# baccarat_round_ctrl_flat

baccarat_round_ctrl_flat/io_fan.png
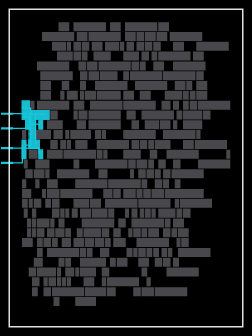

$ cat config.mk
export PLATFORM = sky130hd
export DESIGN_NAME = baccarat_round_ctrl_flat
export DESIGN_NICKNAME = d
export VERILOG_FILES = /design/src/rtl/baccarat_round_ctrl_if.sv /design/src/rtl/baccarat_round_ctrl.sv /design/src/flat_wrapper.sv
export SDC_FILE = /design/constraint.sdc
export NUM_CORES = 1
export LEC_CHECK = 0
export CAP_MARGIN = 20
export CORE_ASPECT_RATIO = 1.4
export CORE_MARGIN = 3
export CORE_UTILIZATION = 60
export CTS_CLUSTER_DIAMETER = 30
export CTS_CLUSTER_SIZE = 28
export DETAILED_ROUTE_END_ITERATION = 7
export DONT_BUFFER_PORTS = 1
export GPL_ROUTABILITY_DRIVEN = 0
export MAX_ROUTING_LAYER = met4
export PLACE_DENSITY = 0.86
export REMOVE_ABC_BUFFERS = 1
export SKIP_CTS_REPAIR_TIMING = 1
export SLEW_MARGIN = 20
export SYNTH_ARGS = -nofsm -noshare
export SYNTH_HDL_FRONTEND = slang
export SYNTH_SLANG_ARGS = --single-unit
$ cat constraint.sdc
create_clock -name slow_clock -period 2.9 [get_ports slow_clock]
set_input_delay 0.87 -clock slow_clock [delete_from_list [all_inputs] [get_ports slow_clock]]
set_output_delay 0.87 -clock slow_clock [all_outputs]
set_load 0.01 [all_outputs]
$ cat src/rtl/baccarat_round_ctrl_if.sv
// Handshake and datapath-feedback bundle between the baccarat round controller and its
// card source / hand datapath.
interface baccarat_round_ctrl_if #(
    parameter int unsigned CNT_W = 8
);
    logic             start;
    logic             card_valid;
    logic [3:0]       pscore;
    logic [3:0]       dscore;
    logic [3:0]       pcard3;
    logic             card_req;
    logic             clear_hand;
    logic             load_pcard1;
    logic             load_pcard2;
    logic             load_pcard3;
    logic             load_dcard1;
    logic             load_dcard2;
    logic             load_dcard3;
    logic             busy;
    logic             player_win_light;
    logic             dealer_win_light;
    logic             error;
    logic [CNT_W-1:0] player_wins;
    logic [CNT_W-1:0] dealer_wins;
    logic [CNT_W-1:0] ties;

    modport master (
        input  start, card_valid, pscore, dscore, pcard3,
        output card_req, clear_hand,
        output load_pcard1, load_pcard2, load_pcard3,
        output load_dcard1, load_dcard2, load_dcard3,
        output busy, player_win_light, dealer_win_light, error,
        output player_wins, dealer_wins, ties
    );

    modport slave (
        output start, card_valid, pscore, dscore, pcard3,
        input  card_req, clear_hand,
        input  load_pcard1, load_pcard2, load_pcard3,
        input  load_dcard1, load_dcard2, load_dcard3,
        input  busy, player_win_light, dealer_win_light, error,
        input  player_wins, dealer_wins, ties
    );
endinterface

$ cat src/rtl/baccarat_round_ctrl.sv
// Multi-round baccarat sequencer: deals cards over a req/valid handshake, applies the
// third-card rules, scores the hand and keeps saturating win/tie tallies.
module baccarat_round_ctrl #(
    parameter int unsigned CNT_W   = 8,
    parameter int unsigned TIMEOUT = 16
) (
    input logic                   slow_clock,
    input logic                   resetb,
    baccarat_round_ctrl_if.master bus
);

    typedef enum logic [3:0] {
        StIdle,
        StClear,
        StReqP1,
        StReqD1,
        StReqP2,
        StReqD2,
        StEval2,
        StReqP3,
        StEval3,
        StReqD3,
        StResult,
        StDone,
        StError
    } state_t;

    localparam logic [15:0] TmoLast = 16'(TIMEOUT - 1);
    localparam logic [CNT_W-1:0] CntMax = {CNT_W{1'b1}};

    state_t           r_state;
    logic [15:0]      r_timer;
    logic             r_player_light;
    logic             r_dealer_light;
    logic             r_error;
    logic [CNT_W-1:0] r_player_wins;
    logic [CNT_W-1:0] r_dealer_wins;
    logic [CNT_W-1:0] r_ties;

    logic   w_is_req;
    logic   w_idle_like;
    logic   w_natural;
    logic   w_banker_draw;
    state_t w_req_next;

    always_comb begin
        w_is_req = 1'b0;
        unique case (r_state)
            StReqP1, StReqD1, StReqP2, StReqD2, StReqP3, StReqD3: w_is_req = 1'b1;
            default: w_is_req = 1'b0;
        endcase
    end

    assign w_idle_like = (r_state == StIdle) || (r_state == StDone) || (r_state == StError);
    assign w_natural   = (bus.pscore >= 4'd8) || (bus.dscore >= 4'd8);

    always_comb begin
        w_req_next = StResult;
        case (r_state)
            StReqP1: w_req_next = StReqD1;
            StReqD1: w_req_next = StReqP2;
            StReqP2: w_req_next = StReqD2;
            StReqD2: w_req_next = StEval2;
            StReqP3: w_req_next = StEval3;
            default: w_req_next = StResult;
        endcase
    end

    // Banker tableau once the player has drawn: two-card banker total vs player third card.
    always_comb begin
        w_banker_draw = 1'b0;
        case (bus.dscore)
            4'd0, 4'd1, 4'd2: w_banker_draw = 1'b1;
            4'd3: w_banker_draw = (bus.pcard3 != 4'd8);
            4'd4: w_banker_draw = (bus.pcard3 >= 4'd2) && (bus.pcard3 <= 4'd7);
            4'd5: w_banker_draw = (bus.pcard3 >= 4'd4) && (bus.pcard3 <= 4'd7);
            4'd6: w_banker_draw = (bus.pcard3 >= 4'd6) && (bus.pcard3 <= 4'd7);
            default: w_banker_draw = 1'b0;
        endcase
    end

    always_ff @(posedge slow_clock or posedge resetb) begin
        if (resetb) begin
            r_state        <= StIdle;
            r_timer        <= 16'd0;
            r_player_light <= 1'b0;
            r_dealer_light <= 1'b0;
            r_error        <= 1'b0;
            r_player_wins  <= '0;
            r_dealer_wins  <= '0;
            r_ties         <= '0;
        end else begin
            case (r_state)
                StIdle, StDone, StError: begin
                    if (bus.start) r_state <= StClear;
                end
                StClear: begin
                    r_player_light <= 1'b0;
                    r_dealer_light <= 1'b0;
                    r_error        <= 1'b0;
                    r_timer        <= 16'd0;
                    r_state        <= StReqP1;
                end
                StReqP1, StReqD1, StReqP2, StReqD2, StReqP3, StReqD3: begin
                    // A card in the expiry cycle still wins over the timeout.
                    if (bus.card_valid) begin
                        r_timer <= 16'd0;
                        r_state <= w_req_next;
                    end else if (r_timer == TmoLast) begin
                        r_timer <= 16'd0;
                        r_error <= 1'b1;
                        r_state <= StError;
                    end else begin
                        r_timer <= r_timer + 16'd1;
                    end
                end
                StEval2: begin
                    if (w_natural) begin
                        r_state <= StResult;
                    end else if (bus.pscore <= 4'd5) begin
                        r_state <= StReqP3;
                    end else if (bus.dscore <= 4'd5) begin
                        r_state <= StReqD3;
                    end else begin
                        r_state <= StResult;
                    end
                end
                StEval3: begin
                    r_state <= w_banker_draw ? StReqD3 : StResult;
                end
                StResult: begin
                    if (bus.pscore > bus.dscore) begin
                        r_player_light <= 1'b1;
                        r_dealer_light <= 1'b0;
                        if (r_player_wins != CntMax) r_player_wins <= r_player_wins + 1'b1;
                    end else if (bus.dscore > bus.pscore) begin
                        r_player_light <= 1'b0;
                        r_dealer_light <= 1'b1;
                        if (r_dealer_wins != CntMax) r_dealer_wins <= r_dealer_wins + 1'b1;
                    end else begin
                        r_player_light <= 1'b1;
                        r_dealer_light <= 1'b1;
                        if (r_ties != CntMax) r_ties <= r_ties + 1'b1;
                    end
                    r_state <= StDone;
                end
                default: r_state <= StIdle;
            endcase
        end
    end

    // Load strobes are Mealy so the datapath captures the card on the accepting edge.
    assign bus.load_pcard1 = (r_state == StReqP1) && bus.card_valid;
    assign bus.load_dcard1 = (r_state == StReqD1) && bus.card_valid;
    assign bus.load_pcard2 = (r_state == StReqP2) && bus.card_valid;
    assign bus.load_dcard2 = (r_state == StReqD2) && bus.card_valid;
    assign bus.load_pcard3 = (r_state == StReqP3) && bus.card_valid;
    assign bus.load_dcard3 = (r_state == StReqD3) && bus.card_valid;

    assign bus.card_req         = w_is_req;
    assign bus.clear_hand       = (r_state == StClear);
    assign bus.busy             = !w_idle_like;
    assign bus.player_win_light = r_player_light;
    assign bus.dealer_win_light = r_dealer_light;
    assign bus.error            = r_error;
    assign bus.player_wins      = r_player_wins;
    assign bus.dealer_wins      = r_dealer_wins;
    assign bus.ties             = r_ties;

endmodule
$ cat src/flat_wrapper.sv
// flat-port wrapper written by rule: the top's interface ports become plain ports
module baccarat_round_ctrl_flat 
#(
    parameter int unsigned CNT_W   = 8,
    parameter int unsigned TIMEOUT = 16
)
  (slow_clock, resetb, bus_start, bus_card_valid, bus_pscore, bus_dscore, bus_pcard3, bus_card_req, bus_clear_hand, bus_load_pcard1, bus_load_pcard2, bus_load_pcard3, bus_load_dcard1, bus_load_dcard2, bus_load_dcard3, bus_busy, bus_player_win_light, bus_dealer_win_light, bus_error, bus_player_wins, bus_dealer_wins, bus_ties);
  baccarat_round_ctrl_if #(.CNT_W(CNT_W)) bus_i ();
  input logic slow_clock;
  input logic resetb;
  input wire logic [$bits(bus_i.start)-1:0] bus_start;
  input wire logic [$bits(bus_i.card_valid)-1:0] bus_card_valid;
  input wire logic [$bits(bus_i.pscore)-1:0] bus_pscore;
  input wire logic [$bits(bus_i.dscore)-1:0] bus_dscore;
  input wire logic [$bits(bus_i.pcard3)-1:0] bus_pcard3;
  output wire logic [$bits(bus_i.card_req)-1:0] bus_card_req;
  output wire logic [$bits(bus_i.clear_hand)-1:0] bus_clear_hand;
  output wire logic [$bits(bus_i.load_pcard1)-1:0] bus_load_pcard1;
  output wire logic [$bits(bus_i.load_pcard2)-1:0] bus_load_pcard2;
  output wire logic [$bits(bus_i.load_pcard3)-1:0] bus_load_pcard3;
  output wire logic [$bits(bus_i.load_dcard1)-1:0] bus_load_dcard1;
  output wire logic [$bits(bus_i.load_dcard2)-1:0] bus_load_dcard2;
  output wire logic [$bits(bus_i.load_dcard3)-1:0] bus_load_dcard3;
  output wire logic [$bits(bus_i.busy)-1:0] bus_busy;
  output wire logic [$bits(bus_i.player_win_light)-1:0] bus_player_win_light;
  output wire logic [$bits(bus_i.dealer_win_light)-1:0] bus_dealer_win_light;
  output wire logic [$bits(bus_i.error)-1:0] bus_error;
  output wire logic [$bits(bus_i.player_wins)-1:0] bus_player_wins;
  output wire logic [$bits(bus_i.dealer_wins)-1:0] bus_dealer_wins;
  output wire logic [$bits(bus_i.ties)-1:0] bus_ties;
  assign bus_i.start = bus_start;
  assign bus_i.card_valid = bus_card_valid;
  assign bus_i.pscore = bus_pscore;
  assign bus_i.dscore = bus_dscore;
  assign bus_i.pcard3 = bus_pcard3;
  assign bus_card_req = bus_i.card_req;
  assign bus_clear_hand = bus_i.clear_hand;
  assign bus_load_pcard1 = bus_i.load_pcard1;
  assign bus_load_pcard2 = bus_i.load_pcard2;
  assign bus_load_pcard3 = bus_i.load_pcard3;
  assign bus_load_dcard1 = bus_i.load_dcard1;
  assign bus_load_dcard2 = bus_i.load_dcard2;
  assign bus_load_dcard3 = bus_i.load_dcard3;
  assign bus_busy = bus_i.busy;
  assign bus_player_win_light = bus_i.player_win_light;
  assign bus_dealer_win_light = bus_i.dealer_win_light;
  assign bus_error = bus_i.error;
  assign bus_player_wins = bus_i.player_wins;
  assign bus_dealer_wins = bus_i.dealer_wins;
  assign bus_ties = bus_i.ties;
  baccarat_round_ctrl #(.CNT_W(CNT_W), .TIMEOUT(TIMEOUT)) u_core (.slow_clock(slow_clock), .resetb(resetb), .bus(bus_i));
endmodule
# stack_mc_controller

$ cat src/rtl/stack_mc_controller.sv
// Multi-cycle control unit and next-PC logic for the stack processor.
// Holds the IR and sequences memory, stack and ALU strobes (Moore FSM).
//
// Ports:
//   clk, reset           clock; asynchronous active-high reset
//   pc                   current PC register value
//   mem_rdata            memory read data (combinational from mem_addr)
//   tos_zero             top-of-stack equals zero
//   stack_empty/full     stack status flags
//   pc_enable, next_pc   PC register write strobe and load value
//   mem_addr             memory address
//   mem_read/mem_write   memory strobes (write data is TOS)
//   mdr_load             capture mem_rdata into the MDR
//   stack_push/pop       stack strobes
//   push_src             push data select: 0 = MDR, 1 = ALU result
//   a_load, b_load       capture TOS into A / B
//   alu_op               00 B+A, 01 B-A, 10 B&A, 11 ~A
//   halted               sticky stack-error indication
module stack_mc_controller #(
  parameter int ADDR_WIDTH = 5
) (
  input  logic                  clk,
  input  logic                  reset,
  input  logic [ADDR_WIDTH-1:0] pc,
  input  logic [ADDR_WIDTH+2:0] mem_rdata,
  input  logic                  tos_zero,
  input  logic                  stack_empty,
  input  logic                  stack_full,
  output logic                  pc_enable,
  output logic [ADDR_WIDTH-1:0] next_pc,
  output logic [ADDR_WIDTH-1:0] mem_addr,
  output logic                  mem_read,
  output logic                  mem_write,
  output logic                  mdr_load,
  output logic                  stack_push,
  output logic                  stack_pop,
  output logic                  push_src,
  output logic                  a_load,
  output logic                  b_load,
  output logic [1:0]            alu_op,
  output logic                  halted
);

  localparam int IW = ADDR_WIDTH + 3;

  localparam logic [2:0] OP_NOT  = 3'b011;
  localparam logic [2:0] OP_PUSH = 3'b100;
  localparam logic [2:0] OP_POP  = 3'b101;
  localparam logic [2:0] OP_JMP  = 3'b110;
  localparam logic [2:0] OP_JZ   = 3'b111;

  typedef enum logic [3:0] {
    S_FETCH,
    S_DECODE,
    S_POP_A,
    S_POP_B,
    S_ALU_PUSH,
    S_MEM_RD,
    S_PUSH_MEM,
    S_POP_ST,
    S_HALT
  } state_t;

  state_t                r_state;
  state_t                w_next;
  logic [IW-1:0]         r_ir;
  logic [2:0]            w_op;
  logic [ADDR_WIDTH-1:0] w_addr;

  assign w_op   = r_ir[IW-1 -: 3];
  assign w_addr = r_ir[ADDR_WIDTH-1:0];

  // ALU op is the low two opcode bits; harmless when the ALU is unused.
  assign alu_op = w_op[1:0];

  always_ff @(posedge clk or posedge reset) begin
    if (reset) begin
      r_state <= S_FETCH;
      r_ir    <= '0;
    end else begin
      r_state <= w_next;
      if (r_state == S_FETCH) begin
        r_ir <= mem_rdata;
      end
    end
  end

  always_comb begin
    w_next     = r_state;
    pc_enable  = 1'b0;
    next_pc    = pc;
    mem_addr   = pc;
    mem_read   = 1'b0;
    mem_write  = 1'b0;
    mdr_load   = 1'b0;
    stack_push = 1'b0;
    stack_pop  = 1'b0;
    push_src   = 1'b0;
    a_load     = 1'b0;
    b_load     = 1'b0;
    halted     = 1'b0;

    case (r_state)
      S_FETCH: begin
        mem_read  = 1'b1;
        pc_enable = 1'b1;
        next_pc   = pc + ADDR_WIDTH'(1);
        w_next    = S_DECODE;
      end

      S_DECODE: begin
        case (w_op)
          OP_JMP: begin
            pc_enable = 1'b1;
            next_pc   = w_addr;
            w_next    = S_FETCH;
          end
          OP_JZ: begin
            // Branch tests TOS without popping; an empty stack has no TOS.
            if (stack_empty) begin
              w_next = S_HALT;
            end else begin
              pc_enable = tos_zero;
              next_pc   = tos_zero ? w_addr : pc;
              w_next    = S_FETCH;
            end
          end
          OP_PUSH: w_next = S_MEM_RD;
          OP_POP:  w_next = S_POP_ST;
          default: w_next = S_POP_A;
        endcase
      end

      S_POP_A: begin
        if (stack_empty) begin
          w_next = S_HALT;
        end else begin
          a_load    = 1'b1;
          stack_pop = 1'b1;
          w_next    = (w_op == OP_NOT) ? S_ALU_PUSH : S_POP_B;
        end
      end

      S_POP_B: begin
        if (stack_empty) begin
          w_next = S_HALT;
        end else begin
          b_load    = 1'b1;
          stack_pop = 1'b1;
          w_next    = S_ALU_PUSH;
        end
      end

      S_ALU_PUSH: begin
        stack_push = 1'b1;
        push_src   = 1'b1;
        w_next     = S_FETCH;
      end

      S_MEM_RD: begin
        mem_addr = w_addr;
        mem_read = 1'b1;
        mdr_load = 1'b1;
        w_next   = S_PUSH_MEM;
      end

      S_PUSH_MEM: begin
        if (stack_full) begin
          w_next = S_HALT;
        end else begin
          stack_push = 1'b1;
          w_next     = S_FETCH;
        end
      end

      S_POP_ST: begin
        if (stack_empty) begin
          w_next = S_HALT;
        end else begin
          mem_addr  = w_addr;
          mem_write = 1'b1;
          stack_pop = 1'b1;
          w_next    = S_FETCH;
        end
      end

      S_HALT: begin
        halted = 1'b1;
      end

      default: begin
        w_next = S_FETCH;
      end
    endcase
  end

endmodule

$ cat config.mk
export PLATFORM = sky130hd
export DESIGN_NAME = stack_mc_controller
export DESIGN_NICKNAME = d
export VERILOG_FILES = /design/src/rtl/stack_mc_controller.sv
export SDC_FILE = /design/constraint.sdc
export NUM_CORES = 1
export LEC_CHECK = 0
export ABC_CLOCK_PERIOD_IN_PS = 1700
export CAP_MARGIN = 20
export CORE_ASPECT_RATIO = 1.75
export CORE_MARGIN = 5
export CORE_UTILIZATION = 38
export CTS_CLUSTER_DIAMETER = 150
export DETAILED_ROUTE_END_ITERATION = 8
export PLACE_DENSITY = 0.75
export SYNTH_ARGS = -nofsm -noshare
export SYNTH_HDL_FRONTEND = slang
export SYNTH_SLANG_ARGS = --single-unit
$ cat constraint.sdc
create_clock -name clk -period 1.7 [get_ports clk]
set_clock_uncertainty 0.1 [all_clocks]
set_input_delay 0.34 -clock clk [delete_from_list [all_inputs] [get_ports clk]]
set_output_delay 0.34 -clock clk [all_outputs]
set_load 0.02 [all_outputs]

==> notes/layouts.md <==
Pictures saved along the way, in no particular order.

M3 wires.
shot_01.png
Scale bar: 10 um.
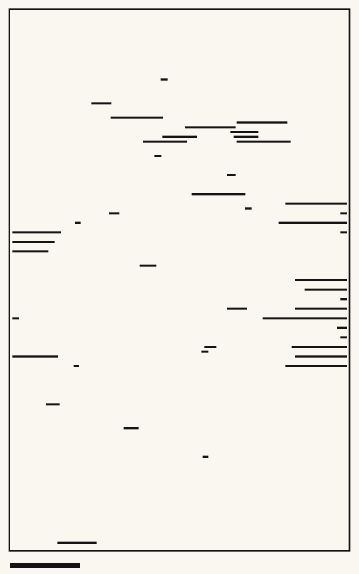
shot_02.png
Scale bar: 20 um.
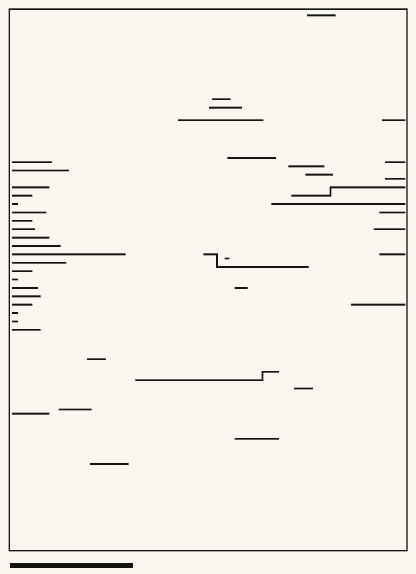
stack_mc_controller -> shot_01.png
baccarat_round_ctrl_flat -> shot_02.png

Key to shot_02.png:
The layer holds 5.0% of the routed length. The wires run mostly horizontal. The longest straight run is 21.4 um.

stack_mc_controller/logic_types.png
Scale bar: 10 um.
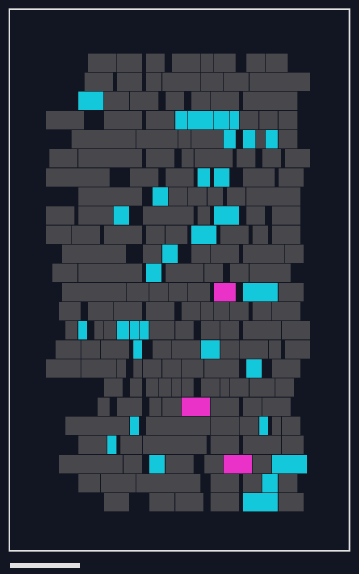
Key: cyan = nand cells [cells 31, most used nand2_1]; magenta = and/or cells [cells 3]
most frequent logic cell in the layout: buf_4
final non-filler cell total: 227
fraction of area in multi-input gates: 40.3%

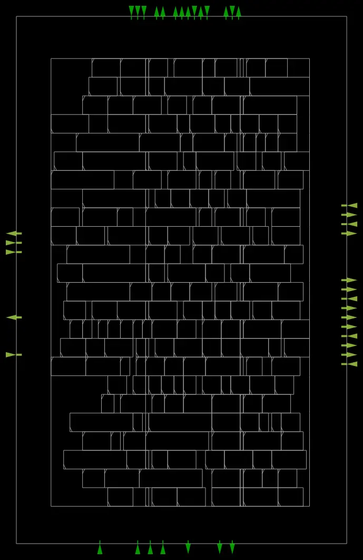
stack_mc_controller/placement.png
Std-Cell Rows: 24
Core Box Area: 2460 um^2
Tapcells: 26

==> flow_metrics.env, stack_mc_controller <==
# flow metrics
export IMPL_maxUsedRoutingLayer="met4"
export IMPL_timing_setup_critical_path_class="reg -> out"
export IMPL_finalSetupViolCount=29
export IMPL_top_area_cell="dfrtp_1"
export IMPL_maxCapViolations=0
export IMPL_clk_latency_ns=0.24
export IMPL_viasPerCell=5.76
export IMPL_status="complete, but fails checks"
export IMPL_drive_gt1_share_pct=58.2
export IMPL_die_w_um=48.2
export IMPL_ir_drop_mv=1.43
export IMPL_avgSynthCellArea_um2=8.16
export IMPL_violations="negative setup slack"
export IMPL_drtAntennaViolNets=0
export IMPL_arrival_ns=1.72
export IMPL_cp_start_kind="flip-flop"
export IMPL_synth_cell_types=32
export IMPL_use_met1_pct=23.7
export IMPL_drt_iter0_drc=44
export IMPL_routed_via_count=1307
export IMPL_hold_viol_final=0
export IMPL_wl_met2_mm=2.34
export IMPL_cp_buffers_inverters=2
export IMPL_critPathCaptureType="primary output"
export IMPL_setup_ws_ns=-0.458
export IMPL_synthesis_area_um2=971
export IMPL_synthCells=119
-- stack_mc_controller: cell usage after synthesis --
library cell	instances
a21o_1	2
nor4_1	2
and3_1	1
or3_1	1
nor4b_1	1
clkbuf_1	3
nand3b_1	1
buf_2	3
buf_6	2
nor2_4	1
a31o_1	1
a31oi_1	2
nor3b_1	2
buf_4	2
nand2_1	10
nand2b_1	4
o22a_1	1
or2_2	1
inv_1	4
a22oi_1	2
nor2b_1	4
nand3_1	10
a21oi_1	6
ha_1	1
dfrtp_1	12
nor2_1	6
o311ai_0	1
nand4_1	6
o21ai_0	8
a222oi_1	1
mux2_2	11
nor3_1	7
-- stack_mc_controller: cell type report --
cell class	count	area [um^2]	share of cell area, %
repair buffers	88	811	39.9
inverters	4	15.0	0.738
well taps	26	32.5	1.60
clock buffers	4	55.1	2.71
flip-flops and latches	12	300	14.8
multi-input cells	93	820	40.3
-- stack_mc_controller: power by group --
part | internal (mW) | switching, mW | leakage, nW
logic | 1.66 | 1.63 | 0.733
registers | 0.434 | 0.126 | 0.147
clock network | 0.204 | 0.0994 | 0.0288
total | 2.30 | 1.86 | 0.909
-- stack_mc_controller: sequential cells by signal (all words and copies together) (netlist names) --
signal,flops
r_ir,8
r_state,4
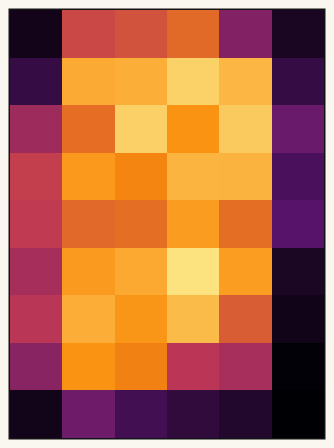
baccarat_round_ctrl_flat/cell_density.png
6 x 9 tiles, from black (low) to pale yellow (high), 0 to 100% covered.
The mean over all tiles is 52%. The emptiest ninth of the die: bottom right. 3.7% of the tiles are nearly empty. 35% of the tiles are over 75% full. The fullest tile reaches 94%.
FP Util: 62.4%
Core Box Area: 4570 um^2
Util after Layout: 66.1%

Notes on baccarat_round_ctrl_flat/io_fan.png above:
Key: cyan = bus_dscore [direction input, end cells 10, buffers 0, wire 68.7 um]
total I/O pin count: 52
IO buf count: 0

==> flow_metrics.env, baccarat_round_ctrl_flat <==
# flow metrics
export IMPL_critPathLaunch="u_core.r_state[2]"
export IMPL_met1_length_mm=2.43
export IMPL_cp_slowest_cell="dfrtp_1"
export IMPL_synthCells=300
export IMPL_area_leaders="dfrtp_1, xnor2_1, ha_1"
export IMPL_maxUsedRoutingLayer="met4"
export IMPL_most_common_cell="dfrtp_1"
export IMPL_period_minus_slack_ns=2.67
export IMPL_endpoint="bus_card_req"
export IMPL_hold_viol_final=0
export IMPL_ir_drop_mv=0.582
export IMPL_rsz0062_at_grt="false"
export IMPL_cts_tree="yes"
export IMPL_use_met3_pct=5.01
export IMPL_placementRows=29
export IMPL_fin_cells=361
export IMPL_regToRegStartpoint="u_core.r_state[2]"
export IMPL_die_w_um=64.3
export IMPL_fin_nets=322
export IMPL_worst_slew_pin_slew_ns=0.587
export IMPL_use_met2_pct=35.9
export IMPL_wl_met2_mm=2.89
export IMPL_synth_edff_count=0
export IMPL_logic_gates=230
export IMPL_async_flop_share_pct=100
export IMPL_common_cells="dfrtp_1, nand2_1, nor2_1"
export IMPL_critPathCaptureType="primary output"
export IMPL_wirelength_mm=5.69
export IMPL_dieArea_um2=5630
export IMPL_drtAntennaViolNets=0
export IMPL_ys_ff=47
export IMPL_status="finished clean"
export IMPL_ys_cells=300
export IMPL_setup_tns_ns=0
export IMPL_use_met1_pct=27.2
export IMPL_dominant_cells="logic gates"
export IMPL_clk_share_pct=4.02
export IMPL_wl_per_cell_um=15.7
export IMPL_arrival_ns=1.80
export IMPL_routed_via_count=2261
export IMPL_crit_fanout=22
export IMPL_grt_first_pass_wirelength_mm=9.52
export IMPL_antenna_found_initial=0
export IMPL_synth_cell_types=56
export IMPL_yosys_warnings=0
baccarat_round_ctrl_flat: per-stage QoR:
| stage | power, mW | setup slack (ns) | cell area [um^2] |
|---|---|---|---|
| final | 2.39 | 0.226 | 3020 |
| after global routing | 2.58 | 0.0513 | 3020 |
| after CTS | 2.40 | 0.217 | 3020 |
| after detailed placement | 1.88 | 0.403 | 2900 |
| after global placement | 1.85 | 0.460 | 2900 |
| after floorplan | 1.66 | 0.394 | 2780 |
baccarat_round_ctrl_flat: sequential cells by signal (all words and copies together) (netlist names):
register / flops
u_core.r_timer: 16
u_core.bus.error: 1
u_core.bus.player_win_light: 1
u_core.r_state: 4
u_core.bus.ties: 8
u_core.bus.dealer_win_light: 1
u_core.bus.player_wins: 8
u_core.bus.dealer_wins: 8
baccarat_round_ctrl_flat: worst max-delay path: cells and delay by family (launching register included):
family,cells,cell delay (ns)
flops,1,0.72
xor+xnor,1,0.25
compound gates,1,0.39
buf+inv,1,0.14
baccarat_round_ctrl_flat: power breakdown:
group | leakage (nW) | switching (mW) | internal [mW] | total [mW]
combinational | 0.631 | 0.503 | 0.346 | 0.849
sequential | 0.636 | 0.259 | 0.762 | 1.02
clock | 0.0618 | 0.235 | 0.284 | 0.519

# seq_divider32

[src/rtl/seq_divider32.sv]
// seq_divider32 -- multi-cycle restoring divider for the DIV/DIVU path in EX.
//
// Produces one quotient bit per clock. Signed operands are reduced to
// magnitudes on acceptance and the signs are reapplied in the FIX state,
// giving truncation toward zero with the remainder taking the dividend's sign.
// Each trial subtraction is an addition of the inverted divisor with a carry-in of 1.
//
// Ports:
//   clk          rising-edge clock
//   reset_n      asynchronous active-low reset
//   i_start      start request, sampled only while idle
//   i_signed     1 = signed (DIV), 0 = unsigned (DIVU), sampled with i_start
//   i_dividend   dividend, sampled with i_start
//   i_divisor    divisor, sampled with i_start
//   o_busy       high from the accepting edge until the edge that raises o_done
//   o_done       one-cycle pulse marking valid results
//   o_quotient   quotient (LO), held until the next completion
//   o_remainder  remainder (HI), held until the next completion
//   o_div_zero   set with o_done for a zero divisor, held until the next completion
module seq_divider32 #(
    parameter int WIDTH = 32
) (
    input  logic             clk,
    input  logic             reset_n,
    input  logic             i_start,
    input  logic             i_signed,
    input  logic [WIDTH-1:0] i_dividend,
    input  logic [WIDTH-1:0] i_divisor,
    output logic             o_busy,
    output logic             o_done,
    output logic [WIDTH-1:0] o_quotient,
    output logic [WIDTH-1:0] o_remainder,
    output logic             o_div_zero
);

    localparam int CW = 6;
    localparam logic [WIDTH-1:0] ONE   = WIDTH'(1);
    localparam logic [WIDTH:0]   ONE_X = (WIDTH + 1)'(1);
    localparam logic [CW-1:0]    LAST  = CW'(WIDTH - 1);

    typedef enum logic [1:0] {IDLE, CALC, FIX} state_t;

    state_t state, state_next;

    logic [WIDTH-1:0] rem_q;      // partial remainder; always < divisor
    logic [WIDTH-1:0] quo_q;      // dividend shifting out, quotient shifting in
    logic [WIDTH-1:0] dsr_q;      // divisor magnitude
    logic [CW-1:0]    cnt_q;
    logic             signed_q;
    logic             dvd_sign_q;
    logic             dsr_sign_q;
    logic             dz_q;

    logic [WIDTH-1:0] dividend_mag;
    logic [WIDTH-1:0] divisor_mag;
    logic [WIDTH:0]   rem_shift;
    logic [WIDTH:0]   trial;
    logic             trial_neg;
    logic [WIDTH-1:0] quo_fix;
    logic [WIDTH-1:0] rem_fix;

    assign dividend_mag = (i_signed && i_dividend[WIDTH-1]) ? ~i_dividend + ONE : i_dividend;
    assign divisor_mag  = (i_signed && i_divisor[WIDTH-1])  ? ~i_divisor + ONE  : i_divisor;

    // The remainder is kept at WIDTH bits because it never reaches the divisor;
    // the extra top bit appears only in the shifted value and the trial result.
    // Since rem < divisor, the true difference lies strictly between -2^WIDTH and
    // 2^WIDTH, so bit WIDTH of the wrapped sum is a reliable sign bit.
    assign rem_shift = {rem_q, quo_q[WIDTH-1]};
    assign trial     = rem_shift + {1'b1, ~dsr_q} + ONE_X;
    assign trial_neg = trial[WIDTH];

    assign quo_fix = (signed_q && (dvd_sign_q ^ dsr_sign_q)) ? ~quo_q + ONE : quo_q;
    assign rem_fix = (signed_q && dvd_sign_q) ? ~rem_q + ONE : rem_q;

    // NOTE: sequential state uses non-blocking assignments so every register
    // samples pre-edge values regardless of statement order.
    always_ff @(posedge clk or negedge reset_n) begin
        if (!reset_n) begin
            state <= IDLE;
        end else begin
            state <= state_next;
        end
    end

    // NOTE: state_next is defaulted first so no path leaves it unassigned (no latch).
    always_comb begin
        state_next = state;
        case (state)
            IDLE:    if (i_start) state_next = (i_divisor == '0) ? FIX : CALC;
            CALC:    if (cnt_q == LAST) state_next = FIX;
            FIX:     state_next = IDLE;
            default: state_next = IDLE;
        endcase
    end

    always_ff @(posedge clk or negedge reset_n) begin
        if (!reset_n) begin
            rem_q       <= '0;
            quo_q       <= '0;
            dsr_q       <= '0;
            cnt_q       <= '0;
            signed_q    <= 1'b0;
            dvd_sign_q  <= 1'b0;
            dsr_sign_q  <= 1'b0;
            dz_q        <= 1'b0;
            o_busy      <= 1'b0;
            o_done      <= 1'b0;
            o_quotient  <= '0;
            o_remainder <= '0;
            o_div_zero  <= 1'b0;
        end else begin
            o_done <= 1'b0;
            case (state)
                IDLE: begin
                    if (i_start) begin
                        signed_q   <= i_signed;
                        dvd_sign_q <= i_dividend[WIDTH-1];
                        dsr_sign_q <= i_divisor[WIDTH-1];
                        rem_q      <= '0;
                        dsr_q      <= divisor_mag;
                        cnt_q      <= '0;
                        o_busy     <= 1'b1;
                        dz_q       <= (i_divisor == '0);
                        // A zero divisor skips CALC, so the raw dividend is kept
                        // here to be returned as the remainder.
                        quo_q      <= (i_divisor == '0) ? i_dividend : dividend_mag;
                    end
                end
                CALC: begin
                    cnt_q <= cnt_q + CW'(1);
                    if (trial_neg) begin
                        rem_q <= rem_shift[WIDTH-1:0];
                        quo_q <= {quo_q[WIDTH-2:0], 1'b0};
                    end else begin
                        rem_q <= trial[WIDTH-1:0];
                        quo_q <= {quo_q[WIDTH-2:0], 1'b1};
                    end
                end
                FIX: begin
                    o_done <= 1'b1;
                    o_busy <= 1'b0;
                    if (dz_q) begin
                        o_quotient  <= '1;
                        o_remainder <= quo_q;
                        o_div_zero  <= 1'b1;
                    end else begin
                        o_quotient  <= quo_fix;
                        o_remainder <= rem_fix;
                        o_div_zero  <= 1'b0;
                    end
                end
                default: ;
            endcase
        end
    end

endmodule

[config.mk]
export PLATFORM = sky130hd
export DESIGN_NAME = seq_divider32
export DESIGN_NICKNAME = d
export VERILOG_FILES = /design/src/rtl/seq_divider32.sv
export SDC_FILE = /design/constraint.sdc
export NUM_CORES = 1
export LEC_CHECK = 0
export CORE_ASPECT_RATIO = 0.75
export CORE_MARGIN = 5
export CORE_UTILIZATION = 34
export CTS_CLUSTER_DIAMETER = 30
export DETAILED_ROUTE_END_ITERATION = 8
export GPL_ROUTABILITY_DRIVEN = 0
export MAX_ROUTING_LAYER = met4
export SETUP_SLACK_MARGIN = 0.5
export SYNTH_ARGS = -nofsm -noshare
export SYNTH_HDL_FRONTEND = slang
export SYNTH_SLANG_ARGS = --single-unit
[constraint.sdc]
create_clock -name clk -period 3.95 [get_ports clk]
set_clock_uncertainty 0.05 [all_clocks]
set_input_delay 0.79 -clock clk [delete_from_list [all_inputs] [get_ports clk]]
set_output_delay 0.79 -clock clk [all_outputs]
set_load 0.02 [all_outputs]
# alu_share_arb_flat

===== config.mk =====
export PLATFORM = sky130hd
export DESIGN_NAME = alu_share_arb_flat
export DESIGN_NICKNAME = d
export VERILOG_FILES = /design/src/rtl/alu_share_arb_if.sv /design/src/rtl/alu_share_arb.sv /design/src/flat_wrapper.sv
export SDC_FILE = /design/constraint.sdc
export NUM_CORES = 1
export LEC_CHECK = 0
export CORE_MARGIN = 3
export CORE_UTILIZATION = 37
export DETAILED_ROUTE_END_ITERATION = 10
export PLACE_DENSITY = 0.81
export SLEW_MARGIN = 20
export SYNTH_ARGS = -nofsm -noshare
export SYNTH_HDL_FRONTEND = slang
export SYNTH_SLANG_ARGS = --single-unit

===== constraint.sdc =====
create_clock -name clk -period 2.2 [get_ports clk]
set_input_delay 0.66 -clock clk [delete_from_list [all_inputs] [get_ports clk]]
set_output_delay 0.66 -clock clk [all_outputs]
set_load 0.03 [all_outputs]

===== src/rtl/alu_share_arb_if.sv =====
// Requester-side bundle for alu_share_arb: two request channels and the shared response path.
interface alu_share_arb_if #(
  parameter int unsigned DATA_WIDTH = 32
);
  logic [1:0]            req_valid;
  logic [1:0]            req_ready;
  logic [DATA_WIDTH-1:0] req_a0;
  logic [DATA_WIDTH-1:0] req_b0;
  logic [3:0]            req_op0;
  logic [DATA_WIDTH-1:0] req_a1;
  logic [DATA_WIDTH-1:0] req_b1;
  logic [3:0]            req_op1;
  logic [1:0]            rsp_valid;
  logic [1:0]            rsp_ready;
  logic [DATA_WIDTH-1:0] rsp_data;
  logic                  rsp_less;
  logic                  rsp_overflow;
  logic                  rsp_zero;

  // Requester side (both requesters share one bundle).
  modport master (
    output req_valid, req_a0, req_b0, req_op0, req_a1, req_b1, req_op1, rsp_ready,
    input  req_ready, rsp_valid, rsp_data, rsp_less, rsp_overflow, rsp_zero
  );

  // Arbiter side.
  modport slave (
    input  req_valid, req_a0, req_b0, req_op0, req_a1, req_b1, req_op1, rsp_ready,
    output req_ready, rsp_valid, rsp_data, rsp_less, rsp_overflow, rsp_zero
  );
endinterface


===== src/rtl/alu_share_arb.sv =====
// Round-robin arbiter sharing one combinational ALU between two requesters.
// One operation in flight: IDLE grants, EXEC drives the ALU, RESP holds the result.
module alu_share_arb #(
  parameter int unsigned DATA_WIDTH = 32
) (
  input  logic                  clk,
  input  logic                  rst,
  alu_share_arb_if.slave        bus,
  output logic [DATA_WIDTH-1:0] alu_a,
  output logic [DATA_WIDTH-1:0] alu_b,
  output logic [3:0]            alu_op,
  input  logic [DATA_WIDTH-1:0] alu_out,
  input  logic                  alu_less,
  input  logic                  alu_overflow,
  input  logic                  alu_zero,
  output logic                  busy
);

  typedef enum logic [1:0] {StIdle, StExec, StResp} state_e;

  state_e                state_q, state_d;
  logic                  owner_q, owner_d;
  logic                  last_q, last_d;
  logic [DATA_WIDTH-1:0] a_q, a_d;
  logic [DATA_WIDTH-1:0] b_q, b_d;
  logic [3:0]            op_q, op_d;
  logic [DATA_WIDTH-1:0] res_data_q, res_data_d;
  logic                  res_less_q, res_less_d;
  logic                  res_ovf_q, res_ovf_d;
  logic                  res_zero_q, res_zero_d;

  logic win;
  logic any_req;
  logic is_idle;

  // Grant selection: a lone requester wins, a tie goes to the one not granted last.
  always_comb begin
    win = 1'b0;
    unique case (bus.req_valid)
      2'b01:   win = 1'b0;
      2'b10:   win = 1'b1;
      2'b11:   win = ~last_q;
      default: win = 1'b0;
    endcase
  end

  assign any_req = |bus.req_valid;
  assign is_idle = (state_q == StIdle);

  assign bus.req_ready[0] = is_idle & any_req & ~win;
  assign bus.req_ready[1] = is_idle & any_req & win;

  assign bus.rsp_valid[0] = (state_q == StResp) & ~owner_q;
  assign bus.rsp_valid[1] = (state_q == StResp) & owner_q;
  assign bus.rsp_data     = res_data_q;
  assign bus.rsp_less     = res_less_q;
  assign bus.rsp_overflow = res_ovf_q;
  assign bus.rsp_zero     = res_zero_q;

  // ALU inputs always mirror the operand register, so they are quiet outside EXEC too.
  assign alu_a  = a_q;
  assign alu_b  = b_q;
  assign alu_op = op_q;
  assign busy   = ~is_idle;

  // Next-state logic: grant and latch operands, capture the ALU, release on response accept.
  always_comb begin
    state_d    = state_q;
    owner_d    = owner_q;
    last_d     = last_q;
    a_d        = a_q;
    b_d        = b_q;
    op_d       = op_q;
    res_data_d = res_data_q;
    res_less_d = res_less_q;
    res_ovf_d  = res_ovf_q;
    res_zero_d = res_zero_q;
    unique case (state_q)
      StIdle: begin
        if (any_req) begin
          a_d     = win ? bus.req_a1  : bus.req_a0;
          b_d     = win ? bus.req_b1  : bus.req_b0;
          op_d    = win ? bus.req_op1 : bus.req_op0;
          owner_d = win;
          last_d  = win;
          state_d = StExec;
        end
      end
      StExec: begin
        res_data_d = alu_out;
        res_less_d = alu_less;
        res_ovf_d  = alu_overflow;
        res_zero_d = alu_zero;
        state_d    = StResp;
      end
      StResp: begin
        // Only the owner's rsp_ready matters.
        if (bus.rsp_ready[owner_q]) begin
          state_d = StIdle;
        end
      end
      default: state_d = StIdle;
    endcase
  end

  // State register with synchronous reset; last resets to 1 so requester 0 wins the first tie.
  always_ff @(posedge clk) begin
    if (rst) begin
      state_q    <= StIdle;
      owner_q    <= 1'b0;
      last_q     <= 1'b1;
      a_q        <= '0;
      b_q        <= '0;
      op_q       <= '0;
      res_data_q <= '0;
      res_less_q <= 1'b0;
      res_ovf_q  <= 1'b0;
      res_zero_q <= 1'b0;
    end else begin
      state_q    <= state_d;
      owner_q    <= owner_d;
      last_q     <= last_d;
      a_q        <= a_d;
      b_q        <= b_d;
      op_q       <= op_d;
      res_data_q <= res_data_d;
      res_less_q <= res_less_d;
      res_ovf_q  <= res_ovf_d;
      res_zero_q <= res_zero_d;
    end
  end

endmodule


===== src/flat_wrapper.sv =====
// flat-port wrapper written by rule: the top's interface ports become plain ports
module alu_share_arb_flat 
#(
  parameter int unsigned DATA_WIDTH = 32
)
  (clk, rst, alu_a, alu_b, alu_op, alu_out, alu_less, alu_overflow, alu_zero, busy, bus_req_valid, bus_req_a0, bus_req_b0, bus_req_op0, bus_req_a1, bus_req_b1, bus_req_op1, bus_rsp_ready, bus_req_ready, bus_rsp_valid, bus_rsp_data, bus_rsp_less, bus_rsp_overflow, bus_rsp_zero);
  alu_share_arb_if #(.DATA_WIDTH(DATA_WIDTH)) bus_i ();
  input  logic clk;
  input  logic rst;
  output logic [DATA_WIDTH-1:0] alu_a;
  output logic [DATA_WIDTH-1:0] alu_b;
  output logic [3:0] alu_op;
  input  logic [DATA_WIDTH-1:0] alu_out;
  input  logic alu_less;
  input  logic alu_overflow;
  input  logic alu_zero;
  output logic busy;
  input wire logic [$bits(bus_i.req_valid)-1:0] bus_req_valid;
  input wire logic [$bits(bus_i.req_a0)-1:0] bus_req_a0;
  input wire logic [$bits(bus_i.req_b0)-1:0] bus_req_b0;
  input wire logic [$bits(bus_i.req_op0)-1:0] bus_req_op0;
  input wire logic [$bits(bus_i.req_a1)-1:0] bus_req_a1;
  input wire logic [$bits(bus_i.req_b1)-1:0] bus_req_b1;
  input wire logic [$bits(bus_i.req_op1)-1:0] bus_req_op1;
  input wire logic [$bits(bus_i.rsp_ready)-1:0] bus_rsp_ready;
  output wire logic [$bits(bus_i.req_ready)-1:0] bus_req_ready;
  output wire logic [$bits(bus_i.rsp_valid)-1:0] bus_rsp_valid;
  output wire logic [$bits(bus_i.rsp_data)-1:0] bus_rsp_data;
  output wire logic [$bits(bus_i.rsp_less)-1:0] bus_rsp_less;
  output wire logic [$bits(bus_i.rsp_overflow)-1:0] bus_rsp_overflow;
  output wire logic [$bits(bus_i.rsp_zero)-1:0] bus_rsp_zero;
  assign bus_i.req_valid = bus_req_valid;
  assign bus_i.req_a0 = bus_req_a0;
  assign bus_i.req_b0 = bus_req_b0;
  assign bus_i.req_op0 = bus_req_op0;
  assign bus_i.req_a1 = bus_req_a1;
  assign bus_i.req_b1 = bus_req_b1;
  assign bus_i.req_op1 = bus_req_op1;
  assign bus_i.rsp_ready = bus_rsp_ready;
  assign bus_req_ready = bus_i.req_ready;
  assign bus_rsp_valid = bus_i.rsp_valid;
  assign bus_rsp_data = bus_i.rsp_data;
  assign bus_rsp_less = bus_i.rsp_less;
  assign bus_rsp_overflow = bus_i.rsp_overflow;
  assign bus_rsp_zero = bus_i.rsp_zero;
  alu_share_arb #(.DATA_WIDTH(DATA_WIDTH)) u_core (.clk(clk), .rst(rst), .bus(bus_i), .alu_a(alu_a), .alu_b(alu_b), .alu_op(alu_op), .alu_out(alu_out), .alu_less(alu_less), .alu_overflow(alu_overflow), .alu_zero(alu_zero), .busy(busy));
endmodule

alu_share_arb_flat/io_fan.png
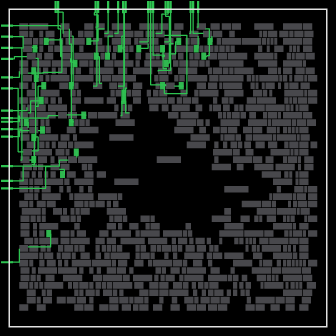
Key: green = bus_req_b1 [direction input, end cells 32, buffers 32, wire 863 um]
IO buf count: 284
total I/O pin count: 285

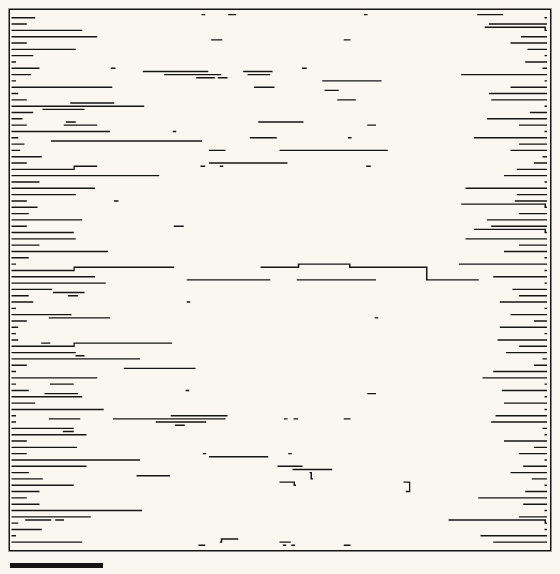
alu_share_arb_flat/layer_met3.png
Scale bar: 20 um.
205 nets have wire on it. The layer holds 11% of the routed length. The layer carries 1820 um of wire. The wires run mostly horizontal.
Vias: 5319
final WL: 17.2 mm
met3 Usage GRT: 7.77%

==> flow_metrics.env, alu_share_arb_flat <==
# flow metrics
export IMPL_warnings=26
export IMPL_setup_tns_ns=0
export IMPL_status="finished clean"
export IMPL_cp_slowest_cell="dlygate4sd2_1"
export IMPL_seq_cell_share_pct=27.8
export IMPL_htree_levels=3
export IMPL_reg2reg_depth=5
export IMPL_hold_viol_final=0
export IMPL_dp_slack_ns=-0.214
export IMPL_taps=143
export IMPL_syn_nets=745
export IMPL_ys_cells=568
export IMPL_root_buffer="clkbuf_16"
export IMPL_placedCellCount=951
export IMPL_grt_first_pass_wirelength_mm=26.0
export IMPL_nClkBuffers=11
export IMPL_wl_per_cell_um=17.8
export IMPL_finalSetupViolCount=0
export IMPL_cp_top_family="buffers and inverters"
export IMPL_clk_share_pct=3.50
export IMPL_fillers=950
export IMPL_ys_area_um2=4500
export IMPL_antenna_found_initial=0
export IMPL_hp_start="u_core.bus.rsp_data[27]"
export IMPL_fmax_mhz=470
export IMPL_whs_path_depth=2
export IMPL_dp_final_hpwl_mm=12.1
export IMPL_cp_depth=5
export IMPL_logic_gates=396
export IMPL_relSlewSlack_pct=48.4
export IMPL_die_height_um=116
export IMPL_critPathCaptureType="primary output"
export IMPL_seq_area_um2=2140
export IMPL_viasPerCell=5.50
export IMPL_placementRows=39
export IMPL_finalCritPeriodShare_pct=96.7
export IMPL_crit_required_ns=1.54
export IMPL_buf_share_pct=39.8
export IMPL_synth_cell_types=25
export IMPL_lay_top_cells="clkdlybuf4s50_1, nand3_1, dfxtp_1"
export IMPL_critPathLaunch="bus_req_valid[1]"
export IMPL_grtUsageTotal_pct=24.1
export IMPL_postPlaceCellArea_um2=7440
export IMPL_hold_ws_ns=0.457
export IMPL_endpoint="bus_req_ready[1]"
alu_share_arb_flat: report_power, final:
part	internal (mW)	switching, mW	total [mW]	leakage [nW]
Sequential	2.11	0.0944	2.20	0.879
Combinational	0.773	0.927	1.70	1.67
Clock	0.776	0.727	1.50	0.127
Total	3.66	1.75	5.41	2.67
alu_share_arb_flat: what timing repair did:
item                                   4_1_cts  5_1_grt
gates resized                                6        1
pin swaps                                    0        0
buffers inserted                             0        0
setup endpoints to repair                    4        2
endpoints found under the hold margin        0        0
alu_share_arb_flat: kinds of logic (layout without fill, tap and decap cells):
group,count (synthesis),count (layout),synth area share (%)
and+or+nand+nor,219,219,23.2
muxes,1,1,0.223
DFF,107,107,47.6
buffers and inverters,65,321,7.35
AOI/OAI and AO/OA,176,176,21.6
alu_share_arb_flat: per-layer routing:
layer  vias to the layer above  wire length, um  GRT usage (%)
met5                         -                0              0
met4                         0              542           10.7
met1                      2444             6640           28.2
met3                        42             1820           7.77
met2                       291             8190           40.2
li1                       2542                -              -
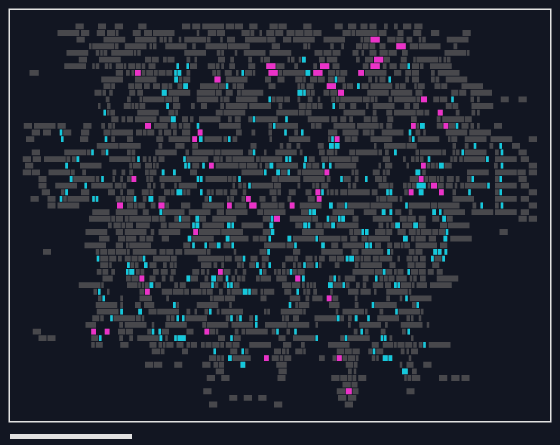
seq_divider32/logic_types.png
Scale bar: 50 um.
Key: magenta = and/or cells [cells 50, most used or3_1]; cyan = nand cells [cells 235, most used nand2_1]
final non-filler cell total: 1984
fraction of area in multi-input gates: 46.5%

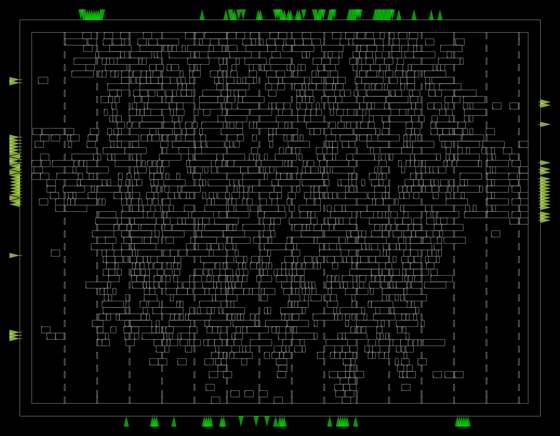
seq_divider32/placement.png
Core Box Area: 33300 um^2
Util after Layout: 43.1%
Std-Cell Rows: 58
flop share of the area: 30.5%
seq_cells: 175

==> flow_metrics.env, seq_divider32 <==
# flow metrics
export IMPL_grt_first_pass_wirelength_mm=56.1
export IMPL_critPathLaunch="i_dividend[4]"
export IMPL_cp_slowest_cell="or4_4"
export IMPL_cts_sinks=175
export IMPL_status="finished clean"
export IMPL_synth_main_ff_cell="dfrtp_1"
export IMPL_lay_top_cells="nand2_1, dfrtp_1, o21ai_0"
export IMPL_endpoint="quo_q[29]"
export IMPL_timing_setup_critical_path_class="in -> reg"
export IMPL_drt_first_pass_iters=5
export IMPL_relSlewSlack_pct=29.4
export IMPL_viasPerCell=5.34
export IMPL_crit_fanout=3
export IMPL_dieArea_um2=37300
export IMPL_rsz0062_at_grt="true"
export IMPL_drc=0
export IMPL_cp_buffers_inverters=2
export IMPL_placedCellCount=1943
export IMPL_root_buffer="clkbuf_16"
export IMPL_p_switching_mw=6.29
export IMPL_p_per_area_nw_per_um2=934
export IMPL_area_leaders="dfrtp_1, xor2_1, o21ai_0"
export IMPL_io_buffers=134
export IMPL_ir_drop_mv=0.372
export IMPL_worst_slew_pin_slew_ns=1.06
export IMPL_syn_nets=1482
export IMPL_wl_per_cell_um=17.6
export IMPL_reg2reg_depth=15
export IMPL_fp_util_pct=34.2
export IMPL_fin_nets=1627
export IMPL_synth_xor_xnor_area_share_pct=11.1
export IMPL_arrival_ns=3.64
export IMPL_hold_buffers=0
export IMPL_power_leakage_nw=5.98
export IMPL_top_cell_area_share_pct=38.4
export IMPL_yosys_warnings=0
export IMPL_synthesis_area_um2=11400
export IMPL_dp_final_hpwl_mm=25.6
export IMPL_num_io_pins=135
export IMPL_ys_top_logic_family="AND-OR/OR-AND gates"
export IMPL_hold_viol_final=0
[seq_divider32: layer usage]
layer | track usage, % | wire length [um] | share of wire [%] | vias up
li1 | - | - | - | 5170
met1 | 26.7 | 17200 | 49 | 5161
met2 | 28.7 | 15900 | 46 | 234
met3 | 3.50 | 1470 | 4.2 | 35
met4 | 3.05 | 299 | 0.86 | 0
met5 | - | 0 | 0 | -
[seq_divider32: flip-flops by register name (all words and copies together) (netlist names), 2 cells and up]
register     count
quo_q           32
cnt_q            6
o_quotient      32
o_remainder     32
dsr_q           32
rem_q           32
state            2
[seq_divider32: power groups by stage]
| stage | Sequential, mW | Clock, mW | Combinational [mW] |
|---|---|---|---|
| after floorplan | 3.64 | 0 | 4.79 |
| after global placement | 3.57 | 0 | 7.39 |
| after detailed placement | 3.58 | 0 | 7.49 |
| after CTS | 3.56 | 1.66 | 7.61 |
| after global routing | 3.69 | 1.74 | 9.06 |
| final | 3.57 | 1.64 | 8.21 |
[seq_divider32: layout make-up]
class                      instances  area (um^2)
clock buffer                      19          433
clock inverter                    13          113
inverter                          59          221
timing repair buffer             210         1980
fill                            3265        18900
multi-input combinational       1058         6680
sequential                       175         4380
tap                              450          563

==> screenshots <==
Cell density map.
Plate I
22 x 17 tiles, from black (low) to pale yellow (high), 0 to 100% covered.
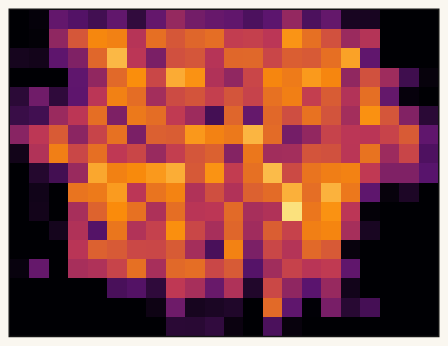
Plate II
12 x 12 tiles, from black (low) to pale yellow (high), 0 to 100% covered.
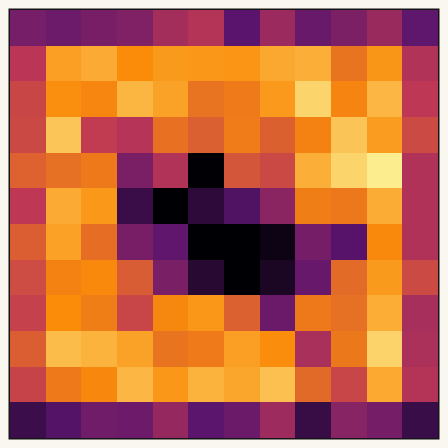
- highest utilization: Plate II
seq_divider32: Plate I
alu_share_arb_flat: Plate II

Key to Plate II:
3.5% of the tiles are nearly empty. The fullest tile reaches 96%. The emptiest ninth of the die: middle. The mean over all tiles is 56%. 28% of the tiles are over 75% full.


# apb_cmd_bridge

==> src/rtl/apb_cmd_bridge.sv <==
// Queued command front-end that issues valid/ready register commands as APB transfers.
// Optional ACCESS-phase timeout is compiled in with `define APB_TIMEOUT_EN.
module apb_cmd_bridge #(
    parameter int unsigned ADDR_W         = 32,
    parameter int unsigned DATA_W         = 32,
    parameter int unsigned FIFO_DEPTH     = 4,
    parameter int unsigned TIMEOUT_CYCLES = 16
) (
    input  logic              PCLK,
    input  logic              PRESETn,
    input  logic              cmd_valid,
    output logic              cmd_ready,
    input  logic              cmd_write,
    input  logic [ADDR_W-1:0] cmd_addr,
    input  logic [DATA_W-1:0] cmd_wdata,
    output logic              rsp_valid,
    input  logic              rsp_ready,
    output logic [DATA_W-1:0] rsp_rdata,
    output logic              rsp_err,
    output logic              PSEL,
    output logic              PENABLE,
    output logic              PWRITE,
    output logic [ADDR_W-1:0] PADDR,
    output logic [DATA_W-1:0] PWDATA,
    input  logic [DATA_W-1:0] PRDATA,
    input  logic              PREADY,
    input  logic              PSLVERR
);

    localparam int unsigned PtrW = (FIFO_DEPTH > 1) ? $clog2(FIFO_DEPTH) : 1;
    localparam int unsigned CntW = $clog2(FIFO_DEPTH + 1);
    localparam int unsigned EntW = 1 + ADDR_W + DATA_W;

    if (FIFO_DEPTH < 2 || (FIFO_DEPTH & (FIFO_DEPTH - 1)) != 0 || TIMEOUT_CYCLES == 0)
    begin : g_bad_cfg
        $error("apb_cmd_bridge: FIFO_DEPTH must be a power of 2 >= 2, TIMEOUT_CYCLES > 0");
    end

    typedef enum logic [1:0] {StIdle, StSetup, StAccess} state_e;

    logic [EntW-1:0]   mem_q [FIFO_DEPTH];
    logic [PtrW-1:0]   wr_ptr_q, wr_ptr_d, rd_ptr_q, rd_ptr_d;
    logic [CntW-1:0]   count_q, count_d;
    logic              full, empty, push, pop, head_avail;
    logic [EntW-1:0]   head;

    state_e            state_q, state_d;
    logic              psel_q, psel_d, penable_q, penable_d, pwrite_q, pwrite_d;
    logic [ADDR_W-1:0] paddr_q, paddr_d;
    logic [DATA_W-1:0] pwdata_q, pwdata_d;
    logic              rsp_valid_q, rsp_valid_d, rsp_err_q, rsp_err_d;
    logic [DATA_W-1:0] rsp_rdata_q, rsp_rdata_d;
    logic              done, done_err;
    logic [DATA_W-1:0] done_rdata;

`ifdef APB_TIMEOUT_EN
    localparam int unsigned TmoW = $clog2(TIMEOUT_CYCLES + 1);
    logic [TmoW-1:0]   tmo_cnt_q, tmo_cnt_d;
`endif

    assign full       = (count_q == CntW'(FIFO_DEPTH));
    assign empty      = (count_q == '0);
    assign push       = cmd_valid && !full;
    assign cmd_ready  = !full;
    // An empty FIFO forwards the command being pushed so IDLE can start on the accept edge.
    assign head       = empty ? {cmd_write, cmd_addr, cmd_wdata} : mem_q[rd_ptr_q];
    assign head_avail = !empty || push;

    always_ff @(posedge PCLK) begin
        if (push) begin
            mem_q[wr_ptr_q] <= {cmd_write, cmd_addr, cmd_wdata};
        end
    end

    always_comb begin
        wr_ptr_d = push ? wr_ptr_q + PtrW'(1) : wr_ptr_q;
        rd_ptr_d = pop  ? rd_ptr_q + PtrW'(1) : rd_ptr_q;
        case ({push, pop})
            2'b10:   count_d = count_q + CntW'(1);
            2'b01:   count_d = count_q - CntW'(1);
            default: count_d = count_q;
        endcase
    end

    always_comb begin
        state_d     = state_q;
        psel_d      = psel_q;
        penable_d   = penable_q;
        pwrite_d    = pwrite_q;
        paddr_d     = paddr_q;
        pwdata_d    = pwdata_q;
        rsp_valid_d = rsp_valid_q;
        rsp_err_d   = rsp_err_q;
        rsp_rdata_d = rsp_rdata_q;
        pop         = 1'b0;
        done        = 1'b0;
        done_err    = 1'b0;
        done_rdata  = '0;
`ifdef APB_TIMEOUT_EN
        tmo_cnt_d   = tmo_cnt_q;
`endif

        if (rsp_valid_q && rsp_ready) begin
            rsp_valid_d = 1'b0;
        end

        unique case (state_q)
            StIdle: begin
                if (head_avail && !rsp_valid_q) begin
                    state_d  = StSetup;
                    psel_d   = 1'b1;
                    pwrite_d = head[EntW-1];
                    paddr_d  = head[EntW-2 -: ADDR_W];
                    pwdata_d = head[DATA_W-1:0];
`ifdef APB_TIMEOUT_EN
                    tmo_cnt_d = '0;
`endif
                end
            end
            StSetup: begin
                state_d   = StAccess;
                penable_d = 1'b1;
            end
            StAccess: begin
                if (PREADY) begin
                    done       = 1'b1;
                    done_err   = PSLVERR;
                    done_rdata = pwrite_q ? '0 : PRDATA;
`ifdef APB_TIMEOUT_EN
                end else if (tmo_cnt_q == TmoW'(TIMEOUT_CYCLES - 1)) begin
                    done     = 1'b1;
                    done_err = 1'b1;
                end else begin
                    tmo_cnt_d = tmo_cnt_q + TmoW'(1);
`endif
                end
            end
            default: state_d = StIdle;
        endcase

        if (done) begin
            pop         = 1'b1;
            rsp_valid_d = 1'b1;
            rsp_err_d   = done_err;
            rsp_rdata_d = done_rdata;
            psel_d      = 1'b0;
            penable_d   = 1'b0;
            state_d     = StIdle;
        end
    end

    always_ff @(posedge PCLK or negedge PRESETn) begin
        if (!PRESETn) begin
            state_q     <= StIdle;
            wr_ptr_q    <= '0;
            rd_ptr_q    <= '0;
            count_q     <= '0;
            psel_q      <= 1'b0;
            penable_q   <= 1'b0;
            pwrite_q    <= 1'b0;
            paddr_q     <= '0;
            pwdata_q    <= '0;
            rsp_valid_q <= 1'b0;
            rsp_err_q   <= 1'b0;
            rsp_rdata_q <= '0;
`ifdef APB_TIMEOUT_EN
            tmo_cnt_q   <= '0;
`endif
        end else begin
            state_q     <= state_d;
            wr_ptr_q    <= wr_ptr_d;
            rd_ptr_q    <= rd_ptr_d;
            count_q     <= count_d;
            psel_q      <= psel_d;
            penable_q   <= penable_d;
            pwrite_q    <= pwrite_d;
            paddr_q     <= paddr_d;
            pwdata_q    <= pwdata_d;
            rsp_valid_q <= rsp_valid_d;
            rsp_err_q   <= rsp_err_d;
            rsp_rdata_q <= rsp_rdata_d;
`ifdef APB_TIMEOUT_EN
            tmo_cnt_q   <= tmo_cnt_d;
`endif
        end
    end

    assign PSEL      = psel_q;
    assign PENABLE   = penable_q;
    assign PWRITE    = pwrite_q;
    assign PADDR     = paddr_q;
    assign PWDATA    = pwdata_q;
    assign rsp_valid = rsp_valid_q;
    assign rsp_err   = rsp_err_q;
    assign rsp_rdata = rsp_rdata_q;

endmodule

==> config.mk <==
export PLATFORM = sky130hd
export DESIGN_NAME = apb_cmd_bridge
export DESIGN_NICKNAME = d
export VERILOG_FILES = /design/src/rtl/apb_cmd_bridge.sv
export SDC_FILE = /design/constraint.sdc
export NUM_CORES = 1
export LEC_CHECK = 0
export CAP_MARGIN = 20
export CORE_AREA = 5 5 227 229
export DETAILED_ROUTE_END_ITERATION = 12
export DIE_AREA = 0 0 232 234
export PLACE_DENSITY = 0.55
export SYNTH_ARGS = -nofsm -noshare
export SYNTH_HDL_FRONTEND = slang
export SYNTH_SLANG_ARGS = --single-unit
==> constraint.sdc <==
create_clock -name PCLK -period 3 [get_ports PCLK]
set_input_delay 0.6 -clock PCLK [delete_from_list [all_inputs] [get_ports PCLK]]
set_output_delay 0.6 -clock PCLK [all_outputs]
set_load 0.01 [all_outputs]
# approx_mul_pipe

===== src/rtl/approx_mul_pipe.sv =====
// Pipelined unsigned multiplier with a selectable approximate mode: the low
// APPROX_COLS product columns are OR-compressed, the upper columns are summed exactly.

// One partial-product row (a[J] & b, shifted by J), split into the columns
// that are OR-compressed (lo) and the columns that are summed exactly (hi).
module approx_mul_row #(
  parameter int WA = 8,
  parameter int WB = 8,
  parameter int J  = 0,
  parameter int AC = 0
) (
  input  logic             aj,
  input  logic [WB-1:0]    b,
  output logic [WA+WB-1:0] hi,
  output logic [WA+WB-1:0] lo
);
  localparam int W = WA + WB;
  localparam logic [W-1:0] LO_MASK = W'((64'd1 << AC) - 64'd1);

  logic [W-1:0] row;

  assign row = W'(b & {WB{aj}}) << J;
  assign hi  = row & ~LO_MASK;
  assign lo  = row & LO_MASK;
endmodule

module approx_mul_pipe #(
  parameter int WA          = 8,
  parameter int WB          = 8,
  parameter int APPROX_COLS = 12,
  parameter int STAGES      = 2
) (
  input  logic             clk,
  input  logic             rst_n,
  input  logic             in_valid,
  output logic             in_ready,
  input  logic [WA-1:0]    a,
  input  logic [WB-1:0]    b,
  input  logic             mode,
  output logic             out_valid,
  input  logic             out_ready,
  output logic [WA+WB-1:0] product,
  output logic             out_mode,
  output logic [15:0]      txn_count
);
  localparam int W  = WA + WB;
  // First stage holding a result: operands get their own register when depth allows.
  localparam int R0 = (STAGES == 1) ? 1 : 2;

  typedef struct packed {
    logic [WA-1:0] a;
    logic [WB-1:0] b;
    logic          mode;
  } op_t;

  typedef struct packed {
    logic [W-1:0] prod;
    logic         mode;
  } res_t;

  logic                 stall;
  logic                 accept;
  logic [STAGES:1]      vld_pipe;
  op_t                  op_c;
  res_t                 res_c;
  res_t [STAGES:R0]     res_pipe;
  logic [WA-1:0][W-1:0] row_hi;
  logic [WA-1:0][W-1:0] row_lo;
  logic [W-1:0]         hi_sum;
  logic [W-1:0]         lo_sum;
  logic [W-1:0]         lo_or;

  assign stall    = vld_pipe[STAGES] && !out_ready;
  assign in_ready = !stall;
  assign accept   = in_valid && in_ready;

  always_ff @(posedge clk or negedge rst_n)
    if (!rst_n) vld_pipe <= '0;
    else if (!stall) begin
      vld_pipe[1] <= accept;
      for (int s = 2; s <= STAGES; s++) vld_pipe[s] <= vld_pipe[s-1];
    end

  generate
    if (STAGES == 1) begin : g_op_comb
      assign op_c = {a, b, mode};
    end else begin : g_op_reg
      always_ff @(posedge clk or negedge rst_n)
        if (!rst_n) op_c <= '0;
        else if (!stall) op_c <= {a, b, mode};
    end
  endgenerate

  generate
    for (genvar j = 0; j < WA; j++) begin : g_row
      approx_mul_row #(.WA(WA), .WB(WB), .J(j), .AC(APPROX_COLS)) u_row (
        .aj (op_c.a[j]),
        .b  (op_c.b),
        .hi (row_hi[j]),
        .lo (row_lo[j])
      );
    end
  endgenerate

  // hi_sum has zeros below APPROX_COLS, so OR-ing in the column flags is carry-free.
  always_comb begin
    hi_sum = '0;
    lo_sum = '0;
    lo_or  = '0;
    for (int j = 0; j < WA; j++) begin
      hi_sum = hi_sum + row_hi[j];
      lo_sum = lo_sum + row_lo[j];
      lo_or  = lo_or | row_lo[j];
    end
    res_c.mode = op_c.mode;
    res_c.prod = op_c.mode ? (hi_sum | lo_or) : (hi_sum + lo_sum);
  end

  always_ff @(posedge clk or negedge rst_n)
    if (!rst_n) res_pipe <= '0;
    else if (!stall) begin
      res_pipe[R0] <= res_c;
      for (int s = R0 + 1; s <= STAGES; s++) res_pipe[s] <= res_pipe[s-1];
    end

  always_ff @(posedge clk or negedge rst_n)
    if (!rst_n) txn_count <= '0;
    else if (out_valid && out_ready && txn_count != 16'hFFFF) txn_count <= txn_count + 16'd1;

  assign out_valid = vld_pipe[STAGES];
  assign product   = res_pipe[STAGES].prod;
  assign out_mode  = res_pipe[STAGES].mode;
endmodule


===== config.mk =====
export PLATFORM = sky130hd
export DESIGN_NAME = approx_mul_pipe
export DESIGN_NICKNAME = d
export VERILOG_FILES = /design/src/rtl/approx_mul_pipe.sv
export SDC_FILE = /design/constraint.sdc
export NUM_CORES = 1
export LEC_CHECK = 0
export CORE_MARGIN = 2
export CORE_UTILIZATION = 40
export DETAILED_ROUTE_END_ITERATION = 16
export GPL_TIMING_DRIVEN = 1
export PLACE_DENSITY = 0.65
export SLEW_MARGIN = 15
export SYNTH_ARGS = -nofsm -noshare
export SYNTH_HDL_FRONTEND = slang
export SYNTH_SLANG_ARGS = --single-unit

===== constraint.sdc =====
create_clock -name clk -period 6.2 [get_ports clk]
set_clock_uncertainty 0.05 [all_clocks]
set_input_delay 0.93 -clock clk [delete_from_list [all_inputs] [get_ports clk]]
set_output_delay 0.93 -clock clk [all_outputs]
set_load 0.02 [all_outputs]

# hazard_ctrl

==> config.mk <==
export PLATFORM = sky130hd
export DESIGN_NAME = hazard_ctrl
export DESIGN_NICKNAME = d
export VERILOG_FILES = /design/src/rtl/hazard_pkg.sv /design/src/rtl/fwd_sel_unit.sv /design/src/rtl/hazard_ctrl.sv
export SDC_FILE = /design/constraint.sdc
export NUM_CORES = 1
export LEC_CHECK = 0
export ABC_AREA = 1
export CAP_MARGIN = 20
export CORE_MARGIN = 2
export CORE_UTILIZATION = 25
export CTS_CLUSTER_DIAMETER = 80
export CTS_CLUSTER_SIZE = 40
export DETAILED_ROUTE_END_ITERATION = 10
export GPL_TIMING_DRIVEN = 0
export REMOVE_ABC_BUFFERS = 1
export SYNTH_ARGS = -nofsm -noshare
export SYNTH_HDL_FRONTEND = slang
export SYNTH_SLANG_ARGS = --single-unit
export TNS_END_PERCENT = 1
==> constraint.sdc <==
create_clock -name clk -period 3.7 [get_ports clk]
set_input_delay 1.11 -clock clk [delete_from_list [all_inputs] [get_ports clk]]
set_output_delay 1.11 -clock clk [all_outputs]
set_load 0.01 [all_outputs]
==> src/rtl/hazard_pkg.sv <==
// Shared encodings and stage-record type for the pipeline hazard controller.
package hazard_pkg;

  localparam int unsigned REG_W = 3;

  localparam logic [1:0] FWD_RF    = 2'b00;
  localparam logic [1:0] FWD_EXMEM = 2'b01;
  localparam logic [1:0] FWD_MEMWB = 2'b10;

  // {pc_sel1, pc_sel2}
  localparam logic [1:0] PC_SEQ = 2'b01;
  localparam logic [1:0] PC_BR  = 2'b10;
  localparam logic [1:0] PC_JMP = 2'b00;

  typedef struct packed {
    logic             valid;
    logic [REG_W-1:0] rd;
    logic             wr_en;
    logic             is_load;
  } stage_rec_t;

endpackage

==> src/rtl/fwd_sel_unit.sv <==
// Per-operand forwarding select: nearest older producer of rs wins, R0 never forwards.
module fwd_sel_unit
  import hazard_pkg::*;
(
  input  logic [REG_W-1:0] rs,
  input  logic             use_rs,
  input  stage_rec_t       ex,
  input  stage_rec_t       mem,
  output logic [1:0]       sel_c
);

  logic ex_hit_c;
  logic mem_hit_c;
  logic unused_load;

  assign ex_hit_c  = ex.valid  && ex.wr_en  && (ex.rd  == rs) && (rs != '0);
  assign mem_hit_c = mem.valid && mem.wr_en && (mem.rd == rs) && (rs != '0);

  // Load latency is handled by the stall logic, not here.
  assign unused_load = ex.is_load ^ mem.is_load;

  always_comb begin
    sel_c = FWD_RF;
    if (use_rs) begin
      if (ex_hit_c)       sel_c = FWD_EXMEM;
      else if (mem_hit_c) sel_c = FWD_MEMWB;
    end
  end

endmodule

==> src/rtl/hazard_ctrl.sv <==
// Hazard detection, forwarding-select and PC-source control for the 5-stage pipeline.
module hazard_ctrl
  import hazard_pkg::*;
#(
  parameter int unsigned REG_BITS = 3,
  parameter int unsigned CNT_BITS = 16
) (
  input  logic                clk,
  input  logic                rst,
  input  logic                id_valid,
  input  logic [REG_BITS-1:0] id_rs1,
  input  logic [REG_BITS-1:0] id_rs2,
  input  logic                id_use1,
  input  logic                id_use2,
  input  logic [REG_BITS-1:0] id_rd,
  input  logic                id_wr_en,
  input  logic                id_is_load,
  input  logic                id_jump,
  input  logic                ex_branch_taken,
  output logic [1:0]          fwd_a_sel,
  output logic [1:0]          fwd_b_sel,
  output logic                pc_sel1,
  output logic                pc_sel2,
  output logic                stall,
  output logic                flush_if,
  output logic                flush_id,
  output logic [CNT_BITS-1:0] stall_cnt,
  output logic [CNT_BITS-1:0] flush_cnt
);

  stage_rec_t       ex_q, mem_q, wb_q;
  stage_rec_t       id_rec_c;
  logic [REG_W-1:0] rs1_c, rs2_c;
  logic [1:0]       fwd_a_c, fwd_b_c;
  logic [1:0]       pc_c;
  logic             load_use_c;
  logic             bubble_c;
  logic             unused_wb;

  assign rs1_c    = REG_W'(id_rs1);
  assign rs2_c    = REG_W'(id_rs2);
  assign id_rec_c = '{valid: id_valid, rd: REG_W'(id_rd), wr_en: id_wr_en, is_load: id_is_load};

  // WB retires into a write-through register file, so nothing downstream reads it.
  assign unused_wb = ^wb_q;

  fwd_sel_unit u_fwd_a (.rs(rs1_c), .use_rs(id_use1), .ex(ex_q), .mem(mem_q), .sel_c(fwd_a_c));
  fwd_sel_unit u_fwd_b (.rs(rs2_c), .use_rs(id_use2), .ex(ex_q), .mem(mem_q), .sel_c(fwd_b_c));

  assign load_use_c = id_valid && ex_q.valid && ex_q.is_load && ex_q.wr_en && (ex_q.rd != '0) &&
                      ((id_use1 && (rs1_c == ex_q.rd)) || (id_use2 && (rs2_c == ex_q.rd)));

  // Branch > load-use > jump > sequential; reset forces the quiet state.
  always_comb begin
    stall    = 1'b0;
    flush_if = 1'b0;
    flush_id = 1'b0;
    pc_c     = PC_SEQ;
    if (!rst) begin
      if (ex_branch_taken) begin
        pc_c     = PC_BR;
        flush_if = 1'b1;
        flush_id = 1'b1;
      end else if (load_use_c) begin
        stall    = 1'b1;
        flush_id = 1'b1;
      end else if (id_jump && id_valid) begin
        pc_c     = PC_JMP;
        flush_if = 1'b1;
      end
    end
  end

  assign pc_sel1  = pc_c[1];
  assign pc_sel2  = pc_c[0];
  assign bubble_c = stall || flush_id;

  always_ff @(posedge clk) begin
    if (rst) begin
      ex_q      <= '0;
      mem_q     <= '0;
      wb_q      <= '0;
      fwd_a_sel <= FWD_RF;
      fwd_b_sel <= FWD_RF;
      stall_cnt <= '0;
      flush_cnt <= '0;
    end else begin
      ex_q      <= bubble_c ? stage_rec_t'('0) : id_rec_c;
      mem_q     <= ex_q;
      wb_q      <= mem_q;
      fwd_a_sel <= bubble_c ? FWD_RF : fwd_a_c;
      fwd_b_sel <= bubble_c ? FWD_RF : fwd_b_c;
      if (stall && (stall_cnt != '1))
        stall_cnt <= stall_cnt + CNT_BITS'(1);
      if ((flush_if || flush_id) && (flush_cnt != '1))
        flush_cnt <= flush_cnt + CNT_BITS'(1);
    end
  end

endmodule
# sram_controller

[config.mk]
export PLATFORM = sky130hd
export DESIGN_NAME = sram_controller
export DESIGN_NICKNAME = d
export VERILOG_FILES = /design/src/rtl/mem_pkg.sv /design/src/rtl/sram_controller.sv
export SDC_FILE = /design/constraint.sdc
export NUM_CORES = 1
export LEC_CHECK = 0
export CORE_MARGIN = 2
export CORE_UTILIZATION = 43
export DETAILED_ROUTE_END_ITERATION = 16
export GPL_ROUTABILITY_DRIVEN = 0
export PLACE_DENSITY = 0.85
export SYNTH_ARGS = -nofsm -noshare
export SYNTH_HDL_FRONTEND = slang
export SYNTH_SLANG_ARGS = --single-unit
[constraint.sdc]
create_clock -name clk -period 3.3 [get_ports clk]
set_input_delay 0.495 -clock clk [delete_from_list [all_inputs] [get_ports clk]]
set_output_delay 0.495 -clock clk [all_outputs]
set_load 0.1 [all_outputs]
[src/rtl/mem_pkg.sv]
// Shared encodings for the SRAM controller: memory request types,
// FSM states and port identifiers.
package mem_pkg;

  localparam logic [1:0] MEM_NONE  = 2'b00;
  localparam logic [1:0] MEM_READ  = 2'b01;
  localparam logic [1:0] MEM_WRITE = 2'b10;

  typedef enum logic [2:0] {
    IDLE,
    RD1,
    RD2,
    WR1,
    WR2,
    WR3
  } state_e;

  localparam logic PORT_A = 1'b0;
  localparam logic PORT_B = 1'b1;

endpackage

[src/rtl/sram_controller.sv]
// Arbitrates the CPU data port (A) and fetch port (B) onto one
// asynchronous 16-bit SRAM with registered, glitch-free strobes.
module sram_controller
  import mem_pkg::*;
#(
  parameter logic [1:0] ADDR_HIGH = 2'b00
) (
  input  logic        clk,
  input  logic        rst,
  input  logic [15:0] aAddr,
  input  logic [15:0] aWriteData,
  input  logic [1:0]  aMemControl,
  output logic [15:0] aReadData,
  output logic        aDone,
  input  logic        bReq,
  input  logic [15:0] bAddr,
  output logic [15:0] bReadData,
  output logic        bDone,
  output logic        stall,
  output logic [17:0] ram_addr,
  output logic [15:0] ram_data_out,
  output logic        ram_data_oe,
  input  logic [15:0] ram_data_in,
  output logic        ram_ce_n,
  output logic        ram_oe_n,
  output logic        ram_we_n
);

  state_e      state_q, state_d;
  logic        done_q, done_d;
  logic        port_q, port_d;
  logic [17:0] addr_q, addr_d;
  logic [15:0] wdata_q, wdata_d;
  logic [15:0] ardata_q, ardata_d;
  logic [15:0] brdata_q, brdata_d;
  logic        adone_q, adone_d;
  logic        bdone_q, bdone_d;
  logic        ce_n_q, ce_n_d;
  logic        oe_n_q, oe_n_d;
  logic        we_n_q, we_n_d;
  logic        doe_q, doe_d;
  logic        a_req;
  logic        fin;

  assign a_req = (aMemControl == MEM_READ) ||
                 (aMemControl == MEM_WRITE);

  always_comb begin
    state_d = state_q;
    port_d  = port_q;
    addr_d  = addr_q;
    wdata_d = wdata_q;
    unique case (state_q)
      IDLE: begin
        if (!done_q) begin
          if (aMemControl == MEM_READ) begin
            state_d = RD1;
            port_d  = PORT_A;
            addr_d  = {ADDR_HIGH, aAddr};
            wdata_d = aWriteData;
          end else if (aMemControl == MEM_WRITE) begin
            state_d = WR1;
            port_d  = PORT_A;
            addr_d  = {ADDR_HIGH, aAddr};
            wdata_d = aWriteData;
          end else if (bReq) begin
            state_d = RD1;
            port_d  = PORT_B;
            addr_d  = {ADDR_HIGH, bAddr};
            wdata_d = aWriteData;
          end
        end
      end
      RD1:     state_d = RD2;
      RD2:     state_d = IDLE;
      WR1:     state_d = WR2;
      WR2:     state_d = WR3;
      WR3:     state_d = IDLE;
      default: state_d = IDLE;
    endcase
  end

  // Strobes are a function of the next state so they register cleanly.
  always_comb begin
    ce_n_d = 1'b1;
    oe_n_d = 1'b1;
    we_n_d = 1'b1;
    doe_d  = 1'b0;
    unique case (state_d)
      RD1, RD2: begin
        ce_n_d = 1'b0;
        oe_n_d = 1'b0;
      end
      WR1, WR3: begin
        ce_n_d = 1'b0;
        doe_d  = 1'b1;
      end
      WR2: begin
        ce_n_d = 1'b0;
        we_n_d = 1'b0;
        doe_d  = 1'b1;
      end
      default: begin
        ce_n_d = 1'b1;
      end
    endcase
  end

  always_comb begin
    fin      = (state_q != IDLE) && (state_d == IDLE);
    done_d   = fin;
    adone_d  = fin && (port_q == PORT_A);
    bdone_d  = fin && (port_q == PORT_B);
    ardata_d = ardata_q;
    brdata_d = brdata_q;
    if (state_q == RD2) begin
      if (port_q == PORT_A) ardata_d = ram_data_in;
      else                  brdata_d = ram_data_in;
    end
  end

  always_ff @(posedge clk) begin
    if (rst) begin
      state_q  <= IDLE;
      done_q   <= 1'b0;
      port_q   <= PORT_A;
      addr_q   <= '0;
      wdata_q  <= '0;
      ardata_q <= '0;
      brdata_q <= '0;
      adone_q  <= 1'b0;
      bdone_q  <= 1'b0;
      ce_n_q   <= 1'b1;
      oe_n_q   <= 1'b1;
      we_n_q   <= 1'b1;
      doe_q    <= 1'b0;
    end else begin
      state_q  <= state_d;
      done_q   <= done_d;
      port_q   <= port_d;
      addr_q   <= addr_d;
      wdata_q  <= wdata_d;
      ardata_q <= ardata_d;
      brdata_q <= brdata_d;
      adone_q  <= adone_d;
      bdone_q  <= bdone_d;
      ce_n_q   <= ce_n_d;
      oe_n_q   <= oe_n_d;
      we_n_q   <= we_n_d;
      doe_q    <= doe_d;
    end
  end

  assign stall = !rst &&
                 ((state_q != IDLE) || (!done_q && (a_req || bReq)));

  assign aReadData    = ardata_q;
  assign bReadData    = brdata_q;
  assign aDone        = adone_q;
  assign bDone        = bdone_q;
  assign ram_addr     = addr_q;
  assign ram_data_out = wdata_q;
  assign ram_data_oe  = doe_q;
  assign ram_ce_n     = ce_n_q;
  assign ram_oe_n     = oe_n_q;
  assign ram_we_n     = we_n_q;

endmodule

approx_mul_pipe/layer_met3.png
Scale bar: 20 um.
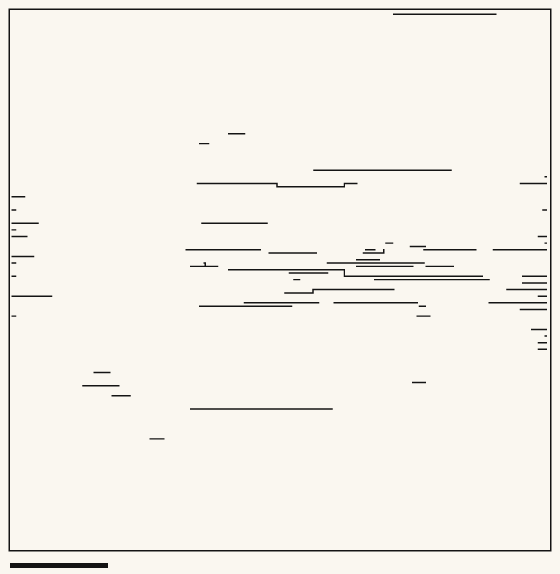
The layer holds 4.7% of the routed length. The layer carries 496 um of wire.
met3 Usage GRT: 2.52%
final WL: 10.7 mm
Vias: 3550

==> flow_metrics.env, approx_mul_pipe <==
# flow metrics
export IMPL_status="finished clean"
export IMPL_pwr_share_clk_pct=15.4
export IMPL_top_area_cell="dfrtp_1"
export IMPL_comb_share_pct=54.5
export IMPL_synth_edff_count=0
export IMPL_fmax_mhz=222
export IMPL_crit_fanout=9
export IMPL_path_common_cell="fa_1"
export IMPL_top_cell_area_share_pct=28.6
export IMPL_grt_first_pass_wirelength_mm=18.3
export IMPL_p_comb_mw=1.27
export IMPL_p_switching_mw=0.940
export IMPL_die_height_um=111
export IMPL_clk_share_pct=3.16
export IMPL_area_leaders="dfrtp_1, fa_1, ha_1"
export IMPL_whs_path_depth=1
export IMPL_rsz0062_at_grt="false"
export IMPL_async_flop_share_pct=100
export IMPL_synth_main_ff_cell="dfrtp_1"
export IMPL_setup_tns_ns=0
export IMPL_placedCellCount=688
export IMPL_wl_per_cell_um=15.3
export IMPL_worst_path_largest_cell_delay_ns=0.55
export IMPL_cp_top_family="adder cells"
export IMPL_num_io_pins=56
export IMPL_grtUsageTotal_pct=18.2
export IMPL_root_buffer="clkbuf_16"
export IMPL_most_common_cell="nand2_1"
export IMPL_clockBufferDepth=2
export IMPL_power_share_switching_pct=44.3
export IMPL_logic_gates=372
export IMPL_regToRegEndpoint="product[15]"
export IMPL_cts_tree="yes"
export IMPL_die_w_um=111
export IMPL_seq_cell_share_pct=24.0
export IMPL_pg_seq_mw=0.523
export IMPL_buf_share_pct=10.5
export IMPL_slew_violations=0
export IMPL_drtAntennaViolNets=0
export IMPL_clk_pin_slew_ns=0.08
export IMPL_sequentialPowerShare_pct=24.6
export IMPL_ys_area_um2=4550
export IMPL_endpoint="product[15]"
export IMPL_hp_start="vld_pipe[1]"
export IMPL_dominant_cells="logic gates"
-- approx_mul_pipe: per-stage QoR --
step	setup WS (ns)	total power, mW	cell area (um^2)	utilization [%]	hold WS [ns]
floorplan	1.98	1.42	4550	-	0.380
global placement	1.78	1.78	5250	47.8	0.392
detailed placement	1.70	1.82	5250	47.8	0.399
CTS	1.69	2.15	5420	49.3	0.419
global route	1.44	2.34	5420	49.3	0.450
finish	1.69	2.12	5420	49.3	0.421
-- approx_mul_pipe: kinds of logic (layout without fill, tap and decap cells) --
family                     count (synthesis)  in the layout
and+or+nand+nor                          203            203
adders and majority gates                 88             88
AOI/OAI and AO/OA                         56             56
muxes                                      5              5
DFF                                       52             52
buffers and inverters                     81            132
xor gates and xnor gates                  20             20
-- approx_mul_pipe: sequential cells by signal (all words and copies together), names as in the netlist --
register and flops:
op_c 17, out_mode 1, product 16, txn_count 16, vld_pipe 2
-- approx_mul_pipe: per-layer routing --
layer,part of all wire (%),global-route usage (%)
met1,44,24.5
met4,0.99,3.50
met5,0,0
met3,4.7,2.52
met2,50,31.5
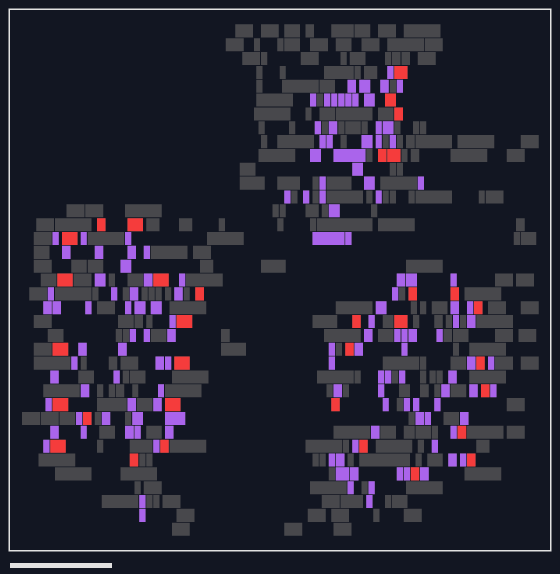
hazard_ctrl/logic_types.png
Scale bar: 20 um.
Key: purple = nand cells [cells 137, most used nand2_1]; red = aoi and oai cells [cells 33, most used a21oi_1]
fraction of area in multi-input gates: 41.7%
most frequent logic cell in the layout: nand2_1
final non-filler cell total: 569

==> flow_metrics.env, hazard_ctrl <==
# flow metrics
export IMPL_fillers=1091
export IMPL_drive_gt1_share_pct=10.9
export IMPL_status="finished clean"
export IMPL_hp_start="ex_q[5]"
export IMPL_finalCritPeriodShare_pct=95.8
export IMPL_synth_cell_types=31
export IMPL_cts_made_buffers=5
export IMPL_drt_iter0_drc=49
export IMPL_viasPerCell=4.38
export IMPL_yosys_area_share_adder_pct=0.960
export IMPL_ys_sh_aoi_pct=8.11
export IMPL_skew_ns=0.0125
export IMPL_seq_cell_share_pct=27.1
export IMPL_syn2layout_area_growth_pct=33.0
export IMPL_die_w_um=106
export IMPL_fp_util_pct=25.5
export IMPL_worst_path_largest_cell_delay_ns=0.58
export IMPL_critPathLaunch="ex_branch_taken"
export IMPL_hold_ws_ns=0.428
export IMPL_simple_gate_area_share_pct=36.5
export IMPL_cts_tree="yes"
export IMPL_timing_setup_critical_path_class="in -> out"
export IMPL_ir_drop_mv=0.152
export IMPL_warnings=25
export IMPL_regToRegStartpoint="flush_cnt[0]"
export IMPL_crit_required_ns=2.59
export IMPL_antenna_cells=0
export IMPL_drc=0
export IMPL_crit_chain="clkdlybuf4s50_1 -> inv_1 -> nor2_1 -> inv_1 -> nand2_1 -> dlygate4sd2_1"
export IMPL_clk_latency_ns=0.30
export IMPL_cp_start_kind="primary input"
export IMPL_setup_ws_ns=0.154
export IMPL_p_total_mw=1.01
export IMPL_cp_depth=6
export IMPL_grt_max_degree=20
export IMPL_lay_top_cells="nand2_1, nor2_1, dfxtp_1"
export IMPL_yosys_warnings=0
export IMPL_reg2reg_setup_slack_ns=1.60
export IMPL_routed_via_count=2491
export IMPL_path_common_cell="inv_1"
export IMPL_seq_area_um2=941
export IMPL_die_height_um=106
export IMPL_reg2reg_depth=10
-- hazard_ctrl: cell usage after synthesis, drive strengths merged --
library cell / count / area, um^2
a21boi: 1 / 7.51
buf: 7 / 48.8
a21oi: 28 / 178
xnor2: 8 / 70.1
o21ai: 1 / 5.00
nand3: 43 / 240
nor3: 12 / 76.3
clkbuf: 3 / 11.3
o22ai: 1 / 6.26
dfxtp: 47 / 941
a211oi: 2 / 15.0
ha: 2 / 25.0
nand2: 83 / 327
inv: 46 / 173
nand3b: 1 / 7.51
nor4: 2 / 12.5
xor2: 20 / 175
nand4: 10 / 62.6
nor2: 55 / 225
-- hazard_ctrl: registers in the layout (all words and copies together), names as in the netlist --
signal,count
ex_q,6
mem_q,5
flush_cnt,16
fwd_b_sel,2
stall_cnt,16
fwd_a_sel,2
-- hazard_ctrl: power breakdown --
group	switching, mW	internal (mW)
logic	0.0570	0.0448
clock network	0.184	0.202
registers	0.00750	0.514
-- hazard_ctrl: metal layers --
layer | GRT usage (%) | wire length, um
met3 | 3.25 | 312
met5 | 0 | 0
met2 | 19.0 | 3020
met1 | 14.8 | 3050
met4 | 3.67 | 129
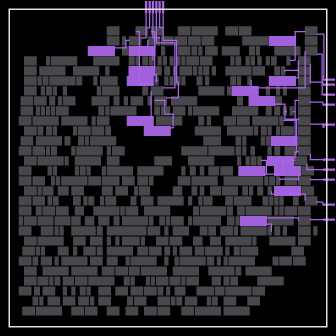
sram_controller/io_fan.png
Key: purple = aReadData [direction output, end cells 16, buffers 16, wire 367 um]
IO buf count: 139
total I/O pin count: 142

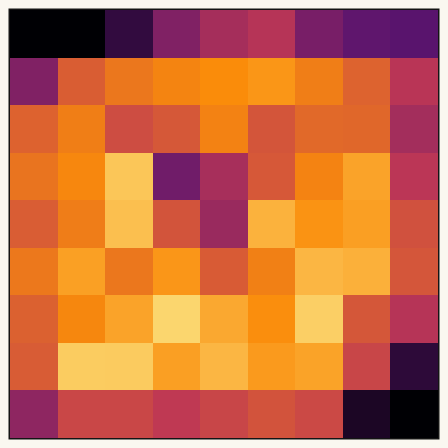
sram_controller/cell_density.png
9 x 9 tiles, from black (low) to pale yellow (high), 0 to 100% covered.
27% of the tiles are over 75% full. 3.7% of the tiles are nearly empty. The mean over all tiles is 60%. The fullest tile reaches 91%.
Util after Layout: 70.2%
Core Box Area: 6420 um^2
FP Util: 44.9%

==> flow_metrics.env, sram_controller <==
# flow metrics
export IMPL_grt_max_degree=73
export IMPL_ys_ff=75
export IMPL_status="finished clean"
export IMPL_cts_resized_gates=0
export IMPL_layout_top_cell="clkdlybuf4s50_1"
export IMPL_clk_latency_ns=0.35
export IMPL_grt_first_pass_wirelength_mm=13.1
export IMPL_synth_cell_types=32
export IMPL_p_switching_mw=1.13
export IMPL_antenna_found_initial=0
export IMPL_drt_iter0_drc=144
export IMPL_setup_tns_ns=0
export IMPL_clockBufferDepth=2
export IMPL_synth_edff_count=0
export IMPL_synthCells=354
export IMPL_async_flop_share_pct=0
export IMPL_grt_pass1_vias=2905
export IMPL_cp_buffers_inverters=3
export IMPL_finalSetupViolCount=0
export IMPL_synth_main_ff_cell="dfxtp_1"
export IMPL_reg2reg_setup_slack_ns=0.99
export IMPL_placedCellCount=548
export IMPL_cp_depth=7
export IMPL_crit_chain="clkdlybuf4s50_1 -> inv_1 -> ha_1 -> a21oi_1 -> nor4_1 -> nor2_1 -> buf_12"
export IMPL_buf_share_pct=31.8
export IMPL_use_met3_pct=5.58
export IMPL_antenna_cells=0
export IMPL_fin_cells=564
export IMPL_die_height_um=85.9
export IMPL_rsz0062_at_grt="false"
export IMPL_wl_per_cell_um=14.5
export IMPL_sequentialPowerShare_pct=35.9
export IMPL_maxUsedRoutingLayer="met4"
export IMPL_drt_first_pass_iters=4
export IMPL_grtUsageTotal_pct=22.4
export IMPL_taps=77
export IMPL_grt_ovfl_total=0
export IMPL_inv_count=3
export IMPL_routed_via_count=2952
export IMPL_area_leaders="dfxtp_1, nand2_1, a21oi_1"
export IMPL_design_area_um2=4510
export IMPL_period_minus_slack_ns=2.51
export IMPL_comb_share_pct=27.2
export IMPL_ir_drop_mv=0.321
## sram_controller: flip-flops by register name (all words and copies together), names as in the netlist
signal / cells
aDone: 1
aReadData: 16
bDone: 1
bReadData: 16
done_q: 1
port_q: 1
ram_addr: 16
ram_ce_n: 1
ram_data_oe: 1
ram_data_out: 16
ram_oe_n: 1
ram_we_n: 1
state_q: 3
## sram_controller: power by group through the flow
stage / Clock, mW / Sequential, mW / Combinational, mW
after floorplan: 0 / 1.57 / 0.236
after global placement: 0 / 1.05 / 1.01
after detailed placement: 0 / 1.05 / 1.02
after CTS: 0.829 / 1.03 / 1.03
after global routing: 0.870 / 1.04 / 1.07
final: 0.817 / 1.03 / 1.02
## sram_controller: cells by family (layout without fill, tap and decap cells)
| kind of cell | Yosys count | after routing | synth area share (%) |
|---|---|---|---|
| other | 1 | 2 | 0.130 |
| AND/OR/NAND/NOR | 156 | 156 | 22.9 |
| adder cells (fa/ha/maj) | 2 | 2 | 0.867 |
| buffers and inverters | 31 | 163 | 5.59 |
| AND-OR/OR-AND | 89 | 89 | 18.5 |
| flip-flops | 75 | 75 | 52.0 |
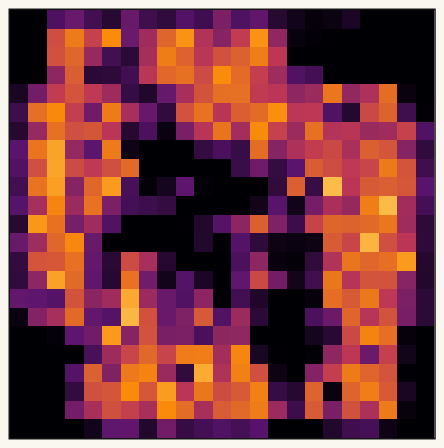
apb_cmd_bridge/cell_density.png
23 x 23 tiles, from black (low) to pale yellow (high), 0 to 100% covered.
The mean over all tiles is 33%. 3.8% of the tiles are over 75% full. The emptiest ninth of the die: middle.
Core Box Area: 49500 um^2
Util after Layout: 37.5%
FP Util: 28.6%

==> flow_metrics.env, apb_cmd_bridge <==
# flow metrics
export IMPL_comb_share_pct=17.6
export IMPL_setup_ws_ns=0.382
export IMPL_area_leaders="edfxtp_1, dfrtp_1, mux4_2"
export IMPL_drt_iter0_drc=388
export IMPL_ys_cells=761
export IMPL_cp_start_kind="flip-flop"
export IMPL_p_switching_mw=6.13
export IMPL_seq_cell_share_pct=56.9
export IMPL_synth_cell_types=32
export IMPL_placementRows=82
export IMPL_clk_share_pct=8.04
export IMPL_htree_levels=2
export IMPL_regToRegStartpoint="count_q[1]"
export IMPL_ys_sh_aoi_pct=8.27
export IMPL_crit_fanout=6
export IMPL_hold_ws_ns=0.148
export IMPL_worst_slew_pin_slew_ns=1.02
export IMPL_period_minus_slack_ns=2.62
export IMPL_status="finished clean"
export IMPL_setup_tns_ns=0
export IMPL_critPathLaunch="count_q[1]"
export IMPL_power_share_switching_pct=30.4
export IMPL_buffers=229
export IMPL_grtUsageTotal_pct=13.1
export IMPL_pg_seq_mw=7.73
export IMPL_grt_pass1_vias=8323
export IMPL_timing_setup_critical_path_class="reg -> out"
export IMPL_antenna_cells=1
export IMPL_layout_top_cell="edfxtp_1"
export IMPL_routed_via_count=7889
export IMPL_hold_viol_final=0
export IMPL_cts_sinks=370
export IMPL_clockBufferDepth=3
## apb_cmd_bridge: flip-flops by register name, summed over array words and instances, names as in the netlist
register   count
PADDR         32
PENABLE        1
PSEL           1
PWDATA        32
PWRITE         1
count_q        3
mem_q        260
rd_ptr_q       2
rsp_err        1
rsp_rdata     32
rsp_valid      1
state_q        2
wr_ptr_q       2
## apb_cmd_bridge: Yosys cell counts, drive strengths merged
cell and n:
mux4 65, o21ai 33, a2bb2oi 65, xnor2 4, mux2i 2, or4b 1, nor3 2, a21boi 1
a21o 1, edfxtp 260, a21oi 2, o22ai 65, nor2 1, and3 4, nand3b 1, nand2 37
xor2 2, mux2 1, buf 32, ha 5, fa 1, or3b 1, clkbuf 21, nand2b 33
dfrtp 110, and2 1, inv 10
## apb_cmd_bridge: worst max-delay path: stages, from the launching register on
cell             delay (ns)
dfrtp_1                0.42
or3b_1                 0.49
clkdlybuf4s50_1        0.55
## apb_cmd_bridge: per-layer routing
metal	GRT usage [%]	part of all wire, %	routed length, um	vias up
met5	0	0.036	13	-
met4	4.06	2.1	763	2
met3	3.04	5.4	1970	46
met2	21.5	49	17800	190
met1	17.4	43	15800	4162
li1	-	-	-	3489

## Gallery

Placed standard cells.
picture 1
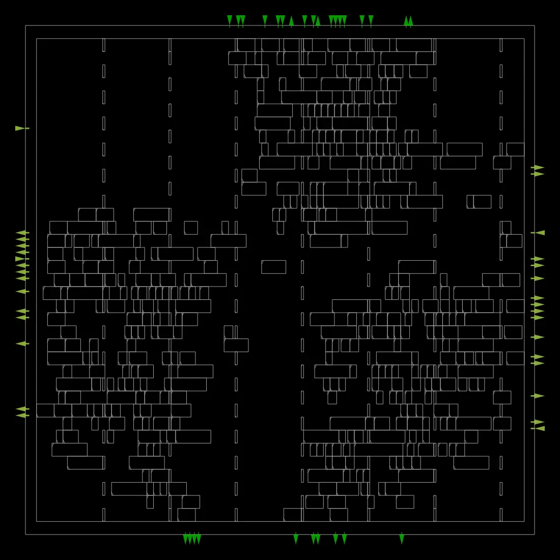
picture 2
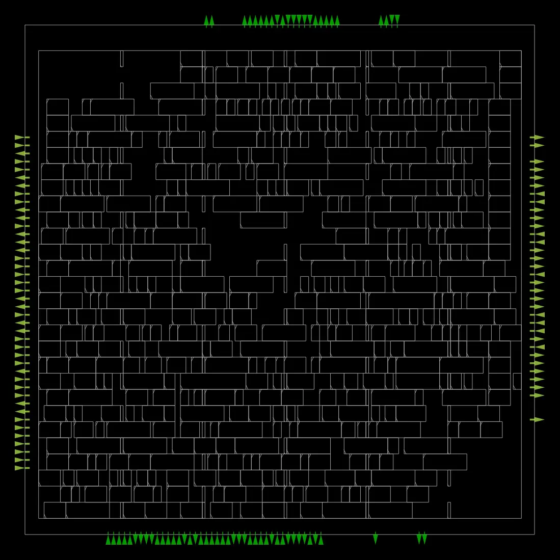
picture 3
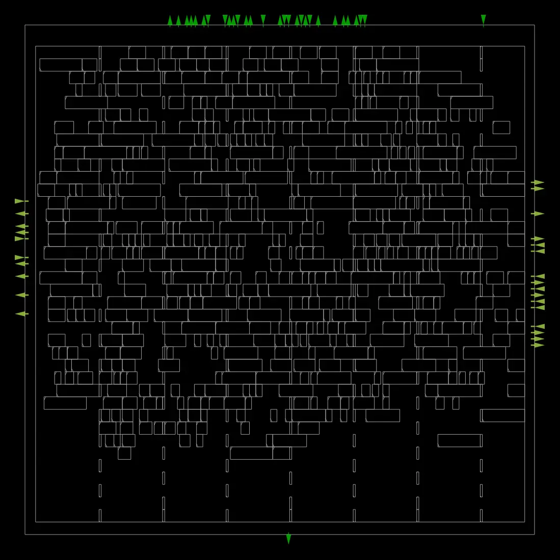
picture 4
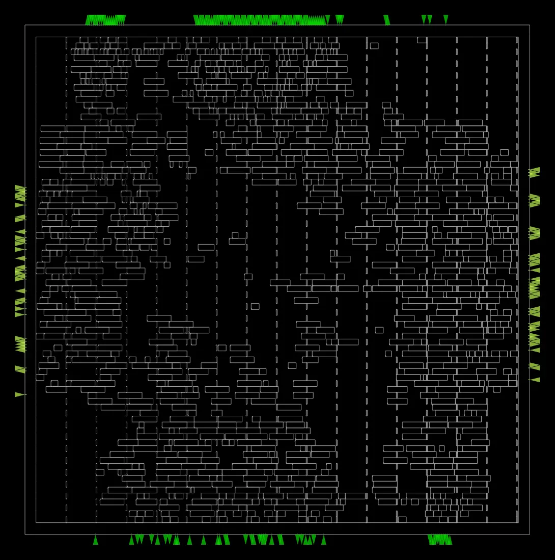
- highest utilization: picture 2
- most cells: picture 4
- picture 1 = hazard_ctrl
- picture 3 = approx_mul_pipe
- picture 2 = sram_controller
- picture 4 = apb_cmd_bridge


# uart_cfg_wr_ctrl

**src/rtl/uart_cfg_wr_ctrl.sv**
```systemverilog
// rtl/uart_cfg_wr_ctrl.sv - UART configuration-frame write controller
// Counts NUM_BYTES rxrdy edges per armed frame and emits shift/load/error strobes.
module uart_cfg_wr_ctrl #(
  parameter int NUM_BYTES      = 11,
  parameter int CNT_W          = 4,
  parameter int TIMEOUT_CYCLES = 50000,
  parameter int TO_W           = 16
) (
  input  logic             clk,
  input  logic             rst,
  input  logic             start_wr,
  input  logic             rxrdy,
  input  logic             abort,
  output logic             shift_rxregs,
  output logic             load_confregs,
  output logic             done_wr,
  output logic             err_wr,
  output logic             busy,
  output logic [CNT_W-1:0] byte_cnt,
  output logic [2:0]       wr_leds
);

  // State encodings double as the LED codes.
  typedef enum logic [2:0] {
    S_IDLE  = 3'b001,
    S_WAIT  = 3'b010,
    S_SHIFT = 3'b011,
    S_LOAD  = 3'b100,
    S_ERR   = 3'b101
  } state_t;

  localparam logic [CNT_W-1:0] LAST_CNT = CNT_W'(NUM_BYTES - 1);
  localparam bit               TO_EN    = (TIMEOUT_CYCLES > 0);
  localparam logic [TO_W-1:0]  TO_LAST  = TO_EN ? TO_W'(TIMEOUT_CYCLES - 1) : '0;

  state_t           r_state;
  state_t           w_next;
  logic             r_rxrdy_d;
  logic             r_abort_pend;
  logic [TO_W-1:0]  r_timer;
  logic [CNT_W-1:0] r_byte_cnt;
  logic             w_rx_edge;
  logic             w_abort;
  logic             w_timeout;

  assign w_rx_edge = rxrdy & ~r_rxrdy_d;
  // An abort seen during SHIFT is held so it still lands in the following WAIT.
  assign w_abort   = abort | r_abort_pend;
  assign w_timeout = TO_EN && (r_byte_cnt != '0) && (r_timer == TO_LAST);

  always_comb begin
    w_next = S_IDLE;
    case (r_state)
      S_IDLE: begin
        if (start_wr) w_next = S_WAIT;
        else          w_next = S_IDLE;
      end
      S_WAIT: begin
        if (w_abort)        w_next = S_ERR;
        else if (w_rx_edge) w_next = S_SHIFT;
        else if (w_timeout) w_next = S_ERR;
        else                w_next = S_WAIT;
      end
      S_SHIFT: begin
        if (r_byte_cnt == LAST_CNT) w_next = S_LOAD;
        else                        w_next = S_WAIT;
      end
      default: w_next = S_IDLE;
    endcase
  end

  always_ff @(posedge clk) begin
    if (rst) begin
      r_state      <= S_IDLE;
      r_rxrdy_d    <= 1'b0;
      r_abort_pend <= 1'b0;
      r_timer      <= '0;
      r_byte_cnt   <= '0;
    end else begin
      r_state      <= w_next;
      r_rxrdy_d    <= rxrdy;
      r_abort_pend <= (r_state == S_SHIFT) && abort;
      // Inter-byte timer only runs once the frame has its first byte.
      if ((r_state == S_WAIT) && (r_byte_cnt != '0)) r_timer <= r_timer + TO_W'(1);
      else                                           r_timer <= '0;
      case (r_state)
        S_SHIFT:      r_byte_cnt <= r_byte_cnt + CNT_W'(1);
        S_LOAD, S_ERR: r_byte_cnt <= '0;
        default:      r_byte_cnt <= r_byte_cnt;
      endcase
    end
  end

  always_comb begin
    shift_rxregs  = 1'b0;
    load_confregs = 1'b0;
    done_wr       = 1'b0;
    err_wr        = 1'b0;
    busy          = (r_state != S_IDLE);
    wr_leds       = 3'b111;
    case (r_state)
      S_IDLE:  wr_leds = 3'b001;
      S_WAIT:  wr_leds = 3'b010;
      S_SHIFT: begin
        wr_leds      = 3'b011;
        shift_rxregs = 1'b1;
      end
      S_LOAD: begin
        wr_leds       = 3'b100;
        load_confregs = 1'b1;
        done_wr       = 1'b1;
      end
      S_ERR: begin
        wr_leds = 3'b101;
        err_wr  = 1'b1;
      end
      default: wr_leds = 3'b111;
    endcase
  end

  assign byte_cnt = r_byte_cnt;

endmodule

```
**config.mk**
```make
export PLATFORM = sky130hd
export DESIGN_NAME = uart_cfg_wr_ctrl
export DESIGN_NICKNAME = d
export VERILOG_FILES = /design/src/rtl/uart_cfg_wr_ctrl.sv
export SDC_FILE = /design/constraint.sdc
export NUM_CORES = 1
export LEC_CHECK = 0
export CORE_MARGIN = 2
export CORE_UTILIZATION = 57
export CTS_CLUSTER_SIZE = 8
export DETAILED_ROUTE_END_ITERATION = 8
export PLACE_DENSITY = 0.93
export SYNTH_ARGS = -nofsm -noshare
export SYNTH_HDL_FRONTEND = slang
export SYNTH_SLANG_ARGS = --single-unit
export TNS_END_PERCENT = 50
```
**constraint.sdc**
```tcl
create_clock -name clk -period 4.5 [get_ports clk]
set_input_delay 0.9 -clock clk [delete_from_list [all_inputs] [get_ports clk]]
set_output_delay 0.9 -clock clk [all_outputs]
set_load 0.01 [all_outputs]
```
# dmem_ctrl

$ cat src/rtl/dmem_ctrl_pkg.sv
// rtl/dmem_ctrl_pkg.sv - shared encodings, widths and reset constants for the data-memory controller
package dmem_ctrl_pkg;

    localparam int DATA_W = 32;
    localparam int REG_AW = 5;

    localparam logic [1:0] SIZE_B = 2'b00;
    localparam logic [1:0] SIZE_H = 2'b01;
    localparam logic [1:0] SIZE_W = 2'b10;

    typedef enum logic [1:0] {
        ST_IDLE = 2'b00,
        ST_BUS  = 2'b01,
        ST_DONE = 2'b10
    } state_t;

    localparam state_t            RST_STATE = ST_IDLE;
    localparam logic [DATA_W-1:0] RST_WORD  = '0;
    localparam logic [REG_AW-1:0] RST_REG   = '0;

    // Size 2'b11 behaves as a word everywhere, including the alignment check.
    function automatic logic is_misaligned(input logic [1:0] size, input logic [1:0] addr_lo);
        case (size)
            SIZE_B:  is_misaligned = 1'b0;
            SIZE_H:  is_misaligned = addr_lo[0];
            default: is_misaligned = (addr_lo != 2'b00);
        endcase
    endfunction

endpackage

$ cat src/rtl/dmem_lane.sv
// rtl/dmem_lane.sv - store lane replication / byte enables and load lane extraction / extension
module dmem_lane
    import dmem_ctrl_pkg::*;
(
    input  logic [1:0]        size,
    input  logic              unsigned_ld,
    input  logic [1:0]        addr_lo,
    input  logic [DATA_W-1:0] wdata,
    input  logic [DATA_W-1:0] rdata,
    output logic [DATA_W-1:0] mem_wdata,
    output logic [3:0]        mem_be,
    output logic [DATA_W-1:0] ld_data
);

    logic [7:0]  ld_byte;
    logic [15:0] ld_half;

    always_comb begin
        ld_byte = rdata[7:0];
        case (addr_lo)
            2'd0: ld_byte = rdata[7:0];
            2'd1: ld_byte = rdata[15:8];
            2'd2: ld_byte = rdata[23:16];
            default: ld_byte = rdata[31:24];
        endcase
        ld_half = addr_lo[1] ? rdata[31:16] : rdata[15:0];
    end

    // Low address bits below natural alignment are ignored, which masks misaligned accesses.
    always_comb begin
        mem_be    = 4'b1111;
        mem_wdata = wdata;
        ld_data   = rdata;
        case (size)
            SIZE_B: begin
                mem_be    = 4'b0001 << addr_lo;
                mem_wdata = {4{wdata[7:0]}};
                ld_data   = unsigned_ld ? {24'b0, ld_byte} : {{24{ld_byte[7]}}, ld_byte};
            end
            SIZE_H: begin
                mem_be    = 4'b0011 << {addr_lo[1], 1'b0};
                mem_wdata = {2{wdata[15:0]}};
                ld_data   = unsigned_ld ? {16'b0, ld_half} : {{16{ld_half[15]}}, ld_half};
            end
            default: begin
                mem_be    = 4'b1111;
                mem_wdata = wdata;
                ld_data   = rdata;
            end
        endcase
    end

endmodule

$ cat src/rtl/dmem_ctrl.sv
// rtl/dmem_ctrl.sv - MEM-stage data RAM controller with ack timeout; MISALIGN_TRAP_EN traps misaligned half/word
module dmem_ctrl
    import dmem_ctrl_pkg::*;
#(
    parameter int TIMEOUT_CYCLES = 16
) (
    input  logic              clk,
    input  logic              resetIn,
    input  logic              reqValid,
    output logic              reqReady,
    input  logic              reqMem,
    input  logic              reqWe,
    input  logic [1:0]        reqSize,
    input  logic              reqUnsigned,
    input  logic [DATA_W-1:0] reqAddr,
    input  logic [DATA_W-1:0] reqWdata,
    input  logic              reqRegWe,
    input  logic [REG_AW-1:0] reqRegAddr,
    output logic              memReq,
    output logic              memWe,
    output logic [DATA_W-1:0] memAddr,
    output logic [DATA_W-1:0] memWdata,
    output logic [3:0]        memBe,
    input  logic              memAck,
    input  logic [DATA_W-1:0] memRdata,
    output logic              wbValid,
    output logic              wbRegWe,
    output logic [REG_AW-1:0] wbRegAddr,
    output logic [DATA_W-1:0] wbData,
    output logic              err
);

    localparam logic [7:0] TO_LAST = 8'(TIMEOUT_CYCLES - 1);

    state_t              state, state_nx;
    logic                rst_done;
    logic [7:0]          to_cnt;
    logic                accept, misalign, timeout, regwe_in;
    logic                lat_we, lat_uns, lat_regwe;
    logic [1:0]          lat_size;
    logic [DATA_W-1:0]   lat_addr, lat_wdata;
    logic [REG_AW-1:0]   lat_regaddr;
    logic [DATA_W-1:0]   lane_wdata, lane_ld;
    logic [3:0]          lane_be;

    assign accept   = reqValid && reqReady;
    assign regwe_in = reqRegWe && (reqRegAddr != '0);

`ifdef MISALIGN_TRAP_EN
    assign misalign = is_misaligned(reqSize, reqAddr[1:0]);
`else
    assign misalign = 1'b0;
`endif

    dmem_lane u_lane (
        .size        (lat_size),
        .unsigned_ld (lat_uns),
        .addr_lo     (lat_addr[1:0]),
        .wdata       (lat_wdata),
        .rdata       (memRdata),
        .mem_wdata   (lane_wdata),
        .mem_be      (lane_be),
        .ld_data     (lane_ld)
    );

    always_ff @(posedge clk or negedge resetIn) begin
        if (!resetIn) begin
            state    <= RST_STATE;
            rst_done <= 1'b0;
        end else begin
            state    <= state_nx;
            rst_done <= 1'b1;
        end
    end

    always_comb begin
        state_nx = state;
        timeout  = 1'b0;
        case (state)
            ST_IDLE: if (accept && reqMem) state_nx = misalign ? ST_DONE : ST_BUS;
            ST_BUS: begin
                if (memAck) begin
                    state_nx = ST_DONE;
                end else if (to_cnt == TO_LAST) begin
                    state_nx = ST_IDLE;
                    timeout  = 1'b1;
                end
            end
            ST_DONE: state_nx = ST_IDLE;
            default: state_nx = ST_IDLE;
        endcase
        reqReady = (state == ST_IDLE) && rst_done;
        memReq   = (state == ST_BUS);
        memWe    = memReq && lat_we;
        memAddr  = memReq ? {lat_addr[31:2], 2'b00} : RST_WORD;
        memWdata = (memReq && lat_we) ? lane_wdata : RST_WORD;
        memBe    = memReq ? lane_be : 4'b0000;
    end

    // The counter is held at zero outside BUS, so it always starts clean on entry.
    always_ff @(posedge clk or negedge resetIn) begin
        if (!resetIn) begin
            to_cnt      <= 8'd0;
            lat_we      <= 1'b0;
            lat_uns     <= 1'b0;
            lat_regwe   <= 1'b0;
            lat_size    <= SIZE_B;
            lat_addr    <= RST_WORD;
            lat_wdata   <= RST_WORD;
            lat_regaddr <= RST_REG;
        end else begin
            to_cnt <= (state == ST_BUS) ? to_cnt + 8'd1 : 8'd0;
            if (state == ST_IDLE && accept && reqMem) begin
                lat_we      <= reqWe;
                lat_uns     <= reqUnsigned;
                lat_regwe   <= regwe_in;
                lat_size    <= reqSize;
                lat_addr    <= reqAddr;
                lat_wdata   <= reqWdata;
                lat_regaddr <= reqRegAddr;
            end
        end
    end

    always_ff @(posedge clk or negedge resetIn) begin
        if (!resetIn) begin
            wbValid   <= 1'b0;
            wbRegWe   <= 1'b0;
            wbRegAddr <= RST_REG;
            wbData    <= RST_WORD;
            err       <= 1'b0;
        end else begin
            wbValid   <= 1'b0;
            wbRegWe   <= 1'b0;
            wbRegAddr <= RST_REG;
            wbData    <= RST_WORD;
            err       <= 1'b0;
            if (state == ST_IDLE && accept && !reqMem) begin
                wbValid   <= 1'b1;
                wbRegWe   <= regwe_in;
                wbRegAddr <= reqRegAddr;
                wbData    <= reqAddr;
            end else if (state == ST_IDLE && accept && misalign) begin
                wbValid   <= 1'b1;
                wbRegAddr <= reqRegAddr;
                err       <= 1'b1;
            end else if (state == ST_BUS && memAck) begin
                wbValid   <= 1'b1;
                wbRegWe   <= lat_regwe && !lat_we;
                wbRegAddr <= lat_regaddr;
                wbData    <= lat_we ? RST_WORD : lane_ld;
            end else if (timeout) begin
                wbValid   <= 1'b1;
                wbRegAddr <= lat_regaddr;
                err       <= 1'b1;
            end
        end
    end

endmodule

$ cat config.mk
export PLATFORM = sky130hd
export DESIGN_NAME = dmem_ctrl
export DESIGN_NICKNAME = d
export VERILOG_FILES = /design/src/rtl/dmem_ctrl_pkg.sv /design/src/rtl/dmem_lane.sv /design/src/rtl/dmem_ctrl.sv
export SDC_FILE = /design/constraint.sdc
export NUM_CORES = 1
export LEC_CHECK = 0
export ABC_AREA = 1
export CORE_MARGIN = 4
export CORE_UTILIZATION = 41
export CTS_CLUSTER_DIAMETER = 100
export DETAILED_ROUTE_END_ITERATION = 10
export PLACE_DENSITY_LB_ADDON = 0.15
export RECOVER_POWER = 50
export SLEW_MARGIN = 20
export SYNTH_ARGS = -nofsm -noshare
export SYNTH_HDL_FRONTEND = slang
export SYNTH_SLANG_ARGS = --single-unit
$ cat constraint.sdc
create_clock -name clk -period 1.3 [get_ports clk]
set_input_delay 0.195 -clock clk [delete_from_list [all_inputs] [get_ports clk]]
set_output_delay 0.195 -clock clk [all_outputs]
set_load 0.005 [all_outputs]
dmem_ctrl/logic_types.png
Scale bar: 50 um.
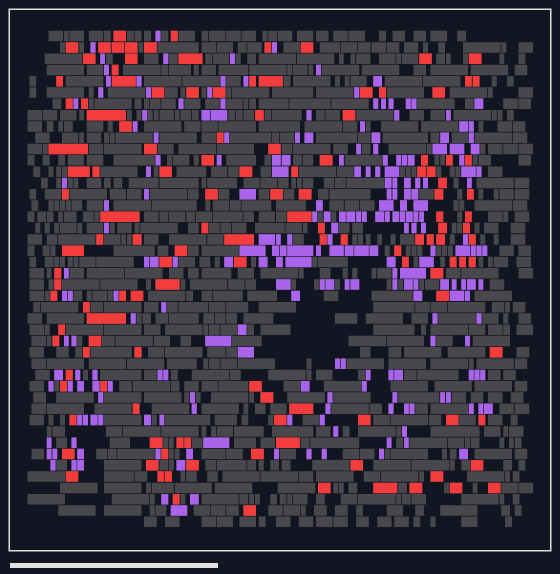
Key: red = aoi and oai cells [cells 132, most used a21oi_2, where widely spread]; purple = nand cells [cells 230, most used nand2_1, where widely spread]
final non-filler cell total: 1335
most frequent logic cell in the layout: nand2_1
fraction of area in multi-input gates: 29.4%

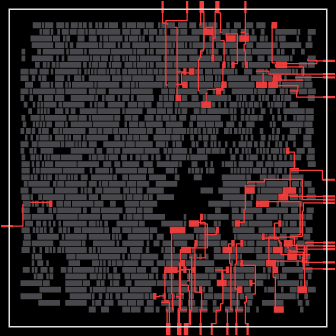
dmem_ctrl/io_fan.png
Key: red = reqAddr [direction input, end cells 63, buffers 32, wire 1300 um]
IO buf count: 219
total I/O pin count: 222

==> flow_metrics.env, dmem_ctrl <==
# flow metrics
export IMPL_setup_ws_ns=-0.716
export IMPL_wirelength_mm=25.7
export IMPL_clk_share_pct=5.22
export IMPL_synth_edff_count=0
export IMPL_fillers=950
export IMPL_grt_ovfl_total=0
export IMPL_inv_count=102
export IMPL_violations="negative setup slack"
export IMPL_seq_cell_share_pct=27.3
export IMPL_routed_via_count=6936
export IMPL_timing_setup_critical_path_class="reg -> out"
export IMPL_cts_tree="yes"
export IMPL_seq_area_um2=3130
export IMPL_cts_setup_buffers=48
export IMPL_die_height_um=130
export IMPL_slew_violations=0
export IMPL_cp_top_family="buffers and inverters"
export IMPL_hold_viol_final=0
export IMPL_fp_util_pct=41.9
export IMPL_cp_start_kind="flip-flop"
export IMPL_logic_gates=542
export IMPL_hold_buffers=1
export IMPL_grt_pass1_vias=6981
export IMPL_buf_share_pct=32.5
export IMPL_cts_made_buffers=17
export IMPL_cp_slowest_cell="dfrtp_1"
export IMPL_setup_tns_ns=-95.49
export IMPL_finalSetupViolCount=184
export IMPL_antenna_found_initial=0
export IMPL_viasPerCell=5.20
export IMPL_root_buffer="clkbuf_16"
export IMPL_nClkBuffers=19
export IMPL_finalCritPeriodShare_pct=155
export IMPL_drtAntennaViolNets=0
export IMPL_clockBufferDepth=2
export IMPL_taps=184
export IMPL_synthCells=806
export IMPL_worstHoldPathType="in -> reg"
export IMPL_simple_gate_area_share_pct=26.9
export IMPL_ys_sh_mux_pct=0
export IMPL_design_area_um2=11500
export IMPL_htree_levels=4
export IMPL_status="complete, but fails checks"
export IMPL_most_common_cell="nand2_1"
export IMPL_dp_slack_ns=-0.539
-- dmem_ctrl: path summary, 6_finish.rpt --
check / from / endpoint / slack (ns) / cells past startpoint
worst max-delay path: state[1] / memWdata[31] / -0.72 / 8
worst min-delay path: reqWdata[30] / lat_wdata[30] / 0.30 / 3
worst max register to register: state[1] / lat_addr[26] / -0.63 / 9
worst min register to register: lat_regaddr[0] / lat_regaddr[0] / 0.49 / 2
max in group asynchronous: resetIn / lat_addr[20] / 0.13 / 3
min in group asynchronous: resetIn / lat_addr[25] / 0.41 / 2
-- dmem_ctrl: metal layers --
layer	vias to the layer above	track usage [%]	wire length [um]
met1	3328	37.2	10000
met3	55	6.84	2140
li1	3198	-	-
met4	0	10.9	675
met2	355	49.9	12900
met5	-	0	0
-- dmem_ctrl: report_power, final --
group	switching [mW]	internal (mW)
Sequential	0.411	4.48
Clock	1.78	3.08
Combinational	2.42	2.15
Total	4.61	9.71
-- dmem_ctrl: flip-flops by register name, summed over array words and instances, names as in the netlist, 2 cells and up --
register and flops:
to_cnt 8, state 2, lat_regaddr 5, lat_wdata 32, lat_size 2, wbData 32
wbRegAddr 5, lat_addr 32
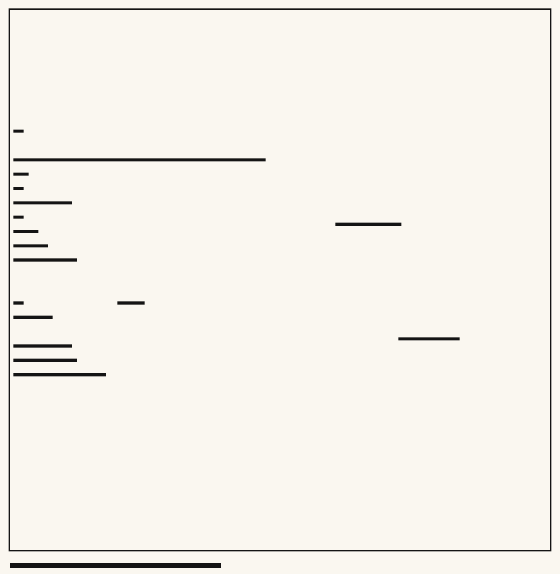
uart_cfg_wr_ctrl/layer_met3.png
Scale bar: 20 um.
The longest straight run is 23.7 um. The wires run mostly horizontal. The layer carries 80.5 um of wire. The layer holds 3.3% of the routed length. 16 nets have wire on it.
Vias: 1055
final WL: 2.48 mm

==> flow_metrics.env, uart_cfg_wr_ctrl <==
# flow metrics
export IMPL_htree_levels=1
export IMPL_placedCellCount=189
export IMPL_antenna_cells=0
export IMPL_status="finished clean"
export IMPL_io_buffers=16
export IMPL_clk_latency_ns=0.31
export IMPL_grt_pass1_vias=1015
export IMPL_use_met3_pct=2.92
export IMPL_dieArea_um2=2630
export IMPL_crit_chain="inv_1 -> and3_1 -> inv_1 -> nand2_1 -> nand2b_1 -> clkdlybuf4s50_1"
export IMPL_timing_setup_critical_path_class="reg -> out"
export IMPL_area_leaders="dfxtp_1, xnor2_1, ha_1"
export IMPL_p_total_mw=0.416
export IMPL_avgSynthCellArea_um2=8.50
export IMPL_syn2layout_area_growth_pct=13.8
export IMPL_seq_area_um2=500
-- uart_cfg_wr_ctrl: worst reg2reg max path, delay by kind of cell (launching register included) --
| kind | cells | cell delay, ns |
|---|---|---|
| compound gates | 1 | 0.15 |
| flops | 1 | 0.40 |
| simple gates | 3 | 1.19 |
-- uart_cfg_wr_ctrl: power by group through the flow --
stage | clock network [mW] | logic (mW) | registers (mW)
2_1_floorplan | 0 | 0.0478 | 0.240
3_3_place_gp | 0 | 0.0826 | 0.240
4_1_cts | 0.101 | 0.0857 | 0.236
5_1_grt | 0.110 | 0.0937 | 0.237
3_5_place_dp | 0 | 0.0845 | 0.240
6_report | 0.0952 | 0.0848 | 0.236
-- uart_cfg_wr_ctrl: logic make-up after synthesis --
kind of cell | count (synthesis) | share of synthesized area [%]
and+or+nand+nor | 76 | 31.9
xor gates and xnor gates | 14 | 9.62
DFF | 25 | 39.3
muxes | 1 | 0.883
AOI/OAI and AO/OA | 14 | 6.28
buffers and inverters | 14 | 6.18
adders and majority gates | 6 | 5.89

==> layout pictures side by side <==
Cell density map.
(a)
10 x 10 tiles, from black (low) to pale yellow (high), 0 to 100% covered.
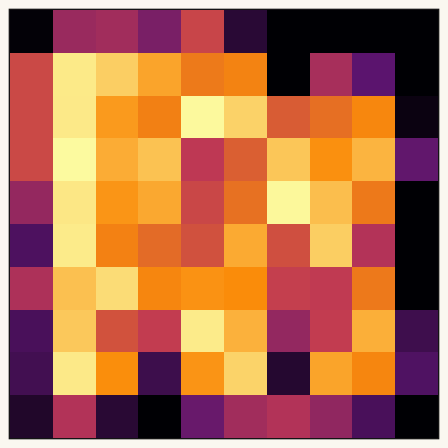
(b)
13 x 13 tiles, from black (low) to pale yellow (high), 0 to 100% covered.
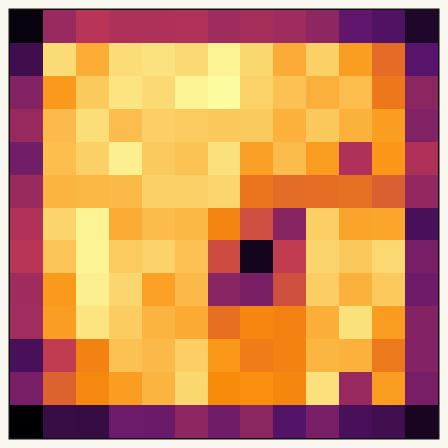
Of these, highest utilization: (b)
(a): uart_cfg_wr_ctrl
(b): dmem_ctrl

Key to (a):
The fullest tile reaches 99%. 34% of the tiles are over 75% full. The mean over all tiles is 54%.



## Gallery

M3 wires.
image #1
Scale bar: 50 um.
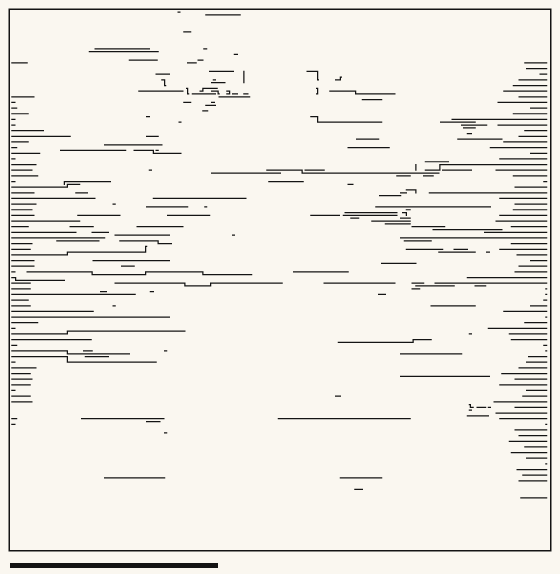
image #2
Scale bar: 50 um.
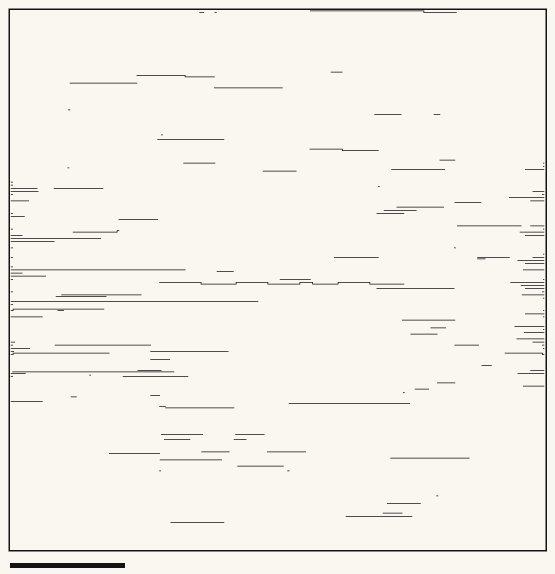
image #3
Scale bar: 20 um.
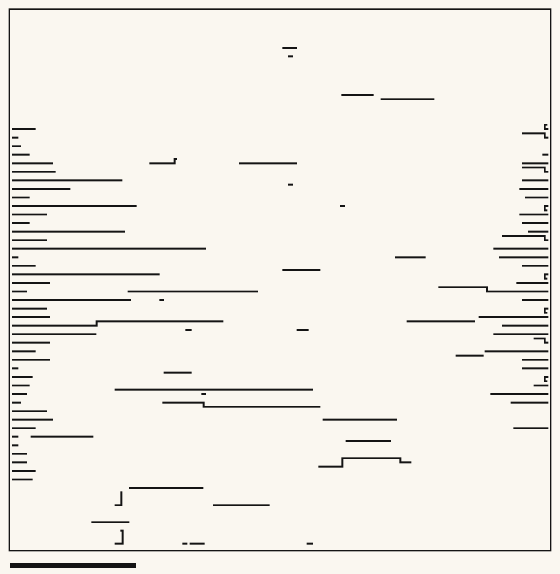
image #4
Scale bar: 20 um.
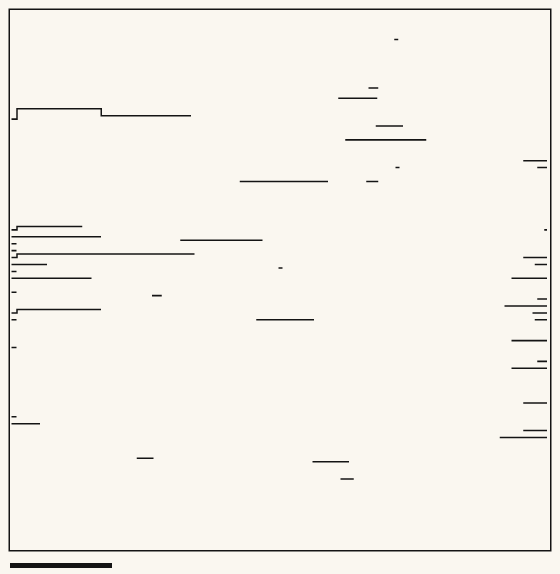
image #5
Scale bar: 50 um.
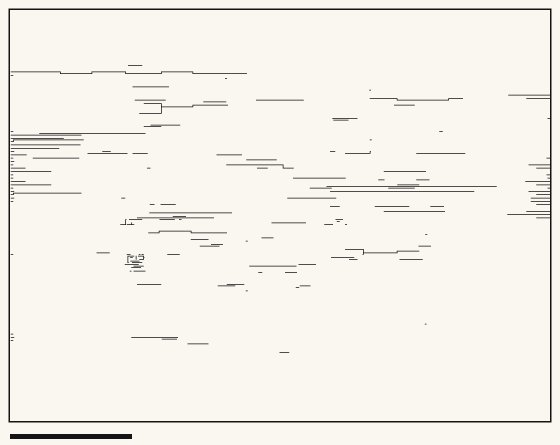
| picture | from |
|---|---|
| image #2 | apb_cmd_bridge |
| image #5 | seq_divider32 |
| image #1 | dmem_ctrl |
| image #3 | sram_controller |
| image #4 | hazard_ctrl |
Of these, smallest die: image #3
Of these, largest die: image #2

Key to image #5:
118 nets have wire on it. The layer holds 4.2% of the routed length. The layer carries 1470 um of wire.


==> screenshots <==
Placed standard cells.
panel A
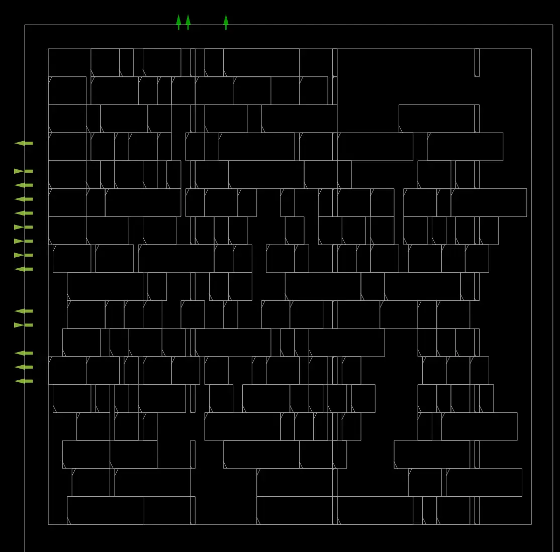
panel B
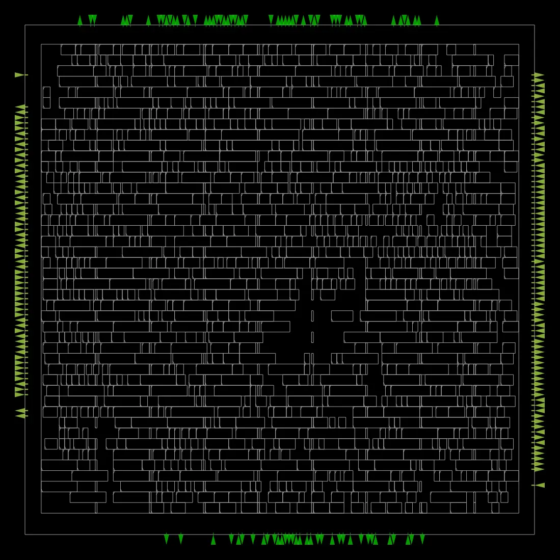
panel C
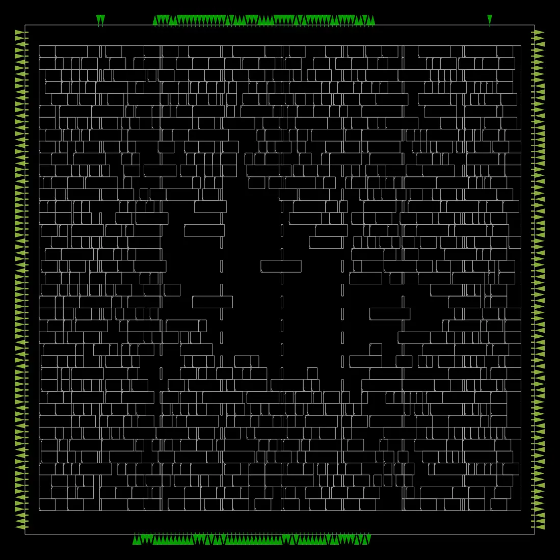
panel D
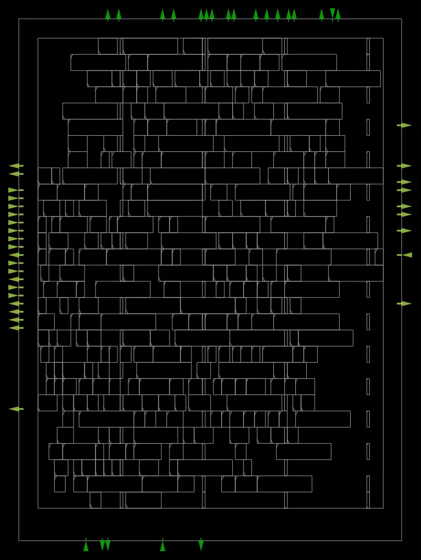
alu_share_arb_flat -> panel C
uart_cfg_wr_ctrl -> panel A
dmem_ctrl -> panel B
baccarat_round_ctrl_flat -> panel D
Of these, highest utilization: panel B
Of these, fewest sequential cells: panel A

Power figures rest on the tool's default switching activity, not on a simulated workload.
